######## tl_loader ########
$ cat config.mk
export PLATFORM = sky130hd
export DESIGN_NAME = tl_loader
export DESIGN_NICKNAME = d
export VERILOG_FILES = /design/src/rtl/tl_loader.sv
export SDC_FILE = /design/constraint.sdc
export NUM_CORES = 1
export LEC_CHECK = 0
export ABC_AREA = 0
export CORE_MARGIN = 5
export CORE_UTILIZATION = 48
export DETAILED_ROUTE_END_ITERATION = 8
export PLACE_DENSITY = 0.85
export SLEW_MARGIN = 20
export SYNTH_ARGS = -nofsm -noshare
export SYNTH_HDL_FRONTEND = slang
export SYNTH_SLANG_ARGS = --single-unit
export TNS_END_PERCENT = 20
$ cat constraint.sdc
create_clock -name clk -period 2.9 [get_ports clk]
set_clock_uncertainty 0.2 [all_clocks]
set_input_delay 0.29 -clock clk [delete_from_list [all_inputs] [get_ports clk]]
set_output_delay 0.29 -clock clk [all_outputs]
set_load 0.005 [all_outputs]
$ cat src/rtl/tl_loader.sv
// TileLink-UL master that packs a byte stream into XLEN-bit Puts and holds the
// CPU in reset until the whole image has been written and acknowledged.
module tl_loader #(
  parameter int unsigned      XLEN      = 32,
  parameter int unsigned      SID_WIDTH = 2,
  parameter int unsigned      SOURCE_ID = 0,
  parameter logic [XLEN-1:0]  BASE_ADDR = '0
) (
  input  logic                   clk,
  input  logic                   reset,
  input  logic                   start,
  input  logic [XLEN-1:0]        length,
  input  logic                   in_valid,
  output logic                   in_ready,
  input  logic [7:0]             in_data,
  output logic                   busy,
  output logic                   done,
  output logic                   error,
  output logic                   cpu_reset_hold,
  output logic                   tl_a_valid,
  input  logic                   tl_a_ready,
  output logic [2:0]             tl_a_opcode,
  output logic [2:0]             tl_a_param,
  output logic [2:0]             tl_a_size,
  output logic [SID_WIDTH-1:0]   tl_a_source,
  output logic [XLEN-1:0]        tl_a_address,
  output logic [XLEN/8-1:0]      tl_a_mask,
  output logic [XLEN-1:0]        tl_a_data,
  input  logic                   tl_d_valid,
  output logic                   tl_d_ready,
  input  logic [2:0]             tl_d_opcode,
  input  logic [1:0]             tl_d_param,
  input  logic [2:0]             tl_d_size,
  input  logic [SID_WIDTH-1:0]   tl_d_source,
  input  logic [XLEN-1:0]        tl_d_data,
  input  logic                   tl_d_corrupt,
  input  logic                   tl_d_denied
);

  localparam int unsigned BYTES  = XLEN / 8;
  localparam int unsigned LANE_W = (BYTES > 1) ? $clog2(BYTES) : 1;

  typedef enum logic [2:0] {
    S_IDLE, S_COLLECT, S_SEND_A, S_WAIT_D, S_DONE, S_ERROR
  } state_e;

  state_e              state_q, state_d;
  logic [XLEN-1:0]     addr_q, addr_d;
  logic [XLEN-1:0]     rem_q, rem_d;
  logic [LANE_W-1:0]   lane_q, lane_d;
  logic [BYTES-1:0]    mask_q, mask_d;
  logic [XLEN-1:0]     buf_q, buf_d;
  logic                resp_ok;
  logic                unused_d;

  assign resp_ok = (tl_d_opcode == 3'd0) && (tl_d_source == SID_WIDTH'(SOURCE_ID)) &&
                   !tl_d_denied && !tl_d_corrupt;
  assign unused_d = ^{tl_d_param, tl_d_size, tl_d_data};

  always_ff @(posedge clk or negedge reset) begin
    if (!reset) begin
      state_q <= S_IDLE;
      addr_q  <= '0;
      rem_q   <= '0;
      lane_q  <= '0;
      mask_q  <= '0;
      buf_q   <= '0;
    end else begin
      state_q <= state_d;
      addr_q  <= addr_d;
      rem_q   <= rem_d;
      lane_q  <= lane_d;
      mask_q  <= mask_d;
      buf_q   <= buf_d;
    end
  end

  always_comb begin
    state_d = state_q;
    addr_d  = addr_q;
    rem_d   = rem_q;
    lane_d  = lane_q;
    mask_d  = mask_q;
    buf_d   = buf_q;
    case (state_q)
      S_IDLE, S_DONE, S_ERROR: begin
        if (start) begin
          rem_d   = length;
          addr_d  = BASE_ADDR;
          lane_d  = '0;
          mask_d  = '0;
          buf_d   = '0;
          state_d = (length == '0) ? S_DONE : S_COLLECT;
        end
      end
      S_COLLECT: begin
        if (in_valid) begin
          for (int unsigned i = 0; i < BYTES; i++) begin
            if (lane_q == LANE_W'(i)) begin
              buf_d[i*8 +: 8] = in_data;
              mask_d[i]       = 1'b1;
            end
          end
          lane_d = lane_q + LANE_W'(1);
          rem_d  = rem_q - XLEN'(1);
          // Last lane and last image byte both close the word on this edge.
          if (lane_q == LANE_W'(BYTES - 1) || rem_q == XLEN'(1)) begin
            state_d = S_SEND_A;
          end
        end
      end
      S_SEND_A: begin
        if (tl_a_ready) state_d = S_WAIT_D;
      end
      S_WAIT_D: begin
        if (tl_d_valid) begin
          if (resp_ok) begin
            addr_d  = addr_q + XLEN'(BYTES);
            lane_d  = '0;
            mask_d  = '0;
            buf_d   = '0;
            state_d = (rem_q != '0) ? S_COLLECT : S_DONE;
          end else begin
            state_d = S_ERROR;
          end
        end
      end
      default: state_d = S_IDLE;
    endcase
  end

  // Outputs decode from state alone so an async reset forces them at once.
  assign busy           = (state_q == S_COLLECT) || (state_q == S_SEND_A) || (state_q == S_WAIT_D);
  assign done           = (state_q == S_DONE);
  assign error          = (state_q == S_ERROR);
  assign cpu_reset_hold = (state_q != S_DONE);
  assign in_ready       = (state_q == S_COLLECT);
  assign tl_a_valid     = (state_q == S_SEND_A);
  assign tl_d_ready     = (state_q == S_WAIT_D);

  assign tl_a_opcode  = (&mask_q) ? 3'd0 : 3'd1;
  assign tl_a_param   = 3'd0;
  assign tl_a_size    = 3'($clog2(BYTES));
  assign tl_a_source  = SID_WIDTH'(SOURCE_ID);
  assign tl_a_address = addr_q;
  assign tl_a_mask    = mask_q;
  assign tl_a_data    = buf_q;

endmodule

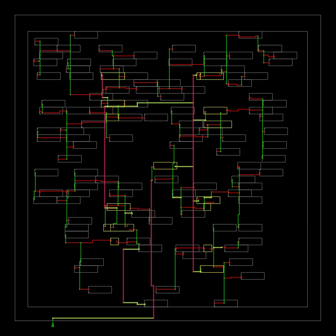
tl_loader: the clock network
flop count: 103
P_clk: 1.26 mW

==> metrics.csv <==
metric,value,unit
status,finished clean,
dieArea,14600,sq um
nNetsFinal,858,
grt_overflow_total,0,
drt-total-wl,17300,um
avgRoutedWirePerCell,19.0,um
period_needed,2790,ps
hold_class,flip-flop to flip-flop,
io_buffers,126,
grt_pass1_wl,28000,um
slew_violations,0,
io_pins,176,
post_cts_buffers,0,
met2_usage,0.392,
p_sw_frac,0.396,
logic_area,3000,sq um
buffer_area_frac,0.202,
start_kind,flip-flop,
timing.final.crit_share,0.962,
top_area_cell,dfrtp_1,
post-synth-top-count-cell,dfrtp_1,
power.density,902,nW/um^2
ys_chip_area,5880,sq um
gr-usage-all-layers,0.238,
crit_end,in_ready,
relSlewSlack,0.448,
irDropWorstVdd,485,uV
pwr-share-comb,0.488,
core-area,12000,sq um
power,6.94,mW
drcViolationCount,0,
grt_pass1_vias,5604,
grtUsageMet1,0.295,
synthCells,617,
final_cell_mix,"clkdlybuf4s50_1, dfrtp_1, nor2_1",
ant_nets,0,
max_freq,0.358,GHz
p_sw,2.75,mW
yosys-stat-cells,617,
place_congestion,0.971,
fin_ws,110,ps
clkTransAtPathRegs,70,ps
intPower,4.20,mW
hold_violations,0,
critPathRequiredTime,2410,ps
die_w,121,um
clk_share,0.0397,
grt_max_degree,48,
ff2ff_setup_slack,180,ps
cts_tree,built,
areaGrowthSynthToFinish,30.9,%
pwr-share-seq,0.330,
fillers,919,
hold_ws,293,ps
design_area,7700,sq um
p_clk_frac,0.182,
worstReg2RegStart,rem_q[27],
rsz0062_at_grt,no,
## per-layer routing
metal / vias to the layer above / wire length, um / part of all wire
met3: 53 / 1120 / 0.065
met1: 2677 / 6890 / 0.40
met5: - / 0 / 0
met2: 245 / 8570 / 0.50
met4: 0 / 713 / 0.041
li1: 2571 / - / -
## worst max-delay path: stages, from the launching register on
cell and delay (ps):
dfrtp_1 460, nor2b_2 400, nand2_1 250, clkinv_1 280, clkdlybuf4s50_1 560
## cell families (layout without fill, tap and decap cells)
| logic type | Yosys count | in the layout | synth area share |
|---|---|---|---|
| adder cells (fa/ha/maj) | 8 | 8 | 0.0170 |
| other | 2 | 12 | 0.00128 |
| multiplexers | 33 | 33 | 0.0632 |
| AND-OR/OR-AND | 165 | 165 | 0.188 |
| XOR/XNOR | 17 | 17 | 0.0253 |
| buffers and inverters | 62 | 200 | 0.0596 |
| AND/OR/NAND/NOR | 227 | 227 | 0.208 |
| flip-flops | 103 | 103 | 0.438 |
## sequential cells by signal (all words and copies together) (netlist names)
register      flops
tl_a_mask         4
state_q           3
tl_a_address     30
tl_a_data        32
lane_q            2
rem_q            32

######## tia_line_doubler ########
tia_line_doubler, the clock network:
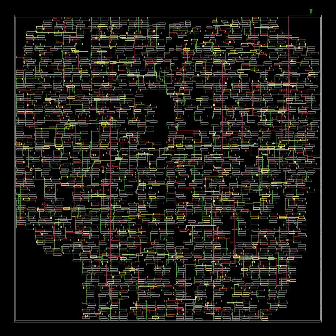
tia_line_doubler, wiring heat map:
The die is cut into 23 by 23 equal tiles; dark purple is low, yellow is high, scaled to the fullest tile. Values are wire area over tile area, all layers added.
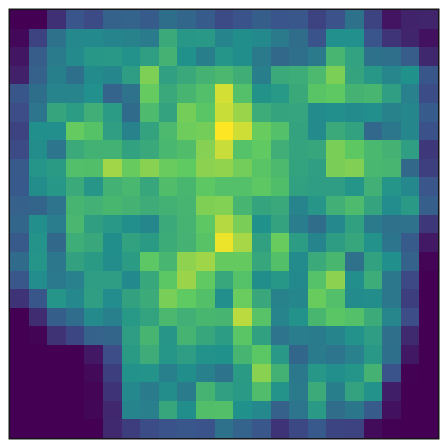
## src/rtl/tia_line_doubler.sv

```systemverilog
// TIA line doubler: captures each visible TIA scanline into one half of a
// ping-pong line buffer while the other half is replayed twice at 2x line
// rate. Output is a progressive 160x384 colour-index stream with sync/DE.
module tia_line_doubler #(
  parameter int H_TOTAL  = 228,
  parameter int VIS_X0   = 68,
  parameter int VIS_W    = 160,
  parameter int VIS_Y0   = 40,
  parameter int VIS_H    = 192,
  parameter int HS_START = 176,
  parameter int HS_LEN   = 16,
  parameter int VS_LINES = 3
) (
  input  logic       i_clk,
  input  logic       i_reset,
  input  logic       i_pix_en,
  input  logic [6:0] i_cur_color,
  input  logic [7:0] i_x_pos,
  input  logic [8:0] i_scan_line,
  output logic [6:0] o_color_out,
  output logic       o_de,
  output logic       o_hsync_out,
  output logic       o_vsync_out,
  output logic [8:0] o_out_row,
  output logic [7:0] o_out_col
);

  localparam logic [7:0] LP_H_LAST   = 8'(H_TOTAL - 1);
  localparam logic [7:0] LP_VIS_X0   = 8'(VIS_X0);
  localparam logic [7:0] LP_VIS_X1   = 8'(VIS_X0 + VIS_W);
  localparam logic [7:0] LP_VIS_W    = 8'(VIS_W);
  localparam logic [7:0] LP_HS0      = 8'(HS_START);
  localparam logic [7:0] LP_HS1      = 8'(HS_START + HS_LEN);
  localparam logic [8:0] LP_VIS_Y0   = 9'(VIS_Y0);
  localparam logic [8:0] LP_VIS_Y1   = 9'(VIS_Y0 + VIS_H);
  localparam logic [8:0] LP_VS_LINES = 9'(VS_LINES);

  logic [6:0] r_bank [0:1][0:VIS_W-1];

  logic       r_wr_bank;
  logic       r_rd_bank;
  logic [1:0] r_valid;
  logic [7:0] r_out_x;
  logic [1:0] r_half;
  logic [8:0] r_row_base;
  // Attributes of the line currently being captured, committed at its end.
  logic [8:0] r_cur_line;
  logic       r_cur_vis;
  logic       r_cur_vs;

  logic       w_line_start;
  logic       w_wr_hit;
  logic [7:0] w_wr_idx;
  logic       w_line_vis;
  logic [8:0] w_line_off;
  logic [8:0] w_row_base;
  logic [7:0] w_rd_idx;
  logic [6:0] w_rd_data;
  logic       w_active;
  logic       w_hsync;

  assign w_line_start = i_pix_en && (i_x_pos == 8'd0);
  assign w_wr_hit     = i_pix_en && (i_x_pos >= LP_VIS_X0) && (i_x_pos < LP_VIS_X1);
  assign w_wr_idx     = i_x_pos - LP_VIS_X0;
  assign w_line_vis   = (i_scan_line >= LP_VIS_Y0) && (i_scan_line < LP_VIS_Y1);
  assign w_line_off   = r_cur_line - LP_VIS_Y0;
  assign w_row_base   = w_line_off << 1;

  // Out-of-range columns read entry 0; the value is masked by w_active anyway.
  assign w_rd_idx  = (r_out_x < LP_VIS_W) ? r_out_x : 8'd0;
  assign w_rd_data = r_bank[r_rd_bank][w_rd_idx];
  assign w_active  = (r_half < 2'd2) && r_valid[r_rd_bank] && (r_out_x < LP_VIS_W);
  assign w_hsync   = (r_half < 2'd2) && (r_out_x >= LP_HS0) && (r_out_x < LP_HS1);

  // Capture visible TIA pixels into the bank being written this line.
  always_ff @(posedge i_clk) begin
    if (w_wr_hit) begin
      r_bank[r_wr_bank][w_wr_idx] <= i_cur_color;
    end
  end

  // Bank swap at line start, otherwise free-running read position and half counter.
  always_ff @(posedge i_clk) begin
    if (i_reset) begin
      r_wr_bank  <= 1'b0;
      r_rd_bank  <= 1'b0;
      r_valid    <= 2'b00;
      r_out_x    <= 8'd0;
      r_half     <= 2'd2;
      r_row_base <= 9'd0;
      r_cur_line <= 9'd0;
      r_cur_vis  <= 1'b0;
      r_cur_vs   <= 1'b0;
    end else if (w_line_start) begin
      r_valid[r_wr_bank] <= r_cur_vis;
      r_rd_bank          <= r_wr_bank;
      r_wr_bank          <= ~r_wr_bank;
      r_out_x            <= 8'd0;
      r_half             <= 2'd0;
      r_row_base         <= w_row_base;
      r_cur_line         <= i_scan_line;
      r_cur_vis          <= w_line_vis;
      r_cur_vs           <= (i_scan_line < LP_VS_LINES);
    end else if (r_out_x == LP_H_LAST) begin
      r_out_x <= 8'd0;
      r_half  <= (r_half == 2'd2) ? 2'd2 : r_half + 2'd1;
    end else begin
      r_out_x <= r_out_x + 8'd1;
    end
  end

  // Single output register stage; everything lags the read position by one clock.
  always_ff @(posedge i_clk) begin
    if (i_reset) begin
      o_color_out <= 7'd0;
      o_de        <= 1'b0;
      o_hsync_out <= 1'b0;
      o_vsync_out <= 1'b0;
      o_out_row   <= 9'd0;
      o_out_col   <= 8'd0;
    end else begin
      o_color_out <= w_active ? w_rd_data : 7'd0;
      o_de        <= w_active;
      o_hsync_out <= w_hsync;
      o_out_row   <= w_active ? (r_row_base + {7'd0, r_half}) : 9'd0;
      o_out_col   <= r_out_x;
      if (w_line_start) begin
        o_vsync_out <= r_cur_vs;
      end
    end
  end

endmodule

```

## config.mk

```make
export PLATFORM = sky130hd
export DESIGN_NAME = tia_line_doubler
export DESIGN_NICKNAME = d
export VERILOG_FILES = /design/src/rtl/tia_line_doubler.sv
export SDC_FILE = /design/constraint.sdc
export NUM_CORES = 2
export LEC_CHECK = 0
export ABC_AREA = 1
export CELL_PAD_IN_SITES_DETAIL_PLACEMENT = 1
export CELL_PAD_IN_SITES_GLOBAL_PLACEMENT = 1
export CORE_UTILIZATION = 47
export DETAILED_ROUTE_END_ITERATION = 10
export GPL_ROUTABILITY_DRIVEN = 0
export HOLD_SLACK_MARGIN = 0.15
export PLACE_DENSITY_LB_ADDON = 0.2
export SLEW_MARGIN = 20
export SYNTH_ARGS = -nofsm -noshare
export SYNTH_HDL_FRONTEND = slang
export SYNTH_SLANG_ARGS = --single-unit
```

## constraint.sdc

```tcl
create_clock -name i_clk -period 2.5 [get_ports i_clk]
set_clock_uncertainty 0.05 [all_clocks]
set_input_delay 0.375 -clock i_clk [delete_from_list [all_inputs] [get_ports i_clk]]
set_output_delay 0.375 -clock i_clk [all_outputs]
set_load 0.03 [all_outputs]
```

==> metrics.csv <==
metric,value,unit
violations,negative setup slack,
detail_route.first_pass.iterations,6,
status,"finished, violations left",
max_slew.worst_pin.slew,825,ps
core-area,200000,sq um
p_sw,19.2,mW
synthFlopType,edfxtp_1,
finalSetupViolCount,7,
path_cells,o21ai_4 > buf_12 > nand2_8 > buf_8 > buf_12 > a21oi_1 > nand2_1 > nand3_1 > nand3_2 > nand3_4 > nand3_2 > nand3_4 > nand3_2 > a21oi_4,
timing.final.crit_share,1.12,
hold_violations,0,
yosys-stat-cells,8125,
fin_ws,-300,ps
yosysUniqueCellTypes,36,
netlist_area,95100,sq um
About 'the clock network' of tia_line_doubler:
CLK BUF: 298
P_clk: 35.4 mW
flop count: 2300
Num CTS Buffers: 233

About 'wiring heat map' of tia_line_doubler:
nearly empty tiles	8.1%
fullest tile	0.60
emptiest ninth of the die	lower left
Detailed Route WL: 342000 um
GRT Overall Usage: 0.319

## worst max-delay path: cells and delay by family (launching register included)
family                 cells  cell delay (ps)
AND-OR/OR-AND              3              570
buffers and inverters      3              600
flip-flops                 1              340
AND/OR/NAND/NOR            8             1110
## per-stage QoR
stage	total power, mW	instance area, sq um	hold WS [ps]
after global placement	47.9	106000	388
after CTS	83.2	116000	404
after detailed placement	48.0	106000	391
final	83.7	119000	411
after global routing	85.3	119000	426
after floorplan	45.1	95600	375
## path summary, 6_finish.rpt
path	from	cells after the start	end
worst max-delay path	r_out_x[6]	14	o_color_out[5]
worst min-delay path	r_cur_line[2]	2	r_cur_line[2]
worst min register to register	r_cur_line[2]	2	r_cur_line[2]
worst max register to register	r_out_x[6]	14	o_color_out[5]
## final cells by class
| type | instances | share of cell area |
|---|---|---|
| Sequential cell | 2300 | 0.576 |
| Multi-Input combinational cell | 5078 | 0.221 |
| Timing Repair Buffer | 1127 | 0.104 |
| Clock buffer | 298 | 0.0522 |
| Tap cell | 2656 | 0.0280 |
| Clock inverter | 135 | 0.0122 |
| Inverter | 158 | 0.00593 |
| Timing Repair inverter | 1 | 0.0000737 |
| Antenna cell | 2 | 0.0000421 |

######## mmu_task_map ########
mmu_task_map, wiring heat map:
Drawn at 2 px/um. The die is cut into 21 by 21 equal tiles; dark purple is low, yellow is high, scaled to the fullest tile. Values are wire area over tile area, all layers added.
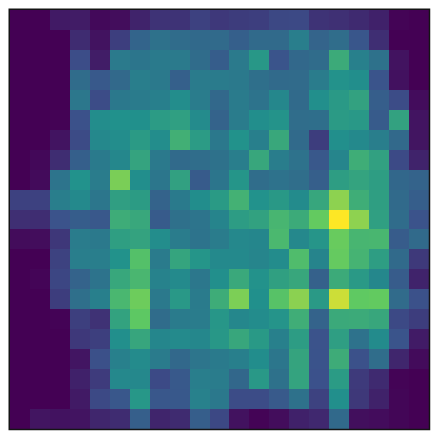
mmu_task_map, metal 3:
Drawn at 2 px/um. Cells faint in the background.
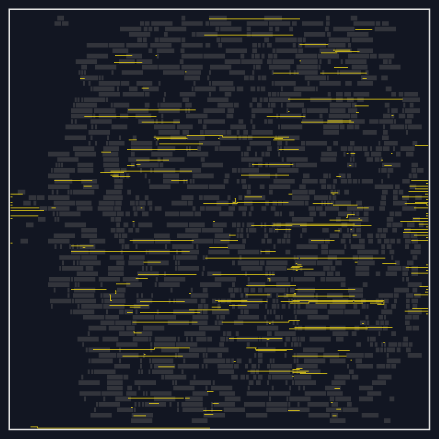
mmu_task_map, sizing map:
Drawn at 1.5 px/um.
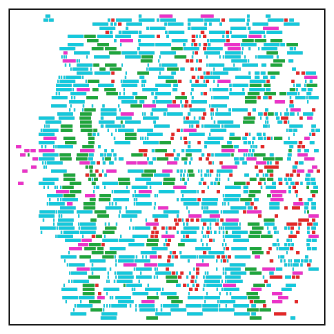
--- src/rtl/mmu_task_map.sv ---
// mmu_task_map: task-based page mapper with auto supervisor switch for the 6809 SBC
module mmu_task_map #(
    parameter int PAGE_BITS = 3,
    parameter int TASK_BITS = 2,
    parameter int PHYS_BITS = 8,
    parameter logic [15:0] MMU_BASE = 16'hFE20
) (
    input  logic                 CLKX4,
    input  logic                 nRESET,
    input  logic                 E,
    input  logic [15:0]          ADDR,
    input  logic                 RnW,
    input  logic                 BA,
    input  logic                 BS,
    input  logic [7:0]           DATA_in,
    output logic [7:0]           DATA_out,
    output logic                 DATA_oe,
    output logic                 MMU_SEL,
    output logic [PHYS_BITS-1:0] PHYS_PAGE,
    output logic [TASK_BITS-1:0] TASK
);
    localparam int IDX_BITS = PAGE_BITS + TASK_BITS;
    localparam int NSLOT = 1 << IDX_BITS;
    localparam int NPAGE = 1 << PAGE_BITS;

    logic [1:0]           ctrl;
    logic [TASK_BITS-1:0] cur_task;
    logic [TASK_BITS-1:0] save;
    logic [IDX_BITS-1:0]  ptr;
    logic [PHYS_BITS-1:0] map [NSLOT];
    logic                 e_q;

    logic [2:0]           off;
    logic [PAGE_BITS-1:0] slot;
    logic                 e_fall;
    logic                 wr_en;
    logic                 rd_inc;
    logic                 vec;

    assign off     = ADDR[2:0];
    assign slot    = ADDR[15 -: PAGE_BITS];
    assign MMU_SEL = ADDR[15:3] == MMU_BASE[15:3];
    assign DATA_oe = E & RnW & MMU_SEL;
    assign TASK    = cur_task;
    assign e_fall  = e_q & ~E;
    assign wr_en   = e_fall & ~RnW & MMU_SEL;
    assign rd_inc  = e_fall & RnW & MMU_SEL & (off == 3'd4);
    assign vec     = e_fall & ~BA & BS;

    // Translate the logical page through the current task's table, or pass it through when disabled
    always_comb begin
        PHYS_PAGE = ctrl[0] ? map[{cur_task, slot}] : PHYS_BITS'(slot);
    end

    // Register read mux; offsets 5..7 read as zero
    always_comb begin
        DATA_out = off == 3'd0 ? 8'(ctrl) :
                   off == 3'd1 ? 8'(cur_task) :
                   off == 3'd2 ? 8'(save) :
                   off == 3'd3 ? 8'(ptr) :
                   off == 3'd4 ? 8'(map[ptr]) : 8'h00;
    end

    // Register writes, PTR auto-increment and vector-fetch task switch, all on the E falling edge
    always_ff @(posedge CLKX4) begin
        if (!nRESET) begin
            ctrl     <= '0;
            cur_task <= '0;
            save     <= '0;
            ptr      <= '0;
            e_q      <= 1'b0;
            for (int i = 0; i < NSLOT; i++) map[i] <= PHYS_BITS'(i % NPAGE);
        end else begin
            e_q <= E;
            if (wr_en && off == 3'd0) ctrl <= DATA_in[1:0];
            if (wr_en && off == 3'd1) cur_task <= DATA_in[TASK_BITS-1:0];
            if (wr_en && off == 3'd3) ptr <= DATA_in[IDX_BITS-1:0];
            if (wr_en && off == 3'd4) map[ptr] <= DATA_in[PHYS_BITS-1:0];
            if ((wr_en && off == 3'd4) || rd_inc) ptr <= ptr + IDX_BITS'(1);
            if (wr_en && off == 3'd5) cur_task <= save;
            if (vec && ctrl[1] && cur_task != '0) begin
                save     <= cur_task;
                cur_task <= '0;
            end
        end
    end
endmodule

--- config.mk ---
export PLATFORM = sky130hd
export DESIGN_NAME = mmu_task_map
export DESIGN_NICKNAME = d
export VERILOG_FILES = /design/src/rtl/mmu_task_map.sv
export SDC_FILE = /design/constraint.sdc
export NUM_CORES = 1
export LEC_CHECK = 0
export CAP_MARGIN = 20
export CORE_MARGIN = 2
export CORE_UTILIZATION = 35
export CTS_BUF_LIST = sky130_fd_sc_hd__clkbuf_16
export CTS_CLUSTER_SIZE = 14
export DETAILED_ROUTE_END_ITERATION = 6
export PLACE_DENSITY_LB_ADDON = 0.08
export SLEW_MARGIN = 20
export SYNTH_ARGS = -nofsm -noshare
export SYNTH_HDL_FRONTEND = slang
export SYNTH_SLANG_ARGS = --single-unit
--- constraint.sdc ---
create_clock -name CLKX4 -period 2.5 [get_ports CLKX4]
set_clock_uncertainty 0.05 [all_clocks]
set_input_delay 0.25 -clock CLKX4 [delete_from_list [all_inputs] [get_ports CLKX4]]
set_output_delay 0.25 -clock CLKX4 [all_outputs]
set_load 0.05 [all_outputs]
==> metrics.csv <==
metric,value,unit
instances_no_fill,1866,
synthTopLogicFamily,multiplexers,
irDropWorstVdd,388,uV
status,"finished, violations left",
edf_count,256,
yosys-stat-cells,1121,
finalSetupViolCount,16,
period_needed,2860,ps
violations,negative setup slack,
buffer_area_frac,0.126,
clk_path_buf_depth,3,
dieArea,43900,sq um
ys_chip_area,14800,sq um
dp_worst_setup_slack,-176,ps
crit_cells,7,
fin_ws,-363,ps
path_delay_family,AND-OR/OR-AND gates,
Notes on 'wiring heat map' of mmu_task_map above:
mean over tiles	0.19
tiles over half the peak	23%
emptiest ninth of the die	upper left
fullest tile	0.56
wire length per cell: 28.1 um
via count: 10600
GRT Overall Usage: 0.242
Detailed Route WL: 52400 um

Notes on 'metal 3' of mmu_task_map above:
nets with wire on the layer	144
main direction	horizontal
met3 GRT Util: 0.0257

Notes on 'sizing map' of mmu_task_map above:
color	size	cells	share	most used
cyan	x1 and smaller	891	67%	edfxtp_1
green	x2	170	13%	mux4_2
red	x3 and x4	183	14%	buf_4
magenta	x6 and larger	83	6.3%	clkbuf_16
synthesis-to-finish area growth: 25.6%
Non-CTS buffers: 243
post-layout worst setup margin: -363 ps
fin area: 18500 sq um

-- power by group through the flow --
| stage | Sequential, mW | Clock (mW) | Combinational, mW |
|---|---|---|---|
| after floorplan | 5.31 | 0 | 0.470 |
| after global placement | 5.37 | 0 | 0.878 |
| after detailed placement | 5.37 | 0 | 0.877 |
| after CTS | 5.28 | 4.67 | 0.894 |
| after global routing | 5.30 | 4.85 | 0.932 |
| final | 5.28 | 4.60 | 0.889 |
-- Yosys cell counts (17+ instances only) --
cell type	number
dfxtp_1	17
nand2_1	117
mux4_2	121
nor2_1	192
mux2i_1	57
buf_2	22
o21ai_0	37
edfxtp_1	256
nor3_1	20
and3_1	25
a22oi_1	18
and2_1	26
clkbuf_1	44
-- sequential cells by signal, indices dropped and copies added, names as in the netlist, named ones only --
register  cells
map         256
ptr           5
ctrl          2
TASK          2
e_q           1
save          2
-- tightest hold or removal path: cells and delay by family --
family,cells,cell delay [ps]
buffers and inverters,2,600
and+or+nand+nor,1,110
-- worst min path at each step --
stage                       start  endpoint
after floorplan                 E       e_q
after global placement    save[1]   save[1]
after detailed placement  save[1]   save[1]
after CTS                       E       e_q
after global routing            E       e_q
final                           E       e_q

######## cordic_angle_seq_flat ########
cordic_angle_seq_flat, wiring heat map:
Drawn at 4 px/um. The die is cut into 18 by 18 equal tiles; dark purple is low, yellow is high, scaled to the fullest tile. Values are wire area over tile area, all layers added.
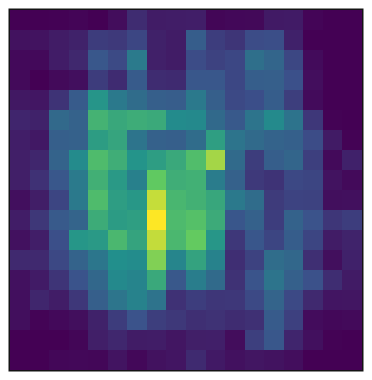
cordic_angle_seq_flat, the clock network:
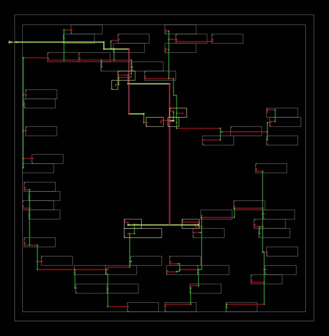
cordic_angle_seq_flat, placement by cell class:
Drawn at 6 px/um.
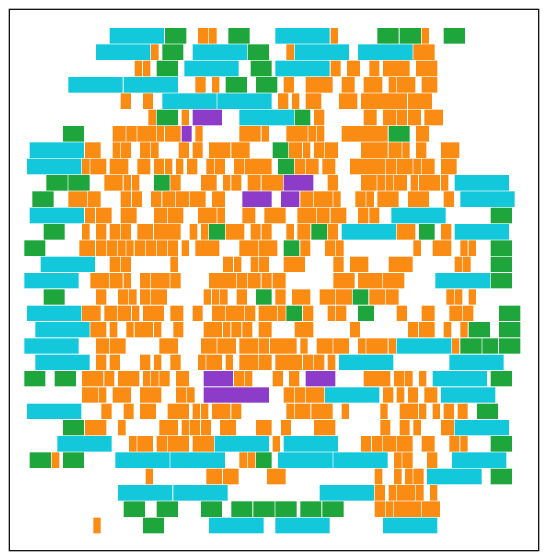
<file path="config.mk">
export PLATFORM = sky130hd
export DESIGN_NAME = cordic_angle_seq_flat
export DESIGN_NICKNAME = d
export VERILOG_FILES = /design/src/rtl/cordic_angle_seq_pkg.sv /design/src/rtl/cordic_angle_seq_if.sv /design/src/rtl/cordic_angle_rom.sv /design/src/rtl/cordic_angle_seq.sv /design/src/flat_wrapper.sv
export SDC_FILE = /design/constraint.sdc
export NUM_CORES = 1
export LEC_CHECK = 0
export ABC_CLOCK_PERIOD_IN_PS = 5450
export CORE_AREA = 2 2 86 88
export DETAILED_ROUTE_END_ITERATION = 12
export DIE_AREA = 0 0 88 90
export GPL_ROUTABILITY_DRIVEN = 0
export PLACE_DENSITY = 0.79
export SYNTH_ARGS = -nofsm -noshare
export SYNTH_HDL_FRONTEND = slang
export SYNTH_SLANG_ARGS = --single-unit
</file>
<file path="constraint.sdc">
create_clock -name clk -period 5.45 [get_ports clk]
set_clock_uncertainty 0.1 [all_clocks]
set_input_delay 1.635 -clock clk [delete_from_list [all_inputs] [get_ports clk]]
set_output_delay 1.635 -clock clk [all_outputs]
set_load 0.02 [all_outputs]
</file>
<file path="src/rtl/cordic_angle_seq_pkg.sv">
// Shared types and elaboration-time angle table builder for the CORDIC angle sequencer.
// Angles are signed Q2.(WIDTH-2); the builder returns a 64-bit word the caller slices.
package cordic_pkg;

    typedef enum logic [1:0] {
        CIRC = 2'd0,
        HYP  = 2'd1,
        LIN  = 2'd2,
        RSVD = 2'd3
    } mode_t;

    typedef enum logic {
        IDLE = 1'b0,
        RUN  = 1'b1
    } state_t;

    localparam logic [5:0] HYP_REP0 = 6'd4;
    localparam logic [5:0] HYP_REP1 = 6'd13;
    localparam logic [5:0] HYP_REP2 = 6'd40;

    function automatic logic is_hyp_repeat(input logic [5:0] i);
        return (i == HYP_REP0) || (i == HYP_REP1) || (i == HYP_REP2);
    endfunction

    // Linear entries are exact powers of two; anything under one LSB is zero.
    function automatic logic [63:0] angle_value(input mode_t m, input int unsigned i,
                                                input int unsigned frac);
        real step;
        real scale;
        logic [63:0] v;
        step  = 1.0 / (2.0 ** i);
        scale = 2.0 ** frac;
        v     = '0;
        case (m)
            CIRC: v = 64'(longint'($floor($atan(step) * scale + 0.5)));
            HYP:  if (i != 0) v = 64'(longint'($floor($atanh(step) * scale + 0.5)));
            LIN:  if (i <= frac) v = 64'd1 << (frac - i);
            default: v = '0;
        endcase
        return v;
    endfunction

endpackage

</file>
<file path="src/rtl/cordic_angle_seq_if.sv">
// Beat stream and control bundle between the CORDIC controller, the sequencer and
// the iteration datapath. master = sequencer side.
interface cordic_angle_seq_if #(
    parameter int unsigned WIDTH = 32
);
    logic             start_i;
    logic [1:0]       mode_i;
    logic             e_valid_o;
    logic             e_ready_i;
    logic [WIDTH-1:0] e_o;
    logic [5:0]       idx_o;
    logic             last_o;
    logic             busy_o;
    logic             done_o;
    logic             err_o;

    modport master (
        input  start_i, mode_i, e_ready_i,
        output e_valid_o, e_o, idx_o, last_o, busy_o, done_o, err_o
    );

    modport slave (
        output start_i, mode_i, e_ready_i,
        input  e_valid_o, e_o, idx_o, last_o, busy_o, done_o, err_o
    );
endinterface

</file>
<file path="src/rtl/cordic_angle_rom.sv">
// Combinational (mode, shift index) -> elementary angle lookup.
// Tables are built at elaboration from the package constant function.
module cordic_angle_rom
    import cordic_pkg::*;
#(
    parameter int unsigned WIDTH = 32
) (
    input  mode_t            mode,
    input  logic [5:0]       idx,
    output logic [WIDTH-1:0] angle
);

    logic [WIDTH-1:0] circ_tab [64];
    logic [WIDTH-1:0] hyp_tab  [64];
    logic [WIDTH-1:0] lin_tab  [64];

    for (genvar g = 0; g < 64; g++) begin : g_tab
        localparam logic [63:0] CIRC_V = angle_value(CIRC, g, WIDTH - 2);
        localparam logic [63:0] HYP_V  = angle_value(HYP,  g, WIDTH - 2);
        localparam logic [63:0] LIN_V  = angle_value(LIN,  g, WIDTH - 2);
        assign circ_tab[g] = CIRC_V[WIDTH-1:0];
        assign hyp_tab[g]  = HYP_V[WIDTH-1:0];
        assign lin_tab[g]  = LIN_V[WIDTH-1:0];
    end

    always_comb begin
        angle = '0;
        case (mode)
            CIRC:    angle = circ_tab[idx];
            HYP:     angle = hyp_tab[idx];
            LIN:     angle = lin_tab[idx];
            default: angle = '0;
        endcase
    end

endmodule

</file>
<file path="src/rtl/cordic_angle_seq.sv">
// Streams per-iteration CORDIC elementary angles and shift indices for a latched mode,
// with hyperbolic repeat iterations and valid/ready back-pressure.
module cordic_angle_seq
    import cordic_pkg::*;
#(
    parameter int unsigned WIDTH = 32,
    parameter int unsigned ITERS = 16
) (
    input logic                clk,
    input logic                rst,
    cordic_angle_seq_if.master bus
);

    localparam logic [5:0] LAST = 6'(ITERS - 1);

    state_t           state;
    mode_t            mode;
    logic [5:0]       cnt;
    logic             rep;
    mode_t            nxt_mode;
    logic [5:0]       nxt_idx;
    logic             nxt_rep;
    logic [WIDTH-1:0] rom_angle;

    // Look up the angle of the beat about to be presented so e_o can be registered.
    always_comb begin
        nxt_mode = mode;
        nxt_idx  = bus.idx_o;
        nxt_rep  = 1'b0;
        if (state == IDLE) begin
            nxt_mode = mode_t'(bus.mode_i);
            nxt_idx  = (nxt_mode == HYP) ? 6'd1 : 6'd0;
        end else if (mode == HYP && is_hyp_repeat(bus.idx_o) && !rep) begin
            nxt_rep = 1'b1;
        end else begin
            nxt_idx = bus.idx_o + 6'd1;
        end
    end

    cordic_angle_rom #(
        .WIDTH(WIDTH)
    ) u_rom (
        .mode  (nxt_mode),
        .idx   (nxt_idx),
        .angle (rom_angle)
    );

    always_ff @(posedge clk or posedge rst) begin
        if (rst) begin
            state         <= IDLE;
            mode          <= CIRC;
            cnt           <= '0;
            rep           <= 1'b0;
            bus.e_valid_o <= 1'b0;
            bus.e_o       <= '0;
            bus.idx_o     <= '0;
            bus.last_o    <= 1'b0;
            bus.busy_o    <= 1'b0;
            bus.done_o    <= 1'b0;
            bus.err_o     <= 1'b0;
        end else begin
            bus.done_o <= 1'b0;
            bus.err_o  <= 1'b0;
            case (state)
                IDLE: begin
                    if (bus.start_i) begin
                        if (nxt_mode == RSVD) begin
                            bus.err_o <= 1'b1;
                        end else begin
                            state         <= RUN;
                            mode          <= nxt_mode;
                            cnt           <= '0;
                            rep           <= nxt_rep;
                            bus.idx_o     <= nxt_idx;
                            bus.e_o       <= rom_angle;
                            bus.e_valid_o <= 1'b1;
                            bus.busy_o    <= 1'b1;
                            bus.last_o    <= (LAST == 6'd0);
                        end
                    end
                end
                RUN: begin
                    if (bus.e_ready_i) begin
                        if (cnt == LAST) begin
                            state         <= IDLE;
                            bus.e_valid_o <= 1'b0;
                            bus.busy_o    <= 1'b0;
                            bus.last_o    <= 1'b0;
                            bus.done_o    <= 1'b1;
                        end else begin
                            cnt        <= cnt + 6'd1;
                            rep        <= nxt_rep;
                            bus.idx_o  <= nxt_idx;
                            bus.e_o    <= rom_angle;
                            bus.last_o <= (cnt + 6'd1 == LAST);
                        end
                    end
                end
                default: state <= IDLE;
            endcase
        end
    end

endmodule

</file>
<file path="src/flat_wrapper.sv">
// flat-port wrapper written by rule: the top's interface ports become plain ports
module cordic_angle_seq_flat import cordic_pkg::*;
#(
    parameter int unsigned WIDTH = 32,
    parameter int unsigned ITERS = 16
)
  (clk, rst, bus_start_i, bus_mode_i, bus_e_ready_i, bus_e_valid_o, bus_e_o, bus_idx_o, bus_last_o, bus_busy_o, bus_done_o, bus_err_o);
  cordic_angle_seq_if #(.WIDTH(WIDTH)) bus_i ();
  input logic clk;
  input logic rst;
  input wire logic [$bits(bus_i.start_i)-1:0] bus_start_i;
  input wire logic [$bits(bus_i.mode_i)-1:0] bus_mode_i;
  input wire logic [$bits(bus_i.e_ready_i)-1:0] bus_e_ready_i;
  output wire logic [$bits(bus_i.e_valid_o)-1:0] bus_e_valid_o;
  output wire logic [$bits(bus_i.e_o)-1:0] bus_e_o;
  output wire logic [$bits(bus_i.idx_o)-1:0] bus_idx_o;
  output wire logic [$bits(bus_i.last_o)-1:0] bus_last_o;
  output wire logic [$bits(bus_i.busy_o)-1:0] bus_busy_o;
  output wire logic [$bits(bus_i.done_o)-1:0] bus_done_o;
  output wire logic [$bits(bus_i.err_o)-1:0] bus_err_o;
  assign bus_i.start_i = bus_start_i;
  assign bus_i.mode_i = bus_mode_i;
  assign bus_i.e_ready_i = bus_e_ready_i;
  assign bus_e_valid_o = bus_i.e_valid_o;
  assign bus_e_o = bus_i.e_o;
  assign bus_idx_o = bus_i.idx_o;
  assign bus_last_o = bus_i.last_o;
  assign bus_busy_o = bus_i.busy_o;
  assign bus_done_o = bus_i.done_o;
  assign bus_err_o = bus_i.err_o;
  cordic_angle_seq #(.WIDTH(WIDTH), .ITERS(ITERS)) u_core (.clk(clk), .rst(rst), .bus(bus_i));
endmodule
</file>
==> metrics.csv <==
metric,value,unit
drive_above_1_share,0.0657,
path_cells,inv_1 > ha_1 > mux2i_1 > nor2_1 > a41o_1 > nor2_1 > buf_4 > ha_1 > o311ai_1 > nand2_1 > o221a_2 > a211oi_1 > o31ai_1,
critical_path_buf_inv_count,2,
drcViolationCount,0,
crit_cells,13,
top_cell_area_share,0.337,
areaGrowthSynthToFinish,16.7,%
rsz0062_at_grt,no,
final_cell_mix,"nand2_1, dfrtp_1, o21ai_0",
worstSetupStartpoint,u_core.bus.idx_o[0],
cts_tree,built,
yosysUniqueCellTypes,65,
dieArea,7920,sq um
synthAdderAreaFrac,0.0330,
holdPathStages,2,
instances_no_fill,601,
synth.area.mux_share,0.0301,
post_cts_buffers,0,
seq_area,1280,sq um
setup_tns,0,ps
timing.rr.end,u_core.bus.e_o[13],
placed_cells,593,
cts.hold.buffers_added,0,
grt_overflow_total,0,
synth-compound-area-share,0.317,
hold_ws,386,ps
edf_count,0,
cpPeakStageDelay,550,ps
topCellsByArea,"dfrtp_1, nand2_1, o21ai_0, a21oi_1, ha_1",
synthFlopType,dfrtp_1,
dp_worst_setup_slack,1110,ps
yosys-stat-cells,471,
ys_chip_area,3790,sq um
post-synth-top-count-cell,nand2_1,
async_flop_share,1.00,
worstReg2RegStart,u_core.bus.idx_o[0],
cts_resized,0,
max_slew.worst_pin.slew,1050,ps
netlist_area,3790,sq um
warnings,33,
avgRoutedWirePerCell,19.6,um
end_kind,flip-flop,
design_area,4420,sq um
final_common_cell,nand2_1,
top_area_cell,dfrtp_1,
status,finished clean,
period_needed,4340,ps
ff2ff_path_depth,13,
ys.flops,51,
clk_path_buf_depth,2,
grt_pass1_vias,3731,
top_cells_by_count,"nand2_1, dfrtp_1, o21ai_0",
die_w,88,um
fin_ws,1110,ps
root_buffer,clkbuf_8,
hold_class,flip-flop to flip-flop,
fp_nets,487,
About 'wiring heat map' of cordic_angle_seq_flat:
fullest tile	1.1
mean over tiles	0.26
nearly empty tiles	11%
tiles over half the peak	14%
densest ninth of the die	center
GRT Overall Usage: 0.301
via count: 4122

About 'the clock network' of cordic_angle_seq_flat:
Num CTS Buffers: 5
CLK BUF: 5

About 'placement by cell class' of cordic_angle_seq_flat:
color	class	cells
green	remaining buffers and delay cells	61
purple	clock drivers and dummy loads	8
orange	remaining logic cells	382
cyan	registers	51
Seq/total area: 0.289
Core Area: 7020 sq um
Std-Cell Rows: 31
post-layout util: 0.629

-- layout make-up --
class / count / area share
clock inverter: 3 / 0.00991
multi-input combinational: 373 / 0.520
inverter: 9 / 0.00764
timing repair buffer: 61 / 0.130
clock buffer: 5 / 0.0156
tap: 99 / 0.0280
sequential: 51 / 0.289
-- registers in the layout, indices dropped and copies added (netlist names) --
register	count
u_core.bus.done_o	1
u_core.bus.e_o	31
u_core.bus.e_valid_o	1
u_core.bus.err_o	1
u_core.bus.idx_o	6
u_core.bus.last_o	1
u_core.cnt	6
u_core.mode	2
u_core.rep	1
u_core.state	1
-- layer usage --
metal  global-route usage  share of wire  vias to the layer above
li1                     -              -                     1821
met1                0.422           0.41                     1919
met2                0.458           0.45                      320
met3               0.0542           0.10                       62
met4                0.112          0.042                        0
met5               0.0280              0                        -
-- tightest hold or removal path: cells and delay by family (launching register included) --
family          cells  cell delay, ps
simple gates        1              40
flops               1             350
compound gates      1              60

######## alu_op_sequencer ########
alu_op_sequencer, metal 3:
Drawn at 2 px/um. Cells faint in the background.
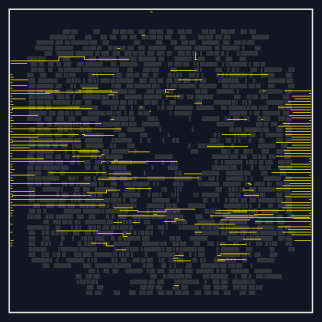
alu_op_sequencer, the clock network:
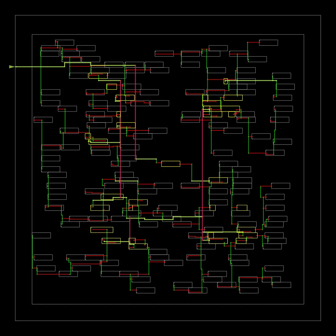
==> src/rtl/rv_alu_pkg.sv <==
// Shared types for the RV32EC ALU sequencer: op codes, array control word, FSM states.
package rv_alu_pkg;

    typedef enum logic [3:0] {
        OP_ADD  = 4'd0,
        OP_SUB  = 4'd1,
        OP_AND  = 4'd2,
        OP_OR   = 4'd3,
        OP_XOR  = 4'd4,
        OP_SLT  = 4'd5,
        OP_SLTU = 4'd6,
        OP_SLL  = 4'd7,
        OP_SRL  = 4'd8,
        OP_SRA  = 4'd9
    } alu_op_e;

    // Field order matches the array's control pins, cin is the LSB carry-in.
    typedef struct packed {
        logic orSel;
        logic invA;
        logic invB;
        logic flood;
        logic cin;
    } alu_ctl_t;

    typedef enum logic [1:0] {
        S_IDLE  = 2'd0,
        S_EXEC  = 2'd1,
        S_SHIFT = 2'd2,
        S_DONE  = 2'd3
    } seq_state_e;

    localparam alu_ctl_t ALU_CTL_IDLE = '0;

endpackage

==> src/rtl/alu_ctl_decode.sv <==
// Combinational op -> array control word; zero latency, no flow control.
module alu_ctl_decode
    import rv_alu_pkg::*;
(
    input  alu_op_e  op,
    output alu_ctl_t ctl
);

    // AND is De Morgan on the OR path: ~(~a | ~b), with flood inverting the output.
    always_comb begin
        ctl = ALU_CTL_IDLE;
        case (op)
            OP_SUB, OP_SLT, OP_SLTU: ctl = '{orSel: 1'b0, invA: 1'b0, invB: 1'b1, flood: 1'b0, cin: 1'b1};
            OP_OR:                   ctl = '{orSel: 1'b1, invA: 1'b0, invB: 1'b0, flood: 1'b0, cin: 1'b0};
            OP_AND:                  ctl = '{orSel: 1'b1, invA: 1'b1, invB: 1'b1, flood: 1'b1, cin: 1'b0};
            default:                 ctl = ALU_CTL_IDLE;
        endcase
    end

endmodule

==> src/rtl/alu_op_sequencer.sv <==
// ALU array sequencer: 1 cycle for array ops, one step per cycle for shifts; result held until rsp_ready.
// ALU_SEQ_SHIFT4_EN: shifts step by 4 while possible and are all done internally.
module alu_op_sequencer
    import rv_alu_pkg::*;
#(
    parameter int XLEN = 32
) (
    input  logic            clk,
    input  logic            rst_n,
    input  logic            flush,
    input  logic            req_valid,
    output logic            req_ready,
    input  logic [3:0]      req_op,
    input  logic [XLEN-1:0] req_a,
    input  logic [XLEN-1:0] req_b,
    output logic            rsp_valid,
    input  logic            rsp_ready,
    output logic [XLEN-1:0] rsp_result,
    output logic [XLEN-1:0] alu_a,
    output logic [XLEN-1:0] alu_b,
    output logic [4:0]      alu_ctl,
    input  logic [XLEN-1:0] alu_c,
    input  logic            alu_cout
);

    localparam int SHW = $clog2(XLEN);

    seq_state_e      state;
    alu_op_e         opReg;
    alu_ctl_t        ctlReg;
    alu_ctl_t        decCtl;
    logic [XLEN-1:0] acc;
    logic [SHW-1:0]  cnt;

    alu_op_e         reqOp;
    logic [SHW-1:0]  reqShamt;
    logic            reqIsShift;
    logic            accept;
    logic            ovf;
    logic [XLEN-1:0] execResult;
    logic [SHW-1:0]  stepBy;
    logic [XLEN-1:0] stepped;

    assign reqOp      = alu_op_e'(req_op);
    assign reqShamt   = req_b[SHW-1:0];
    assign reqIsShift = reqOp inside {OP_SLL, OP_SRL, OP_SRA};

    alu_ctl_decode uCtlDecode (
        .op  (reqOp),
        .ctl (decCtl)
    );

    assign req_ready = !flush && (state == S_IDLE || (state == S_DONE && rsp_ready));
    assign rsp_valid = (state == S_DONE);
    assign accept    = req_valid && req_ready;
    assign alu_ctl   = ctlReg;

    // alu_a/alu_b still hold the latched operands during EXEC.
    always_comb begin
        ovf = (alu_a[XLEN-1] != alu_b[XLEN-1]) && (alu_c[XLEN-1] != alu_a[XLEN-1]);
        case (opReg)
            OP_XOR:  execResult = alu_a ^ alu_b;
            OP_SLT:  execResult = {{(XLEN-1){1'b0}}, alu_c[XLEN-1] ^ ovf};
            OP_SLTU: execResult = {{(XLEN-1){1'b0}}, ~alu_cout};
            default: execResult = alu_c;
        endcase
    end

`ifdef ALU_SEQ_SHIFT4_EN
    assign stepBy = (cnt >= SHW'(4)) ? SHW'(4) : SHW'(1);

    always_comb begin
        case (opReg)
            OP_SLL:  stepped = acc << stepBy;
            OP_SRA:  stepped = $signed(acc) >>> stepBy;
            default: stepped = acc >> stepBy;
        endcase
    end
`else
    assign stepBy = SHW'(1);

    // SLL doubles through the array: alu_a = alu_b = acc with the ADD control word.
    always_comb begin
        case (opReg)
            OP_SLL:  stepped = alu_c;
            OP_SRA:  stepped = {acc[XLEN-1], acc[XLEN-1:1]};
            default: stepped = {1'b0, acc[XLEN-1:1]};
        endcase
    end
`endif

    always_ff @(posedge clk or negedge rst_n) begin
        if (!rst_n) begin
            state      <= S_IDLE;
            opReg      <= OP_ADD;
            ctlReg     <= ALU_CTL_IDLE;
            acc        <= '0;
            cnt        <= '0;
            alu_a      <= '0;
            alu_b      <= '0;
            rsp_result <= '0;
        end else if (flush) begin
            state  <= S_IDLE;
            ctlReg <= ALU_CTL_IDLE;
        end else begin
            case (state)
                S_IDLE, S_DONE: begin
                    if (accept) begin
                        opReg <= reqOp;
                        acc   <= req_a;
                        cnt   <= reqShamt;
                        if (!reqIsShift) begin
                            state  <= S_EXEC;
                            ctlReg <= decCtl;
                            alu_a  <= req_a;
                            alu_b  <= req_b;
                        end else begin
                            // A zero shift still spends one SHIFT cycle so latency is never 0.
                            state <= S_SHIFT;
`ifndef ALU_SEQ_SHIFT4_EN
                            if (reqOp == OP_SLL && reqShamt != '0) begin
                                ctlReg <= decCtl;
                                alu_a  <= req_a;
                                alu_b  <= req_a;
                            end
`endif
                        end
                    end else if (state == S_DONE && rsp_ready) begin
                        state <= S_IDLE;
                    end
                end
                S_EXEC: begin
                    rsp_result <= execResult;
                    ctlReg     <= ALU_CTL_IDLE;
                    state      <= S_DONE;
                end
                S_SHIFT: begin
                    if (cnt == '0) begin
                        rsp_result <= acc;
                        state      <= S_DONE;
                    end else begin
                        acc <= stepped;
                        cnt <= cnt - stepBy;
`ifndef ALU_SEQ_SHIFT4_EN
                        if (opReg == OP_SLL) begin
                            alu_a <= stepped;
                            alu_b <= stepped;
                        end
`endif
                        if (cnt == stepBy) begin
                            rsp_result <= stepped;
                            ctlReg     <= ALU_CTL_IDLE;
                            state      <= S_DONE;
                        end
                    end
                end
                default: state <= S_IDLE;
            endcase
        end
    end

endmodule

==> config.mk <==
export PLATFORM = sky130hd
export DESIGN_NAME = alu_op_sequencer
export DESIGN_NICKNAME = d
export VERILOG_FILES = /design/src/rtl/rv_alu_pkg.sv /design/src/rtl/alu_ctl_decode.sv /design/src/rtl/alu_op_sequencer.sv
export SDC_FILE = /design/constraint.sdc
export NUM_CORES = 1
export LEC_CHECK = 0
export CAP_MARGIN = 20
export CORE_MARGIN = 8
export CORE_UTILIZATION = 45
export DETAILED_ROUTE_END_ITERATION = 6
export GPL_TIMING_DRIVEN = 0
export PLACE_DENSITY = 0.74
export SLEW_MARGIN = 10
export SYNTH_ARGS = -nofsm -noshare
export SYNTH_HDL_FRONTEND = slang
export SYNTH_HIERARCHICAL = 1
export SYNTH_SLANG_ARGS = --single-unit
==> constraint.sdc <==
create_clock -name clk -period 4.59 [get_ports clk]
set_input_delay 0.918 -clock clk [delete_from_list [all_inputs] [get_ports clk]]
set_output_delay 0.918 -clock clk [all_outputs]
set_load 0.05 [all_outputs]
==> metrics.csv <==
metric,value,unit
status,finished clean,
dp_hpwl,19200,um
cts_tree,built,
synthFlopType,dfrtp_1,
max_slew.worst_pin.slew,702,ps
hold_violations,0,
gr-usage-all-layers,0.234,
slew_violations,0,
worstSetupPathType,input pin to output pin,
h-tree-depth,4,
design_area,11200,sq um
drt_iter0_drc,427,
detail_route.first_pass.iterations,5,
setup_tns,0,ps
cpPeakStageDelay,710,ps
grt_overflow_total,0,
powerSeq,2.45,mW
fin_ws,1080,ps
drcViolationCount,0,
wl_met3,2250,um
yosysUniqueCellTypes,54,
io_pins,209,
core-area,17900,sq um
hold_class,input pin to asynchronous set/reset pin,
comb_power,5.56,mW
synthCells,808,
antenna_found_initial,0,
About 'metal 3' of alu_op_sequencer:
longest straight run	55.0 um
share of all routed wire	8.5%
main direction	horizontal
Detailed Route WL: 26600 um
met3 GRT Util: 0.0612
via count: 7188

About 'the clock network' of alu_op_sequencer:
clock sink total: 144
P_clk: 1.40 mW

-- layout by cell type, fill, tap and decap left out, types with 3 or more instances in the layout --
| cell type | count |
|---|---|
| o22a_1 | 3 |
| mux2i_1 | 80 |
| buf_4 | 3 |
| nor2_1 | 46 |
| mux2_2 | 22 |
| nand4_1 | 6 |
| nor3_1 | 4 |
| a221o_1 | 33 |
| ha_1 | 6 |
| xor2_1 | 31 |
| clkbuf_1 | 30 |
| buf_2 | 16 |
| nand2_1 | 96 |
| clkinvlp_4 | 4 |
| a21oi_1 | 10 |
| dfrtp_1 | 144 |
| a31oi_1 | 7 |
| nand2b_1 | 3 |
| a22oi_1 | 31 |
| inv_1 | 29 |
| nand3_1 | 5 |
| clkbuf_8 | 3 |
| buf_6 | 5 |
| o21ai_0 | 71 |
| clkbuf_16 | 17 |
| clkdlybuf4s50_1 | 207 |
| mux2_1 | 43 |
| o21a_1 | 12 |
| clkinv_2 | 3 |
| o21ai_1 | 8 |
| a21boi_0 | 30 |
-- final cells by class --
class,instances,area (sq um)
fill,1543,6710
multi-input combinational,578,4180
sequential,144,3600
timing repair buffer,209,2110
clock buffer,20,467
buffer,57,294
tap,229,287
clock inverter,12,131
inverter,29,109

######## sample_uart_dumper ########
File: src/rtl/sample_uart_pkg.sv
// sample_uart_pkg: shared states and UART framing constants for the FIFO-to-UART sample dumper.
package sample_uart_pkg;
  typedef enum logic [2:0] {IDLE, POP, LATCH, START, DATA, STOP} state_t;
  localparam logic UART_START_BIT = 1'b0;
  localparam logic UART_STOP_BIT = 1'b1;
  localparam logic [7:0] SYNC_BYTE = 8'hA5;
  localparam int BYTES_PER_WORD = 4;
endpackage

File: src/rtl/uart_tx_byte.sv
// uart_tx_byte: 8N1 byte serialiser; o_ready also rises on the last stop-bit cycle so bytes chain with no gap.
module uart_tx_byte
  import sample_uart_pkg::*;
#(
  parameter int CLKS_PER_BIT = 434
) (
  input  logic       i_clk,
  input  logic       _mrst,
  input  logic       i_valid,
  input  logic [7:0] i_byte,
  output logic       o_ready,
  output logic       o_tx
);
  localparam int CW = $clog2(CLKS_PER_BIT);
  state_t r_state;
  logic [CW-1:0] r_cnt;
  logic [2:0] r_bit;
  logic [7:0] r_sh;
  logic r_tx;
  logic w_tick;
  assign w_tick = r_cnt == CW'(CLKS_PER_BIT - 1);
  assign o_ready = (r_state == IDLE) | ((r_state == STOP) & w_tick);
  assign o_tx = r_tx;
  always_ff @(posedge i_clk or negedge _mrst)
    if (!_mrst) begin
      r_state <= IDLE;
      r_cnt <= '0;
      r_bit <= '0;
      r_sh <= '0;
      r_tx <= UART_STOP_BIT;
    end else if (i_valid & o_ready) begin
      r_state <= START;
      r_cnt <= '0;
      r_bit <= '0;
      r_sh <= i_byte;
      r_tx <= UART_START_BIT;
    end else if (r_state != IDLE) begin
      r_cnt <= w_tick ? '0 : r_cnt + 1'b1;
      if (w_tick)
        case (r_state)
          START: begin
            r_state <= DATA;
            r_tx <= r_sh[0];
          end
          DATA: begin
            r_sh <= r_sh >> 1;
            r_bit <= r_bit + 1'b1;
            r_state <= (r_bit == 3'd7) ? STOP : DATA;
            r_tx <= (r_bit == 3'd7) ? UART_STOP_BIT : r_sh[1];
          end
          default: r_state <= IDLE;
        endcase
    end
endmodule

File: src/rtl/sample_uart_dumper.sv
// sample_uart_dumper: pops 32-bit FIFO words and sends them LSB byte first as 8N1 UART bytes.
// Define SAMPLE_UART_SYNC_EN to prefix every word with the sync byte A5.
module sample_uart_dumper
  import sample_uart_pkg::*;
#(
  parameter int CLKS_PER_BIT = 434,
  parameter int DATA_WIDTH = 32
) (
  input  logic                  i_clk,
  input  logic                  _mrst,
  input  logic                  i_enable,
  input  logic                  i_fifo_empty,
  input  logic [DATA_WIDTH-1:0] i_fifo_q,
  output logic                  o_fifo_rdreq,
  output logic                  o_tx,
  output logic                  o_busy,
  output logic                  o_word_done
);
`ifdef SAMPLE_UART_SYNC_EN
  localparam logic [2:0] LAST = 3'(BYTES_PER_WORD);
`else
  localparam logic [2:0] LAST = 3'(BYTES_PER_WORD - 1);
`endif
  state_t r_state;
  logic r_rdreq;
  logic [DATA_WIDTH-1:0] r_word;
  logic [2:0] r_idx;
  logic w_ready, w_valid;
  logic [7:0] w_byte;
  // DATA spans the whole byte stream; bit-level phases live in the serialiser.
  assign w_valid = (r_state == LATCH) | ((r_state == DATA) & (r_idx != LAST));
`ifdef SAMPLE_UART_SYNC_EN
  assign w_byte = (r_state == LATCH) ? SYNC_BYTE : r_word[{r_idx[1:0], 3'b000} +: 8];
`else
  logic [1:0] w_lane;
  assign w_lane = 2'(r_idx + 3'd1);
  assign w_byte = (r_state == LATCH) ? i_fifo_q[7:0] : r_word[{w_lane, 3'b000} +: 8];
`endif
  assign o_fifo_rdreq = r_rdreq;
  assign o_busy = r_state != IDLE;
  assign o_word_done = (r_state == DATA) & w_ready & (r_idx == LAST);
  uart_tx_byte #(.CLKS_PER_BIT(CLKS_PER_BIT)) u_tx (
    .i_clk  (i_clk),
    ._mrst  (_mrst),
    .i_valid(w_valid),
    .i_byte (w_byte),
    .o_ready(w_ready),
    .o_tx   (o_tx)
  );
  always_ff @(posedge i_clk or negedge _mrst)
    if (!_mrst) begin
      r_state <= IDLE;
      r_rdreq <= 1'b0;
      r_word <= '0;
      r_idx <= '0;
    end else begin
      r_rdreq <= (r_state == IDLE) & i_enable & ~i_fifo_empty;
      case (r_state)
        IDLE: if (i_enable & ~i_fifo_empty) r_state <= POP;
        POP: r_state <= LATCH;
        LATCH: begin
          r_word <= i_fifo_q;
          r_idx <= '0;
          r_state <= DATA;
        end
        DATA: if (w_ready) begin
          r_idx <= r_idx + 1'b1;
          if (r_idx == LAST) r_state <= IDLE;
        end
        default: r_state <= IDLE;
      endcase
    end
endmodule

File: config.mk
export PLATFORM = sky130hd
export DESIGN_NAME = sample_uart_dumper
export DESIGN_NICKNAME = d
export VERILOG_FILES = /design/src/rtl/sample_uart_pkg.sv /design/src/rtl/uart_tx_byte.sv /design/src/rtl/sample_uart_dumper.sv
export SDC_FILE = /design/constraint.sdc
export NUM_CORES = 1
export LEC_CHECK = 0
export ABC_AREA = 1
export CAP_MARGIN = 20
export CORE_ASPECT_RATIO = 0.9
export CORE_UTILIZATION = 52
export CTS_BUF_LIST = sky130_fd_sc_hd__clkbuf_4 sky130_fd_sc_hd__clkbuf_8
export DETAILED_ROUTE_END_ITERATION = 16
export PLACE_DENSITY = 0.88
export SLEW_MARGIN = 20
export SYNTH_ARGS = -nofsm -noshare
export SYNTH_HDL_FRONTEND = slang
export SYNTH_SLANG_ARGS = --single-unit
File: constraint.sdc
create_clock -name i_clk -period 1.5 [get_ports i_clk]
set_input_delay 0.3 -clock i_clk [delete_from_list [all_inputs] [get_ports i_clk]]
set_output_delay 0.3 -clock i_clk [all_outputs]
set_load 0.02 [all_outputs]
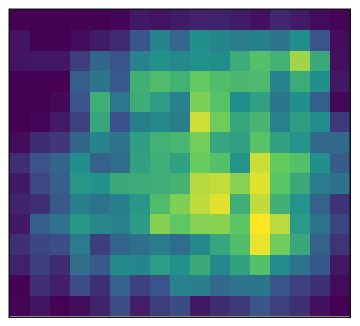
sample_uart_dumper: wiring heat map
Drawn at 4 px/um. The die is cut into 17 by 15 equal tiles; dark purple is low, yellow is high, scaled to the fullest tile. Values are wire area over tile area, all layers added.
mean over tiles	0.34
tiles over half the peak	33%
emptiest ninth of the die	upper left
nearly empty tiles	7.8%
densest ninth of the die	center
GRT Overall Usage: 0.354
Detailed Route WL: 12400 um
via count: 3735
wire length per cell: 20.6 um

==> metrics.csv <==
metric,value,unit
cts.hold.buffers_added,1,
ff2ff_setup_slack,-420,ps
busiest_layer,met2,
root_buffer,clkbuf_8,
grtUsageMet1,0.416,
critical_path_buf_inv_count,2,
grt_pass1_vias,3643,
drcViolationCount,3,
ff2ff_path_depth,12,
finalSetupViolCount,36,
grt_overflow_total,0,
grt_pass1_wl,17600,um
status,"finished, violations left",
netlist_area,3220,sq um
arrival,1670,ps
violations,"design-rule violations, negative setup slack",
p_clk_frac,0.512,
cp_max_fo,2,
n_antenna_cell,0,
ys_seq_share,0.490,
dr.max_layer_used,met4,
edf_count,0,
io_pins,40,
dieArea,6510,sq um
post-synth-top-count-cell,nand2_1,
dr_wl_met2,5890,um
cap_violations,0,
wl_met3,1320,um
period_needed,1970,ps
die_w,84.9,um
fin_ws,-470,ps
drive_above_1_share,0.305,
cp_slowest_cell,dfrtp_1,
warnings,30,
cpPeakStageDelay,410,ps
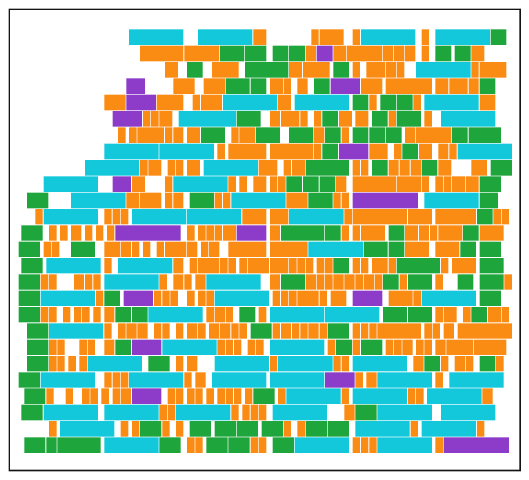
sample_uart_dumper: placement by cell class
Drawn at 6 px/um.
color	class	cells
green	remaining buffers and delay cells	106
orange	remaining logic cells	347
purple	clock drivers and dummy loads	16
cyan	registers	63
post-layout util: 0.835
fin area: 4860 sq um
Std-Cell Rows: 26
Core Area: 5820 sq um
Seq/total area: 0.324

==> power groups by stage <==
stage               Clock [mW]  Combinational (mW)  Sequential [mW]
global route              1.99               0.146             1.70
finish                    1.93               0.135             1.70
floorplan                    0             0.00109             1.73
global placement             0               0.131             1.73
detailed placement           0               0.133             1.73
CTS                       1.87               0.136             1.70
==> metrics by stage <==
step                 util  power, mW  cell area [sq um]  TNS (ps)
detailed placement  0.694       1.86               4040    -10050
floorplan               -       1.73               3270     -1120
global placement    0.694       1.86               4040     -6480
CTS                 0.806       3.71               4700     -5220
finish              0.835       3.76               4860    -10410
global route        0.835       3.84               4860    -11990
==> cells by family after synthesis <==
family | count (synthesis) | synth area share
adders and majority gates | 6 | 0.0233
DFF | 63 | 0.490
and+or+nand+nor | 289 | 0.385
buffers and inverters | 44 | 0.0583
AOI/OAI and AO/OA | 20 | 0.0377
xor gates and xnor gates | 2 | 0.00545
==> final cells by class <==
class                   count  area (sq um)
multi-input cells         318          1810
clock buffers              10           138
fillers                   293           961
repair buffers            106          1020
flip-flops and latches     63          1580
repair inverters            1          7.51
inverters                  28           113
well taps                  70          87.6
clock inverters             6           115

######## wb_int_ctrl ########
wb_int_ctrl, metal 3:
Drawn at 3 px/um. Cells faint in the background.
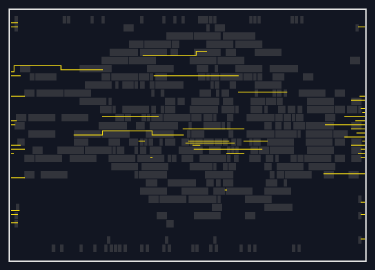
**src/rtl/wb_int_pkg.sv**
```systemverilog
// Shared constants and helpers for the Wishbone interrupt controller.
package wb_int_pkg;

    localparam int unsigned DATA_W = 32;
    localparam int unsigned IDX_W  = 5;

    // Register offsets, decoded from ADDR[3:2]
    localparam logic [1:0] REG_PENDING = 2'd0;
    localparam logic [1:0] REG_MASK    = 2'd1;
    localparam logic [1:0] REG_MODE    = 2'd2;
    localparam logic [1:0] REG_CLAIM   = 2'd3;

    // CLAIM read bit that flags "no active source"
    localparam int unsigned CLAIM_NONE_BIT = 31;

    // Lowest set index of a zero-extended vector; 0 when empty.
    function automatic logic [IDX_W-1:0] prio_enc(input logic [DATA_W-1:0] vec);
        logic [IDX_W-1:0] idx;
        idx = '0;
        for (int i = DATA_W - 1; i >= 0; i--) begin
            if (vec[i]) idx = IDX_W'(i);
        end
        return idx;
    endfunction

endpackage

```
**src/rtl/int_sync_edge.sv**
```systemverilog
// One interrupt source: multi-flop synchroniser followed by a rise detector.
module int_sync_edge #(
    parameter int unsigned STAGES = 2
) (
    input  logic clk,
    input  logic rstn,
    input  logic din,
    output logic level,
    output logic rise_c
);

    logic [STAGES-1:0] sync_q;
    logic              dly;

    // Shift the raw line through the synchroniser, then keep one delayed copy
    always_ff @(posedge clk or negedge rstn) begin
        if (!rstn) begin
            sync_q <= '0;
            dly    <= 1'b0;
        end else begin
            sync_q <= {sync_q[STAGES-2:0], din};
            dly    <= sync_q[STAGES-1];
        end
    end

    assign level  = sync_q[STAGES-1];
    assign rise_c = level & ~dly;

endmodule

```
**src/rtl/wb_int_ctrl.sv**
```systemverilog
// Wishbone-slave interrupt controller: pending/mask/mode registers,
// claim port and a registered priority-encoded INT/CAUSE.
module wb_int_ctrl
    import wb_int_pkg::*;
#(
    parameter int unsigned      N_SRC       = 8,
    parameter int unsigned      SYNC_STAGES = 2,
    parameter logic [N_SRC-1:0] MASK_RST    = '1,
    parameter logic [N_SRC-1:0] MODE_RST    = '1
) (
    input  logic              clk,
    input  logic              rstn,
    input  logic [N_SRC-1:0]  src_in,
    input  logic              STB,
    input  logic              WE,
    input  logic [31:0]       ADDR,
    input  logic [31:0]       DAT_I,
    output logic [31:0]       DAT_O,
    output logic              ACK,
    output logic              INT,
    output logic [31:0]       CAUSE
);

    logic [N_SRC-1:0]  level;
    logic [N_SRC-1:0]  rise;
    logic [N_SRC-1:0]  pending;
    logic [N_SRC-1:0]  mask;
    logic [N_SRC-1:0]  mode;
    logic [N_SRC-1:0]  active;
    logic [N_SRC-1:0]  clr;
    logic [N_SRC-1:0]  pend_next;
    logic [IDX_W-1:0]  win_idx;
    logic              any_act;
    logic              access;
    logic              wr;
    logic              rd;
    logic [1:0]        reg_sel;
    logic [DATA_W-1:0] rdata;
    logic              unused_bus;

    // Per-source synchroniser and rise detector
    for (genvar i = 0; i < int'(N_SRC); i++) begin : g_src
        int_sync_edge #(.STAGES(SYNC_STAGES)) u_sync (
            .clk    (clk),
            .rstn   (rstn),
            .din    (src_in[i]),
            .level  (level[i]),
            .rise_c (rise[i])
        );
    end

    // An access is sampled once: the first STB cycle while ACK is low
    assign access  = STB & ~ACK;
    assign wr      = access & WE;
    assign rd      = access & ~WE;
    assign reg_sel = ADDR[3:2];

    assign active  = pending & mask;
    assign any_act = |active;
    assign win_idx = prio_enc(DATA_W'(active));

    assign unused_bus = ^{ADDR[31:4], ADDR[1:0], DAT_I};

    // Edge-mode clear sources (W1C and claim) and the next pending value
    always_comb begin
        clr = '0;
        if (wr && reg_sel == REG_PENDING) begin
            clr = DAT_I[N_SRC-1:0];
        end
        if (rd && reg_sel == REG_CLAIM && any_act) begin
            clr = clr | (N_SRC'(1) << win_idx);
        end
        // Set wins over clear in edge mode; level mode tracks the synced line
        pend_next = (mode & (rise | (pending & ~clr))) | (~mode & level);
    end

    // Read mux, evaluated against register state at the sampling edge
    always_comb begin
        rdata = '0;
        case (reg_sel)
            REG_PENDING: rdata = DATA_W'(pending);
            REG_MASK:    rdata = DATA_W'(mask);
            REG_MODE:    rdata = DATA_W'(mode);
            default: begin
                rdata[CLAIM_NONE_BIT] = ~any_act;
                rdata[IDX_W-1:0]      = win_idx;
            end
        endcase
    end

    // Bus response, interrupt state registers and registered INT/CAUSE
    always_ff @(posedge clk or negedge rstn) begin
        if (!rstn) begin
            ACK     <= 1'b0;
            DAT_O   <= '0;
            INT     <= 1'b0;
            CAUSE   <= '0;
            pending <= '0;
            mask    <= MASK_RST;
            mode    <= MODE_RST;
        end else begin
            ACK     <= access;
            DAT_O   <= access ? rdata : '0;
            INT     <= any_act;
            CAUSE   <= any_act ? DATA_W'(win_idx) : '0;
            pending <= pend_next;
            if (wr && reg_sel == REG_MASK) mask <= DAT_I[N_SRC-1:0];
            if (wr && reg_sel == REG_MODE) mode <= DAT_I[N_SRC-1:0];
        end
    end

endmodule
```
**config.mk**
```make
export PLATFORM = sky130hd
export DESIGN_NAME = wb_int_ctrl
export DESIGN_NICKNAME = d
export VERILOG_FILES = /design/src/rtl/wb_int_pkg.sv /design/src/rtl/int_sync_edge.sv /design/src/rtl/wb_int_ctrl.sv
export SDC_FILE = /design/constraint.sdc
export NUM_CORES = 1
export LEC_CHECK = 0
export CELL_PAD_IN_SITES_DETAIL_PLACEMENT = 0
export CELL_PAD_IN_SITES_GLOBAL_PLACEMENT = 1
export CORE_ASPECT_RATIO = 0.7
export CORE_MARGIN = 1
export CORE_UTILIZATION = 30
export DETAILED_ROUTE_END_ITERATION = 6
export PLACE_DENSITY = 0.87
export SLEW_MARGIN = 30
export SYNTH_ARGS = -nofsm -noshare
export SYNTH_HDL_FRONTEND = slang
export SYNTH_SLANG_ARGS = --single-unit
```
**constraint.sdc**
```tcl
create_clock -name clk -period 1.95 [get_ports clk]
set_clock_uncertainty 0.1 [all_clocks]
set_input_delay 0.2925 -clock clk [delete_from_list [all_inputs] [get_ports clk]]
set_output_delay 0.2925 -clock clk [all_outputs]
set_load 0.05 [all_outputs]
```
==> metrics.csv <==
metric,value,unit
finalSetupViolCount,0,
die_height,83.5,um
path_cells,clkdlybuf4s50_1,
cp_max_fo,2,
clk_path_buf_depth,2,
slew_violations,0,
timing.rr.end,DAT_O[1],
top_cells_by_count,"buf_4, dfrtp_1, nand2_1",
ys.flops,62,
drt_iter0_drc,105,
cts_tree,built,
synthCells,237,
utilization,0.392,
critical_path_buf_inv_count,1,
max_freq,0.535,GHz
h-tree-depth,3,
synth.avg_cell_area,12.0,sq um
holdPathStages,0,
edf_count,0,
insertion_delay,330,ps
cts_resized,0,
arrival,1480,ps
fin_ws,79.7,ps
final_cell_mix,"conb_1, dfrtp_1, clkdlybuf4s50_1",
largestPowerGroup,clock,
via_per_inst,4.09,
hold_ws,242,ps
comb_power,1.12,mW
worstSetupStartpoint,ACK,
instances_no_fill,421,
worstReg2RegStart,pending[3],
async_flop_share,1.00,
crit_cells,1,
clkTransAtPathRegs,50,ps
end_kind,output pin,
yosys_warnings,0,
die_w,118,um
period_needed,1870,ps
ant_nets,0,
dieArea,9880,sq um
ff2ff_setup_slack,150,ps
place_congestion,0.821,
status,finished clean,
## Picture notes: 'metal 3' of wb_int_ctrl
main direction	horizontal
wire length on this layer	355 um
longest straight run	28.1 um
via count: 1723
Detailed Route WL: 5440 um
met3 GRT Util: 0.0471

## cell families (layout without fill, tap and decap cells)
| logic type | after synthesis | after routing | share of synthesized area |
|---|---|---|---|
| AND-OR/OR-AND | 35 | 35 | 0.0954 |
| buffers and inverters | 58 | 67 | 0.149 |
| multiplexers | 24 | 24 | 0.100 |
| AND/OR/NAND/NOR | 57 | 57 | 0.102 |
| other | 1 | 52 | 0.00132 |
| flip-flops | 62 | 62 | 0.552 |
## area by class of cell
type                    instances  area, sq um  share of cell area
flip-flops and latches         62         1570               0.439
multi-input cells             168         1040               0.291
repair buffers                 49          468               0.131
clock buffers                  13          270              0.0755
well taps                     124          155              0.0433
clock inverters                 3         65.1              0.0182
inverters                       2         7.51             0.00210
## metal layers
metal  share of wire  routed length [um]  track usage
met5               0                   0            0
met2            0.45                2470        0.175
met4           0.011                  59       0.0575
met3           0.065                 354       0.0471
met1            0.47                2560        0.159
## flip-flops by register name, indices dropped and copies added (netlist names), 3 cells and up
signal               cells
g_src.u_sync.sync_q     16
DAT_O                    9
g_src.u_sync.dly         8
mask                     8
mode                     8
pending                  8
CAUSE                    3
## what timing repair did
item,in CTS,in global routing
endpoints found under the setup margin,0,0
hold buffers,1,0
endpoints found under the hold margin,46,0

######## therm_spike_tx ########
therm_spike_tx, metal 3:
Drawn at 6 px/um. Cells faint in the background.
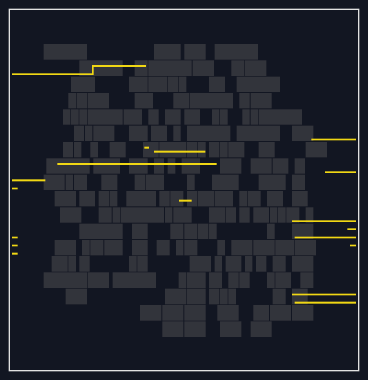
**src/rtl/tnn_pkg.sv**
```systemverilog
// Shared constants and types for the TNN column datapath.
// Thermometer width defaults, count-width helper and FSM encodings.
package tnn_pkg;

    localparam int N_DEF = 16;

    function automatic int cw_of(input int n);
        return $clog2(n + 1);
    endfunction

    typedef enum logic {
        IDLE = 1'b0,
        RUN  = 1'b1
    } state_e;

endpackage

```
**src/rtl/therm_decode.sv**
```systemverilog
// Leading-ones decoder for a sorted thermometer code.
// count is the index of the first zero (N if none); err flags ones above it.
module therm_decode
    import tnn_pkg::*;
#(
    parameter int N = N_DEF,
    localparam int CW = cw_of(N)
) (
    input  logic [N-1:0]  therm_i,
    output logic [CW-1:0] count_o,
    output logic          err_o
);

    logic found;

    always_comb begin
        count_o = CW'(N);
        err_o   = 1'b0;
        found   = 1'b0;
        for (int i = 0; i < N; i++) begin
            if (!found && !therm_i[i]) begin
                count_o = CW'(i);
                found   = 1'b1;
            end else if (found && therm_i[i]) begin
                err_o = 1'b1;
            end
        end
    end

endmodule

```
**src/rtl/therm_spike_tx.sv**
```systemverilog
// Thermometer count to temporal spike converter over an N-cycle gamma window.
// Count c spikes in slot N-c; count 0 never spikes.
module therm_spike_tx
    import tnn_pkg::*;
#(
    parameter int N = N_DEF,
    localparam int CW = cw_of(N)
) (
    input  logic          clk,
    input  logic          rst,
    input  logic [N-1:0]  therm_in,
    input  logic          in_valid,
    output logic          in_ready,
    output logic          spike_out,
    output logic          gamma_start,
    output logic          busy,
    output logic [CW-1:0] count_out,
    output logic          err
);

    localparam int SW = $clog2(N);

    state_e          state_q;
    logic [SW-1:0]   slot_q, slot_d;
    logic [CW-1:0]   count_q;
    logic            spike_q, spike_d;
    logic            gs_q, busy_q, err_q;
    logic [CW-1:0]   dec_count;
    logic            dec_err;
    logic            last, xfer;

    therm_decode #(.N(N)) u_dec (
        .therm_i (therm_in),
        .count_o (dec_count),
        .err_o   (dec_err)
    );

    assign last     = (state_q == RUN) && (slot_q == SW'(N - 1));
    assign in_ready = !rst && ((state_q == IDLE) || last);
    assign xfer     = in_valid && in_ready;

    // Outputs are registered, so decide the spike for the slot being entered.
    assign slot_d  = slot_q + 1'b1;
    assign spike_d = (count_q != '0) &&
                     ({{(CW-SW){1'b0}}, slot_d} == CW'(N) - count_q);

    always_ff @(posedge clk) begin
        if (rst) begin
            state_q <= IDLE;
            slot_q  <= '0;
            count_q <= '0;
            spike_q <= 1'b0;
            gs_q    <= 1'b0;
            busy_q  <= 1'b0;
            err_q   <= 1'b0;
        end else if (xfer) begin
            state_q <= RUN;
            slot_q  <= '0;
            count_q <= dec_count;
            spike_q <= (dec_count == CW'(N));
            gs_q    <= 1'b1;
            busy_q  <= 1'b1;
            err_q   <= dec_err;
        end else if (state_q == RUN) begin
            gs_q  <= 1'b0;
            err_q <= 1'b0;
            if (last) begin
                state_q <= IDLE;
                slot_q  <= '0;
                spike_q <= 1'b0;
                busy_q  <= 1'b0;
            end else begin
                slot_q  <= slot_d;
                spike_q <= spike_d;
            end
        end
    end

    assign spike_out   = spike_q;
    assign gamma_start = gs_q;
    assign busy        = busy_q;
    assign count_out   = count_q;
    assign err         = err_q;

endmodule

```
**config.mk**
```make
export PLATFORM = sky130hd
export DESIGN_NAME = therm_spike_tx
export DESIGN_NICKNAME = d
export VERILOG_FILES = /design/src/rtl/tnn_pkg.sv /design/src/rtl/therm_decode.sv /design/src/rtl/therm_spike_tx.sv
export SDC_FILE = /design/constraint.sdc
export NUM_CORES = 1
export LEC_CHECK = 0
export ABC_CLOCK_PERIOD_IN_PS = 2650
export CORE_AREA = 5 5 53 55
export CTS_CLUSTER_SIZE = 25
export DETAILED_ROUTE_END_ITERATION = 8
export DIE_AREA = 0 0 58 60
export PLACE_DENSITY_LB_ADDON = 0.25
export RECOVER_POWER = 50
export SKIP_LAST_GASP = 1
export SLEW_MARGIN = 20
export SYNTH_ARGS = -nofsm -noshare
export SYNTH_HDL_FRONTEND = slang
export SYNTH_HIERARCHICAL = 1
export SYNTH_SLANG_ARGS = --single-unit
```
**constraint.sdc**
```tcl
create_clock -name clk -period 2.65 [get_ports clk]
set_clock_uncertainty 0.1 [all_clocks]
set_input_delay 0.265 -clock clk [delete_from_list [all_inputs] [get_ports clk]]
set_output_delay 0.265 -clock clk [all_outputs]
set_load 0.005 [all_outputs]
```
==> metrics.csv <==
metric,value,unit
status,finished clean,
setup_tns,0,ps
hold_ws,359,ps
dp_hpwl,2120,um
edf_count,0,
critPathRequiredTime,2290,ps
design_area,1420,sq um
ff2ff_setup_slack,570,ps
insertion_delay,270,ps
synthCells,136,
ys.flops,14,
yosys_warnings,6,
hold_violations,0,
clkTransAtPathRegs,90,ps
post_cts_buffers,0,
grt_pass1_wl,4610,um
detail_route.first_pass.iterations,4,
ff2ff_path_depth,8,
async_flop_share,0,
start_kind,flip-flop,
hold_class,flip-flop to flip-flop,
fp_util,0.441,
drt_iter0_drc,59,
numCtsBuffers,3,
via_per_inst,5.34,
core-area,2340,sq um
p_leak,0.571,nW
ys_seq_share,0.272,
worstSetupStartpoint,slot_q[0],
warnings,26,
grt_overflow_total,0,
drive_above_1_share,0.117,
placed_cell_area,1390,sq um
dp_worst_setup_slack,29.6,ps
die_w,58,um
h-tree-depth,1,
cts_resized,0,
min_from,gamma_start,
end_kind,output pin,
period_needed,2340,ps
antenna_found_initial,0,
clk_path_buf_depth,2,
power.density,360,nW/um^2
cts.hold.buffers_added,0,
die_height,60,um
cpPeakStageDelay,530,ps
topCellsByArea,"dfxtp_1, a21oi_1, inv_1, nand2_1, nor2_1",
clock-sinks,14,
path_delay_family,buffers and inverters,
nNetsFinal,194,
Notes on 'metal 3' of therm_spike_tx above:
main direction	horizontal
wire length on this layer	122 um
Detailed Route WL: 2600 um
met3 GRT Util: 0.0432
via count: 1073

[area by class of cell]
cell class	instances	share of cell area
Clock buffer	4	0.0256
Inverter	13	0.0344
Multi-Input combinational cell	103	0.474
Sequential cell	14	0.198
Tap cell	30	0.0265
Timing Repair Buffer	37	0.243
[sequential cells by signal, indices dropped and copies added (netlist names)]
name         cells
busy             1
count_out        5
err              1
gamma_start      1
slot_q           4
spike_out        1
state_q          1
[metal layers]
layer	vias up	global-route usage	wire length, um
met5	-	0	0
met1	492	0.196	1160
li1	559	-	-
met3	2	0.0432	122
met4	0	0.0397	13
met2	20	0.306	1310
[power by group]
| part | leakage [nW] | total, mW | switching (mW) | internal [mW] |
|---|---|---|---|---|
| combinational | 0.436 | 0.128 | 0.0568 | 0.0713 |
| clock | 0.0210 | 0.152 | 0.0686 | 0.0834 |
| sequential | 0.114 | 0.230 | 0.0109 | 0.219 |
[cells by family after synthesis]
family	Yosys count	share of synthesized area
DFF	14	0.272
adders and majority gates	3	0.0364
xor gates and xnor gates	8	0.0752
AOI/OAI and AO/OA	36	0.223
muxes	3	0.0291
buffers and inverters	19	0.0776
and+or+nand+nor	53	0.287

######## fan_mode_ctrl ########
fan_mode_ctrl, sizing map:
Drawn at 3 px/um.
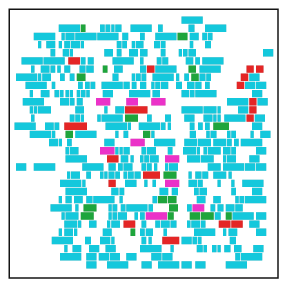
File: src/rtl/fan_pkg.sv
// Shared types and constants for the fan mode controller: state, speed and
// off-timer codes, preset multipliers and the remaining-seconds width.
package fan_pkg;

    localparam int unsigned REMAIN_W = 18;

    typedef enum logic {
        ST_OFF = 1'b0,
        ST_RUN = 1'b1
    } state_t;

    typedef enum logic [1:0] {
        SPD_OFF = 2'd0,
        SPD_1   = 2'd1,
        SPD_2   = 2'd2,
        SPD_3   = 2'd3
    } speed_t;

    typedef enum logic [1:0] {
        TMR_NONE = 2'd0,
        TMR_1    = 2'd1,
        TMR_3    = 2'd2,
        TMR_5    = 2'd3
    } timer_sel_t;

    localparam int unsigned PRESET_MULT_1 = 1;
    localparam int unsigned PRESET_MULT_3 = 3;
    localparam int unsigned PRESET_MULT_5 = 5;

    function automatic int unsigned preset_mult(input timer_sel_t sel);
        case (sel)
            TMR_1:   return PRESET_MULT_1;
            TMR_3:   return PRESET_MULT_3;
            TMR_5:   return PRESET_MULT_5;
            default: return 0;
        endcase
    endfunction

endpackage

File: src/rtl/fan_sec_tick.sv
// Seconds prescaler: counts 0..CLK_PER_SEC-1 while enabled and flags the wrap
// cycle on tick. Synchronous clear restarts the full second.
module fan_sec_tick #(
    parameter int unsigned CLK_PER_SEC = 125_000_000
) (
    input  logic clk,
    input  logic reset_p,
    input  logic en,
    input  logic clr,
    output logic tick
);

    localparam int unsigned CNT_W = (CLK_PER_SEC > 1) ? $clog2(CLK_PER_SEC) : 1;
    localparam logic [CNT_W-1:0] CNT_MAX = CNT_W'(CLK_PER_SEC - 1);

    logic [CNT_W-1:0] cnt_q;

    always_ff @(posedge clk) begin
        if (reset_p || clr || !en) begin
            cnt_q <= '0;
        end else if (cnt_q == CNT_MAX) begin
            cnt_q <= '0;
        end else begin
            cnt_q <= cnt_q + CNT_W'(1);
        end
    end

    // Kept independent of clr so the controller's clear decision cannot loop back.
    assign tick = en && (cnt_q == CNT_MAX);

endmodule

File: src/rtl/fan_mode_ctrl.sv
// Fan mode controller: gesture pulses drive speed, off-timer preset and power.
// Optional soft-start duty ramp is built when FAN_SOFT_START_EN is defined.
module fan_mode_ctrl
    import fan_pkg::*;
#(
    parameter int unsigned CLK_PER_SEC    = 125_000_000,
    parameter int unsigned TIMER_UNIT_SEC = 3600,
    parameter int unsigned DUTY_L1        = 85,
    parameter int unsigned DUTY_L2        = 170,
    parameter int unsigned DUTY_L3        = 255,
    parameter int unsigned RAMP_CYCLES    = 125_000
) (
    input  logic                clk,
    input  logic                reset_p,
    input  logic                single_i,
    input  logic                double_i,
    input  logic                long_i,
    output logic [1:0]          speed,
    output logic [1:0]          timer_sel,
    output logic [REMAIN_W-1:0] remain_sec,
    output logic [7:0]          duty,
    output logic                running,
    output logic                expired
);

    if (5 * TIMER_UNIT_SEC > (2 ** REMAIN_W) - 1) begin : g_width_check
        $error("5*TIMER_UNIT_SEC does not fit in remain_sec");
    end
    if (CLK_PER_SEC == 0 || RAMP_CYCLES == 0) begin : g_zero_check
        $error("CLK_PER_SEC and RAMP_CYCLES must be nonzero");
    end

    state_t                state_q, state_n;
    speed_t                speed_q, speed_n;
    timer_sel_t            tsel_q, tsel_n;
    logic [REMAIN_W-1:0]   remain_q, remain_n;
    logic [7:0]            duty_q, duty_n, target_n;
    logic                  expired_q, expired_n;
    logic                  tick, tick_en, tick_clr;

    function automatic logic [7:0] duty_for(input speed_t s);
        case (s)
            SPD_1:   return 8'(DUTY_L1);
            SPD_2:   return 8'(DUTY_L2);
            SPD_3:   return 8'(DUTY_L3);
            default: return 8'd0;
        endcase
    endfunction

    assign tick_en = (state_q == ST_RUN) && (tsel_q != TMR_NONE);

    fan_sec_tick #(
        .CLK_PER_SEC(CLK_PER_SEC)
    ) u_sec_tick (
        .clk    (clk),
        .reset_p(reset_p),
        .en     (tick_en),
        .clr    (tick_clr),
        .tick   (tick)
    );

    // Priority: long = expiry > double > single; lower events are dropped.
    always_comb begin
        state_n   = state_q;
        speed_n   = speed_q;
        tsel_n    = tsel_q;
        remain_n  = remain_q;
        expired_n = 1'b0;
        tick_clr  = 1'b0;
        case (state_q)
            ST_OFF: begin
                if (single_i) begin
                    state_n  = ST_RUN;
                    speed_n  = SPD_1;
                    tsel_n   = TMR_NONE;
                    remain_n = '0;
                end
            end
            ST_RUN: begin
                if (long_i || (tick && remain_q == REMAIN_W'(1))) begin
                    state_n   = ST_OFF;
                    speed_n   = SPD_OFF;
                    tsel_n    = TMR_NONE;
                    remain_n  = '0;
                    expired_n = !long_i;
                end else if (double_i) begin
                    tsel_n   = timer_sel_t'(tsel_q + 2'd1);
                    remain_n = REMAIN_W'(preset_mult(tsel_n) * TIMER_UNIT_SEC);
                    tick_clr = 1'b1;
                end else begin
                    if (single_i) begin
                        speed_n = (speed_q == SPD_3) ? SPD_1 : speed_t'(speed_q + 2'd1);
                    end
                    if (tick) begin
                        remain_n = remain_q - REMAIN_W'(1);
                    end
                end
            end
            default: state_n = ST_OFF;
        endcase
        target_n = duty_for(speed_n);
    end

`ifdef FAN_SOFT_START_EN
    localparam int unsigned RAMP_W = (RAMP_CYCLES > 1) ? $clog2(RAMP_CYCLES) : 1;
    localparam logic [RAMP_W-1:0] RAMP_MAX = RAMP_W'(RAMP_CYCLES - 1);

    logic [RAMP_W-1:0] ramp_q, ramp_n;
    logic [7:0]        target_cur;

    assign target_cur = duty_for(speed_q);

    // Drops follow the next-state target at once; rises follow the settled
    // speed so a ramp step never lands on the edge that powers off.
    always_comb begin
        duty_n = duty_q;
        ramp_n = '0;
        if (target_n < duty_q) begin
            duty_n = target_n;
        end else if (duty_q < target_cur && duty_q < target_n) begin
            if (ramp_q == RAMP_MAX) begin
                duty_n = duty_q + 8'd1;
            end else begin
                ramp_n = ramp_q + RAMP_W'(1);
            end
        end
    end

    always_ff @(posedge clk) begin
        if (reset_p) begin
            ramp_q <= '0;
        end else begin
            ramp_q <= ramp_n;
        end
    end
`else
    assign duty_n = target_n;
`endif

    always_ff @(posedge clk) begin
        if (reset_p) begin
            state_q   <= ST_OFF;
            speed_q   <= SPD_OFF;
            tsel_q    <= TMR_NONE;
            remain_q  <= '0;
            duty_q    <= '0;
            expired_q <= 1'b0;
        end else begin
            state_q   <= state_n;
            speed_q   <= speed_n;
            tsel_q    <= tsel_n;
            remain_q  <= remain_n;
            duty_q    <= duty_n;
            expired_q <= expired_n;
        end
    end

    assign speed      = speed_q;
    assign timer_sel  = tsel_q;
    assign remain_sec = remain_q;
    assign duty       = duty_q;
    assign running    = (state_q == ST_RUN);
    assign expired    = expired_q;

endmodule

File: config.mk
export PLATFORM = sky130hd
export DESIGN_NAME = fan_mode_ctrl
export DESIGN_NICKNAME = d
export VERILOG_FILES = /design/src/rtl/fan_pkg.sv /design/src/rtl/fan_sec_tick.sv /design/src/rtl/fan_mode_ctrl.sv
export SDC_FILE = /design/constraint.sdc
export NUM_CORES = 1
export LEC_CHECK = 0
export CAP_MARGIN = 5
export CORE_UTILIZATION = 40
export CTS_CLUSTER_SIZE = 25
export DETAILED_ROUTE_END_ITERATION = 10
export GPL_TIMING_DRIVEN = 0
export SLEW_MARGIN = 30
export SYNTH_ARGS = -nofsm -noshare
export SYNTH_HDL_FRONTEND = slang
export SYNTH_HIERARCHICAL = 1
export SYNTH_SLANG_ARGS = --single-unit
export TNS_END_PERCENT = 20
File: constraint.sdc
create_clock -name clk -period 4.22 [get_ports clk]
set_clock_uncertainty 0.2 [all_clocks]
set_input_delay 0.422 -clock clk [delete_from_list [all_inputs] [get_ports clk]]
set_output_delay 0.422 -clock clk [all_outputs]
set_load 0.02 [all_outputs]
==> metrics.csv <==
metric,value,unit
status,finished clean,
core-area,7290,sq um
edf_count,0,
max_freq,0.267,GHz
power.density,290,nW/um^2
antenna_found_initial,0,
cts_tree,built,
placed_cell_area,3510,sq um
clock-sinks,52,
logic_area,1810,sq um
critPathRequiredTime,4260,ps
busiest_layer,met2,
async_flop_share,0,
timing.final.crit_share,0.887,
vias,2732,
dr_wl_met2,3290,um
cp_common_cell,inv_1,
clkTransAtPathRegs,120,ps
dieArea,7930,sq um
ff2ff_setup_slack,480,ps
grt_pass1_vias,2447,
cp_slowest_cell,nor4_4,
largestPowerGroup,registers,
yosysUniqueCellTypes,64,
cts.hold.buffers_added,0,
avgRoutedWirePerCell,14.8,um
arrival,3780,ps
timing.rr.end,u_sec_tick/cnt_q[7],
irDropWorstVdd,134,uV
p_sw_frac,0.300,
worstReg2RegStart,timer_sel[0],
simple_gate_area_frac,0.320,
crit_cells,14,
pwr-share-comb,0.212,
dp_worst_setup_slack,344,ps
ff2ff_path_depth,14,
grtUsageMet1,0.290,
final_cell_mix,"dfxtp_1, clkdlybuf4s50_1, nor2_1",
p_clk,0.306,mW
root_buffer,clkbuf_8,
n_antenna_cell,0,
drt-total-wl,7430,um
clk_path_buf_depth,2,
wl_met3,394,um
post_cts_buffers,0,
io_pins,37,
yosys-stat-cells,361,
max_slew.worst_pin.slew,771,ps
min_to,u_sec_tick/cnt_q[26],
synthTopLogicFamily,simple AND/OR/NAND/NOR gates,
h-tree-depth,2,
fp_util,0.416,
rows,31,
die_height,89.1,um
relSlewSlack,0.483,
synth.area.mux_share,0,
ys_chip_area,3030,sq um
ant_nets,0,
p_clk_frac,0.292,
cts_resized,0,
detail_route.first_pass.iterations,4,
yosys_warnings,6,
cap_violations,0,
rsz0062_at_grt,no,
Notes on 'sizing map' of fan_mode_ctrl above:
color	size	cells	share
cyan	x1 and smaller	356	88%
red	x3 and x4	18	4.5%
green	x2	21	5.2%
magenta	x6 and larger	9	2.2%
fin area: 3610 sq um
Non-CTS buffers: 57
synthesis-to-finish area growth: 19.2%

[through the flow]
stage | std cells | util
final | 503 | 0.496
after global routing | 503 | 0.496
after CTS | 503 | 0.495
after detailed placement | 495 | 0.482
after global placement | 495 | 0.481
after floorplan | 361 | -
[registers in the layout (all words and copies together), names as in the netlist]
name              flops
duty                  1
expired               1
remain_sec           18
running               1
speed                 2
timer_sel             2
u_sec_tick/cnt_q     27
[layout make-up]
| cell class | instances | area share |
|---|---|---|
| Timing Repair Buffer | 35 | 0.0969 |
| Buffer | 22 | 0.0363 |
| Multi-Input combinational cell | 270 | 0.501 |
| Clock inverter | 1 | 0.00208 |
| Sequential cell | 52 | 0.288 |
| Clock buffer | 7 | 0.0239 |
| Tap cell | 99 | 0.0343 |
| Inverter | 17 | 0.0177 |
[cells in the mapped netlist (10+ instances only)]
library cell	instances	area (sq um)
nand2_1	23	86.3
dfxtp_1	52	1040
nor3_1	16	80.1
inv_1	17	63.8
nor4_1	10	62.6
a21oi_1	25	125
nand4_1	10	62.6
nand3_1	22	110
o21ai_0	13	65.1
xnor2_1	13	114
nor2_1	33	124
ha_1	13	163

######## dmem_bridge_flat ########
dmem_bridge_flat, the clock network:
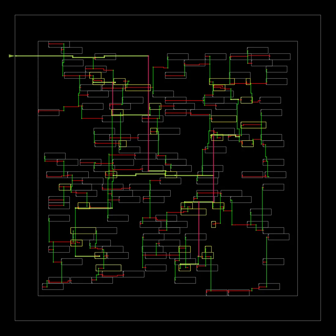
dmem_bridge_flat, sizing map:
Drawn at 2 px/um.
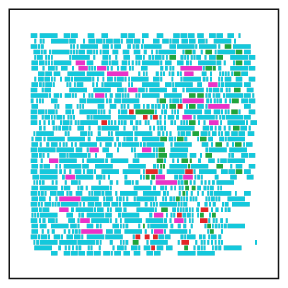
### config.mk
export PLATFORM = sky130hd
export DESIGN_NAME = dmem_bridge_flat
export DESIGN_NICKNAME = d
export VERILOG_FILES = /design/src/rtl/riscv_definitions.sv /design/src/rtl/dmem_bridge_if.sv /design/src/rtl/dmem_lane_align.sv /design/src/rtl/dmem_bridge.sv /design/src/flat_wrapper.sv
export SDC_FILE = /design/constraint.sdc
export NUM_CORES = 1
export LEC_CHECK = 0
export ABC_AREA = 1
export CAP_MARGIN = 10
export CORE_MARGIN = 10
export CORE_UTILIZATION = 50
export CTS_BUF_LIST = sky130_fd_sc_hd__clkbuf_8
export CTS_CLUSTER_SIZE = 20
export DETAILED_ROUTE_END_ITERATION = 16
export PLACE_DENSITY_LB_ADDON = 0.12
export SLEW_MARGIN = 0
export SYNTH_ARGS = -nofsm -noshare
export SYNTH_HDL_FRONTEND = slang
export SYNTH_SLANG_ARGS = --single-unit
### constraint.sdc
create_clock -name clk -period 7.9 [get_ports clk]
set_input_delay 1.185 -clock clk [delete_from_list [all_inputs] [get_ports clk]]
set_output_delay 1.185 -clock clk [all_outputs]
set_load 0.01 [all_outputs]
### src/rtl/riscv_definitions.sv
// Shared definitions for the data-memory bridge: FSM state encoding,
// access-size masks and a byte-lane mask expander.
package riscv_definitions;

  typedef enum logic [1:0] {
    IDLE = 2'd0,
    WAIT = 2'd1,
    DONE = 2'd2
  } dmem_state_t;

  localparam logic [3:0] BYTE = 4'b0001;
  localparam logic [3:0] HALF = 4'b0011;
  localparam logic [3:0] WORD = 4'b1111;

  function automatic logic [31:0] lane_mask(input logic [3:0] be);
    return {{8{be[3]}}, {8{be[2]}}, {8{be[1]}}, {8{be[0]}}};
  endfunction

endpackage

### src/rtl/dmem_bridge_if.sv
// Word-aligned system bus between the data-memory bridge (master) and memory (slave).
interface dmem_bridge_if;
  logic        o_bus_req;
  logic        o_bus_we;
  logic [31:0] o_bus_addr;
  logic [31:0] o_bus_wdata;
  logic [3:0]  o_bus_be;
  logic        i_bus_ack;
  logic        i_bus_err;
  logic [31:0] i_bus_rdata;

  modport master (
    output o_bus_req, o_bus_we, o_bus_addr, o_bus_wdata, o_bus_be,
    input  i_bus_ack, i_bus_err, i_bus_rdata
  );

  modport slave (
    input  o_bus_req, o_bus_we, o_bus_addr, o_bus_wdata, o_bus_be,
    output i_bus_ack, i_bus_err, i_bus_rdata
  );
endinterface

### src/rtl/dmem_lane_align.sv
// Byte-lane steering: shifts store data/byte enables onto bus lanes and
// brings load data back right-aligned, masked to the access size.
module dmem_lane_align
  import riscv_definitions::*;
(
  input  logic [1:0]  ofs,
  input  logic [3:0]  size,
  input  logic [31:0] wdata,
  input  logic [31:0] rdata,
  output logic [3:0]  be,
  output logic [31:0] wdata_sh,
  output logic [31:0] rdata_al
);

  // Lanes shifted past byte 3 fall off the top; no wrap into the next word.
  assign be       = size << ofs;
  assign wdata_sh = wdata << {ofs, 3'b000};
  assign rdata_al = (rdata >> {ofs, 3'b000}) & lane_mask(size);

endmodule

### src/rtl/dmem_bridge.sv
// MEM-stage to system-bus bridge: one outstanding access, stall while busy,
// timeout abort. Define DMEM_MISALIGN_CHECK_EN to reject misaligned half/word accesses.
module dmem_bridge
  import riscv_definitions::*;
#(
  parameter int unsigned TIMEOUT_CYCLES = 255
) (
  input  logic          clk,
  input  logic          rst,
  input  logic [31:0]   i_data_addr,
  input  logic [31:0]   i_data_wr,
  input  logic [3:0]    i_data_rd_en_ctrl,
  input  logic          i_data_rd_en,
  input  logic          i_data_wr_en,
  output logic [31:0]   o_data_rd,
  output logic          o_stall,
  output logic          o_err,
  dmem_bridge_if.master bus
);

  localparam logic [15:0] TMO = 16'(TIMEOUT_CYCLES);

  dmem_state_t state_q, state_d;
  logic [31:0] addr_q, wdata_q, data_rd_q;
  logic [3:0]  size_q;
  logic        we_q, err_q;
  logic [15:0] cnt_q, cnt_inc;
  logic        req, misalign, start, done_ok, abort, abort_ld, in_wait;
  logic [3:0]  be_al;
  logic [31:0] wdata_al, rdata_al;

  assign req     = i_data_rd_en | i_data_wr_en;
  assign in_wait = (state_q == WAIT);
  assign cnt_inc = (cnt_q == 16'hFFFF) ? cnt_q : cnt_q + 16'd1;

  always_comb begin
    misalign = 1'b0;
`ifdef DMEM_MISALIGN_CHECK_EN
    misalign = ((i_data_rd_en_ctrl == HALF) && i_data_addr[0]) ||
               ((i_data_rd_en_ctrl == WORD) && (i_data_addr[1:0] != 2'b00));
`endif
  end

  dmem_lane_align u_align (
    .ofs      (addr_q[1:0]),
    .size     (size_q),
    .wdata    (wdata_q),
    .rdata    (bus.i_bus_rdata),
    .be       (be_al),
    .wdata_sh (wdata_al),
    .rdata_al (rdata_al)
  );

  always_ff @(posedge clk or posedge rst) begin
    if (rst) state_q <= IDLE;
    else     state_q <= state_d;
  end

  // Error beats ack; ack beats a timeout landing in the same cycle.
  always_comb begin
    state_d  = state_q;
    start    = 1'b0;
    done_ok  = 1'b0;
    abort    = 1'b0;
    abort_ld = 1'b0;
    case (state_q)
      IDLE: begin
        if (req) begin
          start = 1'b1;
          if (misalign) begin
            abort    = 1'b1;
            abort_ld = !i_data_wr_en;
            state_d  = DONE;
          end else begin
            state_d = WAIT;
          end
        end
      end
      WAIT: begin
        if (bus.i_bus_err || (!bus.i_bus_ack && (cnt_inc == TMO))) begin
          abort    = 1'b1;
          abort_ld = !we_q;
          state_d  = DONE;
        end else if (bus.i_bus_ack) begin
          done_ok = 1'b1;
          state_d = DONE;
        end
      end
      DONE:    state_d = IDLE;
      default: state_d = IDLE;
    endcase
  end

  always_ff @(posedge clk or posedge rst) begin
    if (rst) begin
      addr_q    <= '0;
      wdata_q   <= '0;
      size_q    <= '0;
      we_q      <= 1'b0;
      cnt_q     <= '0;
      data_rd_q <= '0;
      err_q     <= 1'b0;
    end else begin
      err_q <= abort;
      if (start) begin
        addr_q  <= i_data_addr;
        wdata_q <= i_data_wr;
        size_q  <= i_data_rd_en_ctrl;
        we_q    <= i_data_wr_en;
        cnt_q   <= '0;
      end else if (in_wait) begin
        cnt_q <= cnt_inc;
      end
      if (done_ok && !we_q) data_rd_q <= rdata_al;
      else if (abort_ld)    data_rd_q <= '0;
    end
  end

  // Bus is driven only while waiting, so it reads all-zero in IDLE/DONE/reset.
  assign bus.o_bus_req   = in_wait;
  assign bus.o_bus_we    = in_wait & we_q;
  assign bus.o_bus_addr  = in_wait ? {addr_q[31:2], 2'b00} : 32'd0;
  assign bus.o_bus_be    = in_wait ? be_al : 4'd0;
  assign bus.o_bus_wdata = in_wait ? wdata_al : 32'd0;

  assign o_stall   = !rst && (((state_q == IDLE) && req) || in_wait);
  assign o_err     = err_q;
  assign o_data_rd = data_rd_q;

endmodule

### src/flat_wrapper.sv
// flat-port wrapper written by rule: the top's interface ports become plain ports
module dmem_bridge_flat import riscv_definitions::*;
#(
  parameter int unsigned TIMEOUT_CYCLES = 255
)
  (clk, rst, i_data_addr, i_data_wr, i_data_rd_en_ctrl, i_data_rd_en, i_data_wr_en, o_data_rd, o_stall, o_err, bus_o_bus_req, bus_o_bus_we, bus_o_bus_addr, bus_o_bus_wdata, bus_o_bus_be, bus_i_bus_ack, bus_i_bus_err, bus_i_bus_rdata);
  dmem_bridge_if bus_i ();
  input  logic clk;
  input  logic rst;
  input  logic [31:0] i_data_addr;
  input  logic [31:0] i_data_wr;
  input  logic [3:0] i_data_rd_en_ctrl;
  input  logic i_data_rd_en;
  input  logic i_data_wr_en;
  output logic [31:0] o_data_rd;
  output logic o_stall;
  output logic o_err;
  output wire logic [$bits(bus_i.o_bus_req)-1:0] bus_o_bus_req;
  output wire logic [$bits(bus_i.o_bus_we)-1:0] bus_o_bus_we;
  output wire logic [$bits(bus_i.o_bus_addr)-1:0] bus_o_bus_addr;
  output wire logic [$bits(bus_i.o_bus_wdata)-1:0] bus_o_bus_wdata;
  output wire logic [$bits(bus_i.o_bus_be)-1:0] bus_o_bus_be;
  input wire logic [$bits(bus_i.i_bus_ack)-1:0] bus_i_bus_ack;
  input wire logic [$bits(bus_i.i_bus_err)-1:0] bus_i_bus_err;
  input wire logic [$bits(bus_i.i_bus_rdata)-1:0] bus_i_bus_rdata;
  assign bus_o_bus_req = bus_i.o_bus_req;
  assign bus_o_bus_we = bus_i.o_bus_we;
  assign bus_o_bus_addr = bus_i.o_bus_addr;
  assign bus_o_bus_wdata = bus_i.o_bus_wdata;
  assign bus_o_bus_be = bus_i.o_bus_be;
  assign bus_i.i_bus_ack = bus_i_bus_ack;
  assign bus_i.i_bus_err = bus_i_bus_err;
  assign bus_i.i_bus_rdata = bus_i_bus_rdata;
  dmem_bridge #(.TIMEOUT_CYCLES(TIMEOUT_CYCLES)) u_core (.clk(clk), .rst(rst), .i_data_addr(i_data_addr), .i_data_wr(i_data_wr), .i_data_rd_en_ctrl(i_data_rd_en_ctrl), .i_data_rd_en(i_data_rd_en), .i_data_wr_en(i_data_wr_en), .o_data_rd(o_data_rd), .o_stall(o_stall), .o_err(o_err), .bus(bus_i));
endmodule
==> metrics.csv <==
metric,value,unit
synthCells,874,
vias,6416,
ant_nets,0,
min_from,u_core.wdata_q[27],
status,finished clean,
fin_ws,3650,ps
netlist_area,6480,sq um
topCellsByArea,"dfrtp_1, nand2_1, nor2_1, o21ai_0, nand3_2",
cpPeakStageDelay,670,ps
drt-met1-wl,8200,um
setup_tns,0,ps
end_kind,output pin,
fp_util,0.512,
post_cts_buffers,0,
p_sw,1.33,mW
rows,41,
utilization,0.721,
intPower,1.99,mW
cts.hold.buffers_added,0,
About 'the clock network' of dmem_bridge_flat:
Fin Clk Skew: 9.11 ps
Num CTS Buffers: 17
P_clk: 0.719 mW
Skew-Pair Late Insertion Delay: 440 ps
CLK BUF: 20

About 'sizing map' of dmem_bridge_flat:
color	size	cells	share	most used
cyan	x1 and smaller	978	91%	nand2_1
green	x2	53	4.9%	nand3_2
red	x3 and x4	15	1.4%	buf_4
magenta	x6 and larger	27	2.5%	clkbuf_8
fin area: 9140 sq um
synthesis-to-finish area growth: 41.0%

==> final cells by class <==
class,count,area (sq um)
fill,1054,3530
timing repair buffer,213,2120
clock buffer,20,275
tap,172,215
inverter,82,310
sequential,120,3000
clock inverter,12,244
multi-input combinational,626,2970
==> how the worst min path moves through the flow <==
stage | endpoint | slack, ps
after global placement | u_core.wdata_q[27] | 470
final | u_core.wdata_q[27] | 500
after CTS | u_core.wdata_q[28] | 490
after global routing | u_core.wdata_q[28] | 510
after floorplan | u_core.wdata_q[24] | 450
after detailed placement | u_core.wdata_q[28] | 470
==> cells by family (layout without fill, tap and decap cells) <==
| group | Yosys count | after routing | synth area share |
|---|---|---|---|
| AND/OR/NAND/NOR | 494 | 494 | 0.338 |
| buffers and inverters | 129 | 327 | 0.0793 |
| AND-OR/OR-AND | 128 | 128 | 0.116 |
| flip-flops | 120 | 120 | 0.463 |
| adder cells (fa/ha/maj) | 1 | 1 | 0.00193 |
| other | 1 | 2 | 0.000578 |
| XOR/XNOR | 1 | 1 | 0.00135 |
==> worst reg2reg max path: stages, from the launching register on <==
cell      delay [ps]
dfrtp_1          390
nor2_2           630
inv_2            520
nor4_2           450
inv_2            460
nor2_1           630
o211ai_1         230
nand2_1          110

######## gtech_aoi_pipe ########
gtech_aoi_pipe, placement by cell class:
Drawn at 8 px/um.
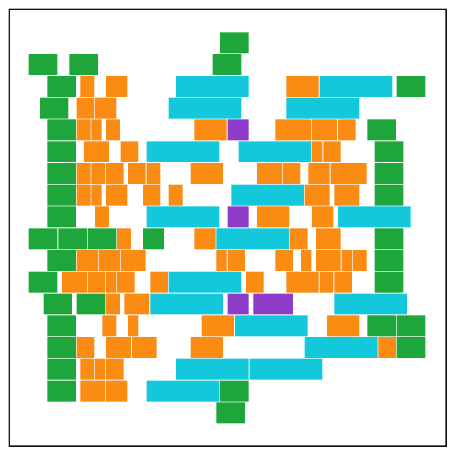
gtech_aoi_pipe, sizing map:
Drawn at 4 px/um.
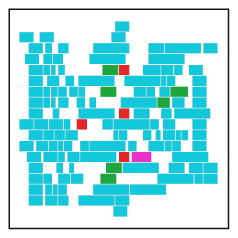
gtech_aoi_pipe, wiring heat map:
Drawn at 6 px/um. The die is cut into 11 by 11 equal tiles; dark purple is low, yellow is high, scaled to the fullest tile. Values are wire area over tile area, all layers added.
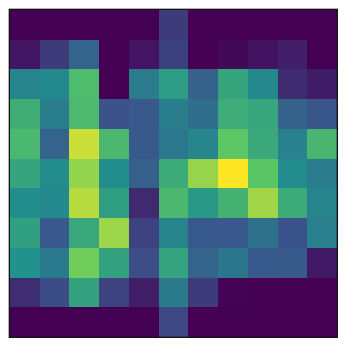
### src/rtl/gtech_aoi_pipe.sv
// Elastic pipeline of per-channel AOI/OAI cells with valid/ready flow
// control, bubble collapse and a saturating completed-transfer counter.
module gtech_aoi_pipe #(
    parameter int WIDTH  = 4,
    parameter int STAGES = 2,
    parameter int CNTW   = 8
) (
    input  logic             CP,
    input  logic             CD,
    input  logic [WIDTH-1:0] A,
    input  logic [WIDTH-1:0] B,
    input  logic [WIDTH-1:0] C,
    input  logic [WIDTH-1:0] D,
    input  logic [1:0]       MODE,
    input  logic             IV,
    output logic             IR,
    output logic [WIDTH-1:0] Z,
    output logic             OV,
    input  logic             OR,
    output logic [CNTW-1:0]  OCNT
);

    logic [WIDTH-1:0]             f;
    logic [STAGES-1:0]            v;
    logic [STAGES-1:0][WIDTH-1:0] data;
    logic [STAGES-1:0]            up_v;
    logic [STAGES-1:0][WIDTH-1:0] up_d;
    logic [STAGES:0]              rdy;
    logic [CNTW-1:0]              cnt;

    always_comb begin
        f = '0;
        unique case (MODE)
            2'b00: f = ~((A & B) | (C & D));
            2'b01: f = ~((A & B) | ~(C | D));
            2'b10: f = ~((A | B) & (C | D));
            2'b11: f = (A & B) | ~(C | D);
        endcase
    end

    // A stage may take new data if it or any later stage has room.
    always_comb begin
        logic r;
        r           = OR;
        rdy[STAGES] = OR;
        for (int k = STAGES - 1; k >= 0; k--) begin
            r      = ~v[k] | r;
            rdy[k] = r;
        end
    end

    always_comb begin
        up_v[0] = IV;
        up_d[0] = f;
        for (int k = 1; k < STAGES; k++) begin
            up_v[k] = v[k-1];
            up_d[k] = data[k-1];
        end
    end

    always_ff @(posedge CP or negedge CD) begin
        if (!CD) begin
            v    <= '0;
            data <= '0;
        end else begin
            for (int k = 0; k < STAGES; k++) begin
                if (rdy[k]) begin
                    v[k] <= up_v[k];
                    if (up_v[k])
                        data[k] <= up_d[k];
                end
            end
        end
    end

    always_ff @(posedge CP or negedge CD) begin
        if (!CD)
            cnt <= '0;
        else if (OV && OR && (cnt != {CNTW{1'b1}}))
            cnt <= cnt + CNTW'(1);
    end

    assign IR   = rdy[0];
    assign Z    = data[STAGES-1];
    assign OV   = v[STAGES-1];
    assign OCNT = cnt;

endmodule

### config.mk
export PLATFORM = sky130hd
export DESIGN_NAME = gtech_aoi_pipe
export DESIGN_NICKNAME = d
export VERILOG_FILES = /design/src/rtl/gtech_aoi_pipe.sv
export SDC_FILE = /design/constraint.sdc
export NUM_CORES = 1
export LEC_CHECK = 0
export CAP_MARGIN = 5
export CORE_MARGIN = 2
export CORE_UTILIZATION = 40
export CTS_CLUSTER_DIAMETER = 40
export DETAILED_ROUTE_END_ITERATION = 16
export PLACE_DENSITY = 0.84
export REMOVE_ABC_BUFFERS = 1
export SLEW_MARGIN = 20
export SYNTH_ARGS = -nofsm -noshare
export SYNTH_HDL_FRONTEND = slang
export SYNTH_SLANG_ARGS = --single-unit
### constraint.sdc
create_clock -name CP -period 4.2 [get_ports CP]
set_clock_uncertainty 0.1 [all_clocks]
set_input_delay 1.26 -clock CP [delete_from_list [all_inputs] [get_ports CP]]
set_output_delay 1.26 -clock CP [all_outputs]
set_load 0.01 [all_outputs]
==> metrics.csv <==
metric,value,unit
status,finished clean,
p_leak,0.561,nW
irDropWorstVdd,270,uV
nWellTaps,30,
dr_wl_met2,953,um
start_kind,input pin,
clkTransAtPathRegs,90,ps
die_height,54.4,um
warnings,25,
dr.max_layer_used,met3,
ys_seq_share,0.443,
yosys-stat-cells,99,
cp_max_fo,4,
rsz0062_at_grt,no,
nNetsFinal,157,
grt_pass1_wl,3040,um
slew_violations,0,
power.density,426,nW/um^2
drive_above_1_share,0.0827,
drt_iter0_drc,9,
worstReg2RegStart,OCNT[0],
seq_cells,18,
root_buffer,clkbuf_4,
critPathRequiredTime,2840,ps
yosysUniqueCellTypes,28,
via_per_inst,5.38,
holdPathStages,1,
finalSetupViolCount,0,
Notes on 'placement by cell class' of gtech_aoi_pipe above:
color	class	cells
green	remaining buffers and delay cells	36
orange	remaining logic cells	75
cyan	registers	18
purple	clock drivers and dummy loads	4
post-layout util: 0.578
Std-Cell Rows: 18
fin area: 1410 sq um
Seq/total area: 0.320

Notes on 'sizing map' of gtech_aoi_pipe above:
color	size	cells	share	most used
red	x3 and x4	4	3.0%	clkbuf_4
green	x2	6	4.5%	mux2_2
cyan	x1 and smaller	122	92%	clkdlybuf4s50_1
magenta	x6 and larger	1	0.75%	clkbuf_8
post-layout worst setup margin: 354 ps
synthesis-to-finish area growth: 38.3%
Non-CTS buffers: 36

Notes on 'wiring heat map' of gtech_aoi_pipe above:
nearly empty tiles	23%
mean over tiles	0.11
emptiest ninth of the die	lower right
fullest tile	0.31
tiles over half the peak	28%
via count: 877
Detailed Route WL: 1930 um

==> cell families after synthesis <==
group | synth area share
compound gates | 0.153
xor+xnor | 0.0344
fa+ha+maj | 0.0123
buf+inv | 0.0418
flops | 0.443
mux | 0.0886
simple gates | 0.228
==> how the worst max path moves through the flow <==
stage	to	slack [ps]
finish	IR	350
global route	IR	330
CTS	IR	360
detailed placement	IR	370
global placement	IR	350
floorplan	IR	1290
==> per-stage QoR <==
stage / utilization / cells / hold slack [ps] / worst slack [ps] / power [mW]
global route: 0.578 / 163 / 409 / 328 / 0.642
CTS: 0.578 / 163 / 403 / 356 / 0.609
detailed placement: 0.563 / 159 / 377 / 375 / 0.505
finish: 0.578 / 163 / 399 / 354 / 0.599
global placement: 0.563 / 159 / 363 / 350 / 0.493
floorplan: - / 93 / 352 / 1290 / 0.369
==> report_power, final <==
group          leakage [nW]  internal [mW]  total (mW)  switching [mW]
clock                0.0210         0.0528       0.103          0.0499
sequential            0.216          0.221       0.269          0.0478
combinational         0.324          0.141       0.228          0.0863
==> critical path, stage by stage <==
cell,delay (ps)
clkdlybuf4s50_1,520
nand3b_1,150
clkdlybuf4s50_1,560

######## ddr_wr_burst_ctrl_flat ########
$ cat src/rtl/ddr_wr_burst_ctrl_if.sv
// Command, beat-source and DDR out-channel bundle for ddr_wr_burst_ctrl.
// master = the burst controller, slave = its environment.
interface ddr_wr_burst_ctrl_if #(
  parameter int DDR_W      = 512,
  parameter int DDR_ADDR_W = 32,
  parameter int BURST_W    = 8,
  parameter int LEN_W      = 16
);

  logic                  cmd_valid;
  logic                  cmd_ready;
  logic [DDR_ADDR_W-1:0] cmd_addr;
  logic [LEN_W-1:0]      cmd_len;

  logic [DDR_W-1:0]      wr_data;
  logic                  wr_valid;
  logic                  wr_ready;

  logic [DDR_ADDR_W-1:0] ddr_out_addr;
  logic [BURST_W-1:0]    ddr_out_size;
  logic                  ddr_out_addr_valid;
  logic                  ddr_out_addr_ready;

  logic [DDR_W-1:0]      ddr_out_data;
  logic                  ddr_out_valid;
  logic                  ddr_out_ready;

  modport master (
    input  cmd_valid,
    input  cmd_addr,
    input  cmd_len,
    output cmd_ready,
    input  wr_data,
    input  wr_valid,
    output wr_ready,
    output ddr_out_addr,
    output ddr_out_size,
    output ddr_out_addr_valid,
    input  ddr_out_addr_ready,
    output ddr_out_data,
    output ddr_out_valid,
    input  ddr_out_ready
  );

  modport slave (
    output cmd_valid,
    output cmd_addr,
    output cmd_len,
    input  cmd_ready,
    output wr_data,
    output wr_valid,
    input  wr_ready,
    input  ddr_out_addr,
    input  ddr_out_size,
    input  ddr_out_addr_valid,
    output ddr_out_addr_ready,
    input  ddr_out_data,
    input  ddr_out_valid,
    output ddr_out_ready
  );

endinterface

$ cat src/rtl/ddr_wr_burst_ctrl.sv
// Write-side DDR master: splits a linear write command into bursts.
// Define DDR_4K_SPLIT_EN to keep every burst inside one 4 KB page.
module ddr_wr_burst_ctrl #(
  parameter int DDR_W      = 512,
  parameter int DDR_ADDR_W = 32,
  parameter int BURST_W    = 8,
  parameter int MAX_BURST  = 32,
  parameter int LEN_W      = 16
) (
  input  logic                clk,
  input  logic                rst_n,
  ddr_wr_burst_ctrl_if.master bus,
  output logic                busy,
  output logic                done
);

  localparam int BYTES = DDR_W / 8;
  localparam int OFF_W = $clog2(BYTES);
  localparam logic [DDR_ADDR_W-1:0] ALIGN =
    ~DDR_ADDR_W'(BYTES - 1);

  typedef enum logic [1:0] {
    IDLE,
    ADDR,
    DATA,
    DONE
  } state_t;

  state_t state;
  state_t state_n;

  logic [DDR_ADDR_W-1:0] cur_addr;
  logic [LEN_W-1:0]      rem;
  logic [BURST_W-1:0]    bcnt;
  logic                  a_valid;
  logic [DDR_ADDR_W-1:0] a_addr;
  logic [BURST_W-1:0]    a_size;

  logic                  cmd_fire;
  logic                  a_fire;
  logic                  beat;
  logic                  last;
  logic [LEN_W-1:0]      lim;
  logic [BURST_W-1:0]    burst;
  logic [DDR_ADDR_W-1:0] inc;

  assign cmd_fire = (state == IDLE) & bus.cmd_valid;
  assign a_fire   = a_valid & bus.ddr_out_addr_ready;
  assign beat     = (state == DATA) & bus.wr_valid
                  & bus.ddr_out_ready;
  assign last     = beat & (bcnt == BURST_W'(1));
  assign inc      = DDR_ADDR_W'(a_size) << OFF_W;

`ifdef DDR_4K_SPLIT_EN
  logic [12:0]      to_4k;
  logic [LEN_W-1:0] beats_4k;

  // cur_addr is beat aligned, so the distance is a whole beat count
  assign to_4k    = 13'h1000 - {1'b0, cur_addr[11:0]};
  assign beats_4k = LEN_W'(to_4k >> OFF_W);

  always_comb begin
    lim = LEN_W'(MAX_BURST);
    if (rem < lim) lim = rem;
    if (beats_4k < lim) lim = beats_4k;
  end
`else
  always_comb begin
    lim = LEN_W'(MAX_BURST);
    if (rem < lim) lim = rem;
  end
`endif

  assign burst = BURST_W'(lim);

  always_ff @(posedge clk or negedge rst_n) begin
    if (!rst_n) state <= IDLE;
    else        state <= state_n;
  end

  always_comb begin
    state_n       = state;
    bus.cmd_ready = 1'b0;
    done          = 1'b0;
    busy          = (state != IDLE);
    unique case (state)
      IDLE: begin
        bus.cmd_ready = 1'b1;
        if (cmd_fire) begin
          if (bus.cmd_len == '0) state_n = DONE;
          else                   state_n = ADDR;
        end
      end
      ADDR: begin
        if (a_fire) state_n = DATA;
      end
      DATA: begin
        if (last) begin
          if (rem == LEN_W'(1)) state_n = DONE;
          else                  state_n = ADDR;
        end
      end
      DONE: begin
        done    = 1'b1;
        state_n = IDLE;
      end
      default: state_n = IDLE;
    endcase
  end

  assign bus.ddr_out_data  = bus.wr_data;
  assign bus.ddr_out_valid = (state == DATA) & bus.wr_valid;
  assign bus.wr_ready      = (state == DATA) & bus.ddr_out_ready;

  assign bus.ddr_out_addr       = a_addr;
  assign bus.ddr_out_size       = a_size;
  assign bus.ddr_out_addr_valid = a_valid;

  always_ff @(posedge clk or negedge rst_n) begin
    if (!rst_n) begin
      cur_addr <= '0;
      rem      <= '0;
      bcnt     <= '0;
      a_valid  <= 1'b0;
      a_addr   <= '0;
      a_size   <= '0;
    end else begin
      unique case (state)
        IDLE: begin
          if (cmd_fire) begin
            cur_addr <= bus.cmd_addr & ALIGN;
            rem      <= bus.cmd_len;
          end
        end
        ADDR: begin
          if (!a_valid) begin
            a_valid <= 1'b1;
            a_addr  <= cur_addr;
            a_size  <= burst;
          end else if (bus.ddr_out_addr_ready) begin
            a_valid <= 1'b0;
            bcnt    <= a_size;
          end
        end
        DATA: begin
          if (beat) begin
            bcnt <= bcnt - BURST_W'(1);
            rem  <= rem - LEN_W'(1);
            if (bcnt == BURST_W'(1))
              cur_addr <= cur_addr + inc;
          end
        end
        default: ;
      endcase
    end
  end

  // Address request must be held stable until accepted
  a_hold: assert property (
    @(posedge clk) disable iff (!rst_n)
    a_valid && !bus.ddr_out_addr_ready |=>
      a_valid && $stable(a_addr) && $stable(a_size)
  );

  a_size_nz: assert property (
    @(posedge clk) disable iff (!rst_n)
    a_valid |-> a_size != '0
  );

  a_bcnt_nz: assert property (
    @(posedge clk) disable iff (!rst_n)
    state == DATA |-> bcnt != '0
  );

endmodule
$ cat src/flat_wrapper.sv
// flat-port wrapper written by rule: the top's interface ports become plain ports
module ddr_wr_burst_ctrl_flat 
#(
  parameter int DDR_W      = 512,
  parameter int DDR_ADDR_W = 32,
  parameter int BURST_W    = 8,
  parameter int MAX_BURST  = 32,
  parameter int LEN_W      = 16
)
  (clk, rst_n, busy, done, bus_cmd_valid, bus_cmd_addr, bus_cmd_len, bus_cmd_ready, bus_wr_data, bus_wr_valid, bus_wr_ready, bus_ddr_out_addr, bus_ddr_out_size, bus_ddr_out_addr_valid, bus_ddr_out_addr_ready, bus_ddr_out_data, bus_ddr_out_valid, bus_ddr_out_ready);
  ddr_wr_burst_ctrl_if #(.DDR_W(DDR_W), .DDR_ADDR_W(DDR_ADDR_W), .BURST_W(BURST_W), .LEN_W(LEN_W)) bus_i ();
  input  logic clk;
  input  logic rst_n;
  output logic busy;
  output logic done;
  input wire logic [$bits(bus_i.cmd_valid)-1:0] bus_cmd_valid;
  input wire logic [$bits(bus_i.cmd_addr)-1:0] bus_cmd_addr;
  input wire logic [$bits(bus_i.cmd_len)-1:0] bus_cmd_len;
  output wire logic [$bits(bus_i.cmd_ready)-1:0] bus_cmd_ready;
  input wire logic [$bits(bus_i.wr_data)-1:0] bus_wr_data;
  input wire logic [$bits(bus_i.wr_valid)-1:0] bus_wr_valid;
  output wire logic [$bits(bus_i.wr_ready)-1:0] bus_wr_ready;
  output wire logic [$bits(bus_i.ddr_out_addr)-1:0] bus_ddr_out_addr;
  output wire logic [$bits(bus_i.ddr_out_size)-1:0] bus_ddr_out_size;
  output wire logic [$bits(bus_i.ddr_out_addr_valid)-1:0] bus_ddr_out_addr_valid;
  input wire logic [$bits(bus_i.ddr_out_addr_ready)-1:0] bus_ddr_out_addr_ready;
  output wire logic [$bits(bus_i.ddr_out_data)-1:0] bus_ddr_out_data;
  output wire logic [$bits(bus_i.ddr_out_valid)-1:0] bus_ddr_out_valid;
  input wire logic [$bits(bus_i.ddr_out_ready)-1:0] bus_ddr_out_ready;
  assign bus_i.cmd_valid = bus_cmd_valid;
  assign bus_i.cmd_addr = bus_cmd_addr;
  assign bus_i.cmd_len = bus_cmd_len;
  assign bus_cmd_ready = bus_i.cmd_ready;
  assign bus_i.wr_data = bus_wr_data;
  assign bus_i.wr_valid = bus_wr_valid;
  assign bus_wr_ready = bus_i.wr_ready;
  assign bus_ddr_out_addr = bus_i.ddr_out_addr;
  assign bus_ddr_out_size = bus_i.ddr_out_size;
  assign bus_ddr_out_addr_valid = bus_i.ddr_out_addr_valid;
  assign bus_i.ddr_out_addr_ready = bus_ddr_out_addr_ready;
  assign bus_ddr_out_data = bus_i.ddr_out_data;
  assign bus_ddr_out_valid = bus_i.ddr_out_valid;
  assign bus_i.ddr_out_ready = bus_ddr_out_ready;
  ddr_wr_burst_ctrl #(.DDR_W(DDR_W), .DDR_ADDR_W(DDR_ADDR_W), .BURST_W(BURST_W), .MAX_BURST(MAX_BURST), .LEN_W(LEN_W)) u_core (.clk(clk), .rst_n(rst_n), .bus(bus_i), .busy(busy), .done(done));
endmodule
$ cat config.mk
export PLATFORM = sky130hd
export DESIGN_NAME = ddr_wr_burst_ctrl_flat
export DESIGN_NICKNAME = d
export VERILOG_FILES = /design/src/rtl/ddr_wr_burst_ctrl_if.sv /design/src/rtl/ddr_wr_burst_ctrl.sv /design/src/flat_wrapper.sv
export SDC_FILE = /design/constraint.sdc
export NUM_CORES = 1
export LEC_CHECK = 0
export CORE_AREA = 2 2 438 440
export DETAILED_ROUTE_END_ITERATION = 10
export DIE_AREA = 0 0 440 442
export DONT_BUFFER_PORTS = 1
export SLEW_MARGIN = 25
export SYNTH_ARGS = -nofsm -noshare
export SYNTH_HDL_FRONTEND = slang
export SYNTH_SLANG_ARGS = --single-unit
$ cat constraint.sdc
create_clock -name clk -period 2.24 [get_ports clk]
set_input_delay 0.224 -clock clk [delete_from_list [all_inputs] [get_ports clk]]
set_output_delay 0.224 -clock clk [all_outputs]
set_load 0.02 [all_outputs]
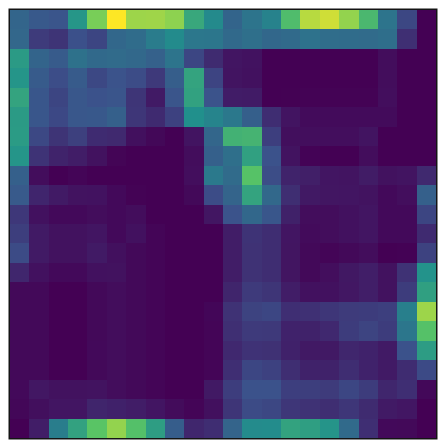
ddr_wr_burst_ctrl_flat: wiring heat map
The die is cut into 22 by 22 equal tiles; dark purple is low, yellow is high, scaled to the fullest tile. Values are wire area over tile area, all layers added.
mean over tiles	0.089
densest ninth of the die	upper left
fullest tile	0.57
nearly empty tiles	22%
emptiest ninth of the die	middle left
wire length per cell: 26.6 um
GRT Overall Usage: 0.0828
via count: 5978
Detailed Route WL: 84000 um

==> metrics.csv <==
metric,value,unit
comb_power,3.43,mW
fin_ws,-40.5,ps
async_flop_share,1.00,
hold_violations,87,
powerSeq,3.63,mW
insertion_delay,360,ps
cp_slowest_cell,dfrtp_2,
timing.final.crit_share,1.02,
simple_gate_area_frac,0.140,
period_needed,2280,ps
start_kind,flip-flop,
dieArea,194000,sq um
seq_area,2180,sq um
hold_ws,-442,ps
io_pins,1124,
clock-sinks,87,
relSlewSlack,0.475,
status,"finished, violations left",
fin_skew,10.4,ps
critical_path_buf_inv_count,0,
ys_seq_share,0.245,
final_common_cell,nand2_1,
finalSetupViolCount,3,
drive_above_1_share,0.170,
violations,"negative hold slack, negative setup slack",
cts_tree,built,
max_slew.worst_pin.slew,788,ps
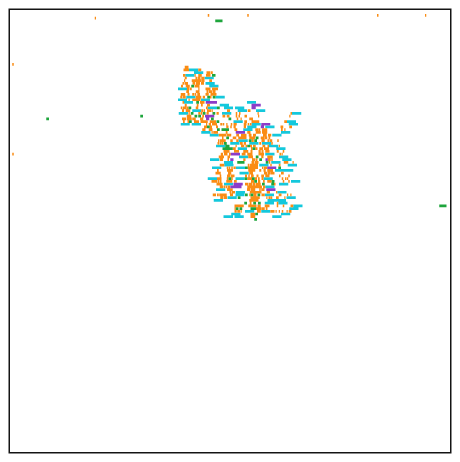
ddr_wr_burst_ctrl_flat: placement by cell class
Drawn at 1 px/um.
color	class	cells
purple	clock drivers and dummy loads	16
orange	remaining logic cells	468
green	remaining buffers and delay cells	59
cyan	registers	87
fin area: 8970 sq um
Seq/total area: 0.243
Core Area: 190000 sq um
post-layout util: 0.0473
Std-Cell Rows: 160

==> state kept, by name (all words and copies together), names as in the netlist <==
signal                         cells
u_core.cur_addr                   26
u_core.bus.ddr_out_addr_valid      1
u_core.state                       2
u_core.bcnt                        8
u_core.rem                        16
u_core.bus.ddr_out_addr           26
u_core.bus.ddr_out_size            8
==> layer usage <==
layer  vias up  wire (um)  global-route usage
li1       2232          -                   -
met1      2707      15600              0.0448
met2       849      38900               0.131
met3       182      25300               0.117
met4         8       3800              0.0371
met5         -        511              0.0211
==> final timing paths <==
path                       slack (ps)  cells after the start                     endpoint
setup reg to reg                  -40                      7          u_core.cur_addr[18]
hold reg to reg                   510                      1               u_core.bcnt[7]
hold / removal                   -440                      0  u_core.bus.ddr_out_addr[14]
min in group clk                   10                      2                u_core.rem[0]
max in group asynchronous        2520                      0              u_core.state[1]
setup / recovery                  -40                      7          u_core.cur_addr[18]
==> metrics by stage <==
stage | area [sq um] | setup WS [ps]
finish | 8970 | -40.5
detailed placement | 8530 | -133
CTS | 8880 | -41.9
global route | 8960 | -122
global placement | 8530 | -146
floorplan | 8910 | -84.7


==> screenshots <==
Sizing map.
panel A
Drawn at 3 px/um.
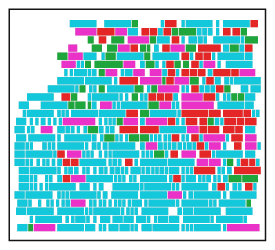
panel B
Drawn at 2 px/um.
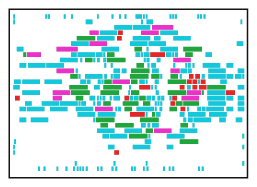
panel C
Drawn at 4 px/um.
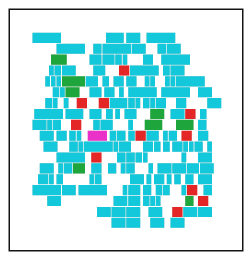
panel D
Drawn at 3 px/um.
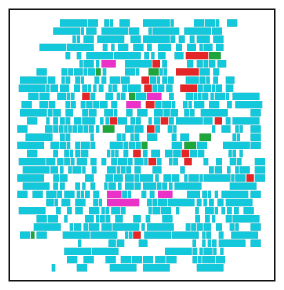
panel E
Drawn at 2 px/um.
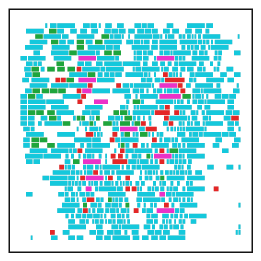
panel F
Drawn at 2 px/um.
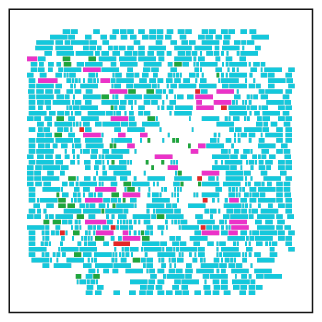
The one with the largest die is panel F.
| from | picture |
|---|---|
| alu_op_sequencer | panel F |
| therm_spike_tx | panel C |
| tl_loader | panel E |
| cordic_angle_seq_flat | panel D |
| sample_uart_dumper | panel A |
| wb_int_ctrl | panel B |


## Gallery

The clock network.
(a)
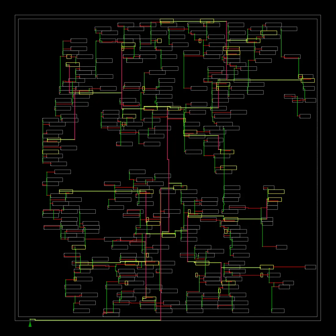
(b)
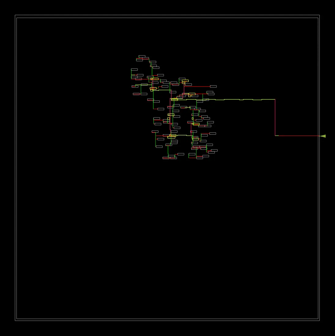
(c)
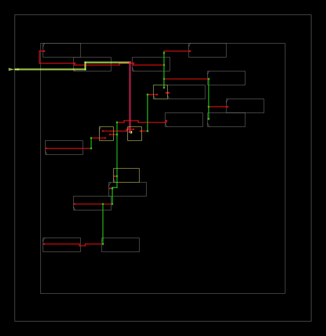
(d)
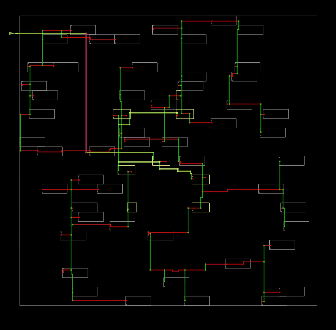
(e)
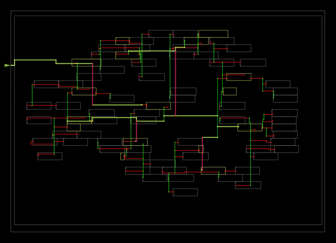
(f)
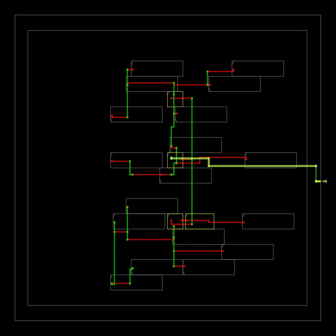
fan_mode_ctrl -> (d)
gtech_aoi_pipe -> (f)
therm_spike_tx -> (c)
wb_int_ctrl -> (e)
ddr_wr_burst_ctrl_flat -> (b)
mmu_task_map -> (a)
The one with the most clock buffers is (a).
The one with the most sequential cells is (a).

No activity file was given, so power comes from the tool's default toggle rates.
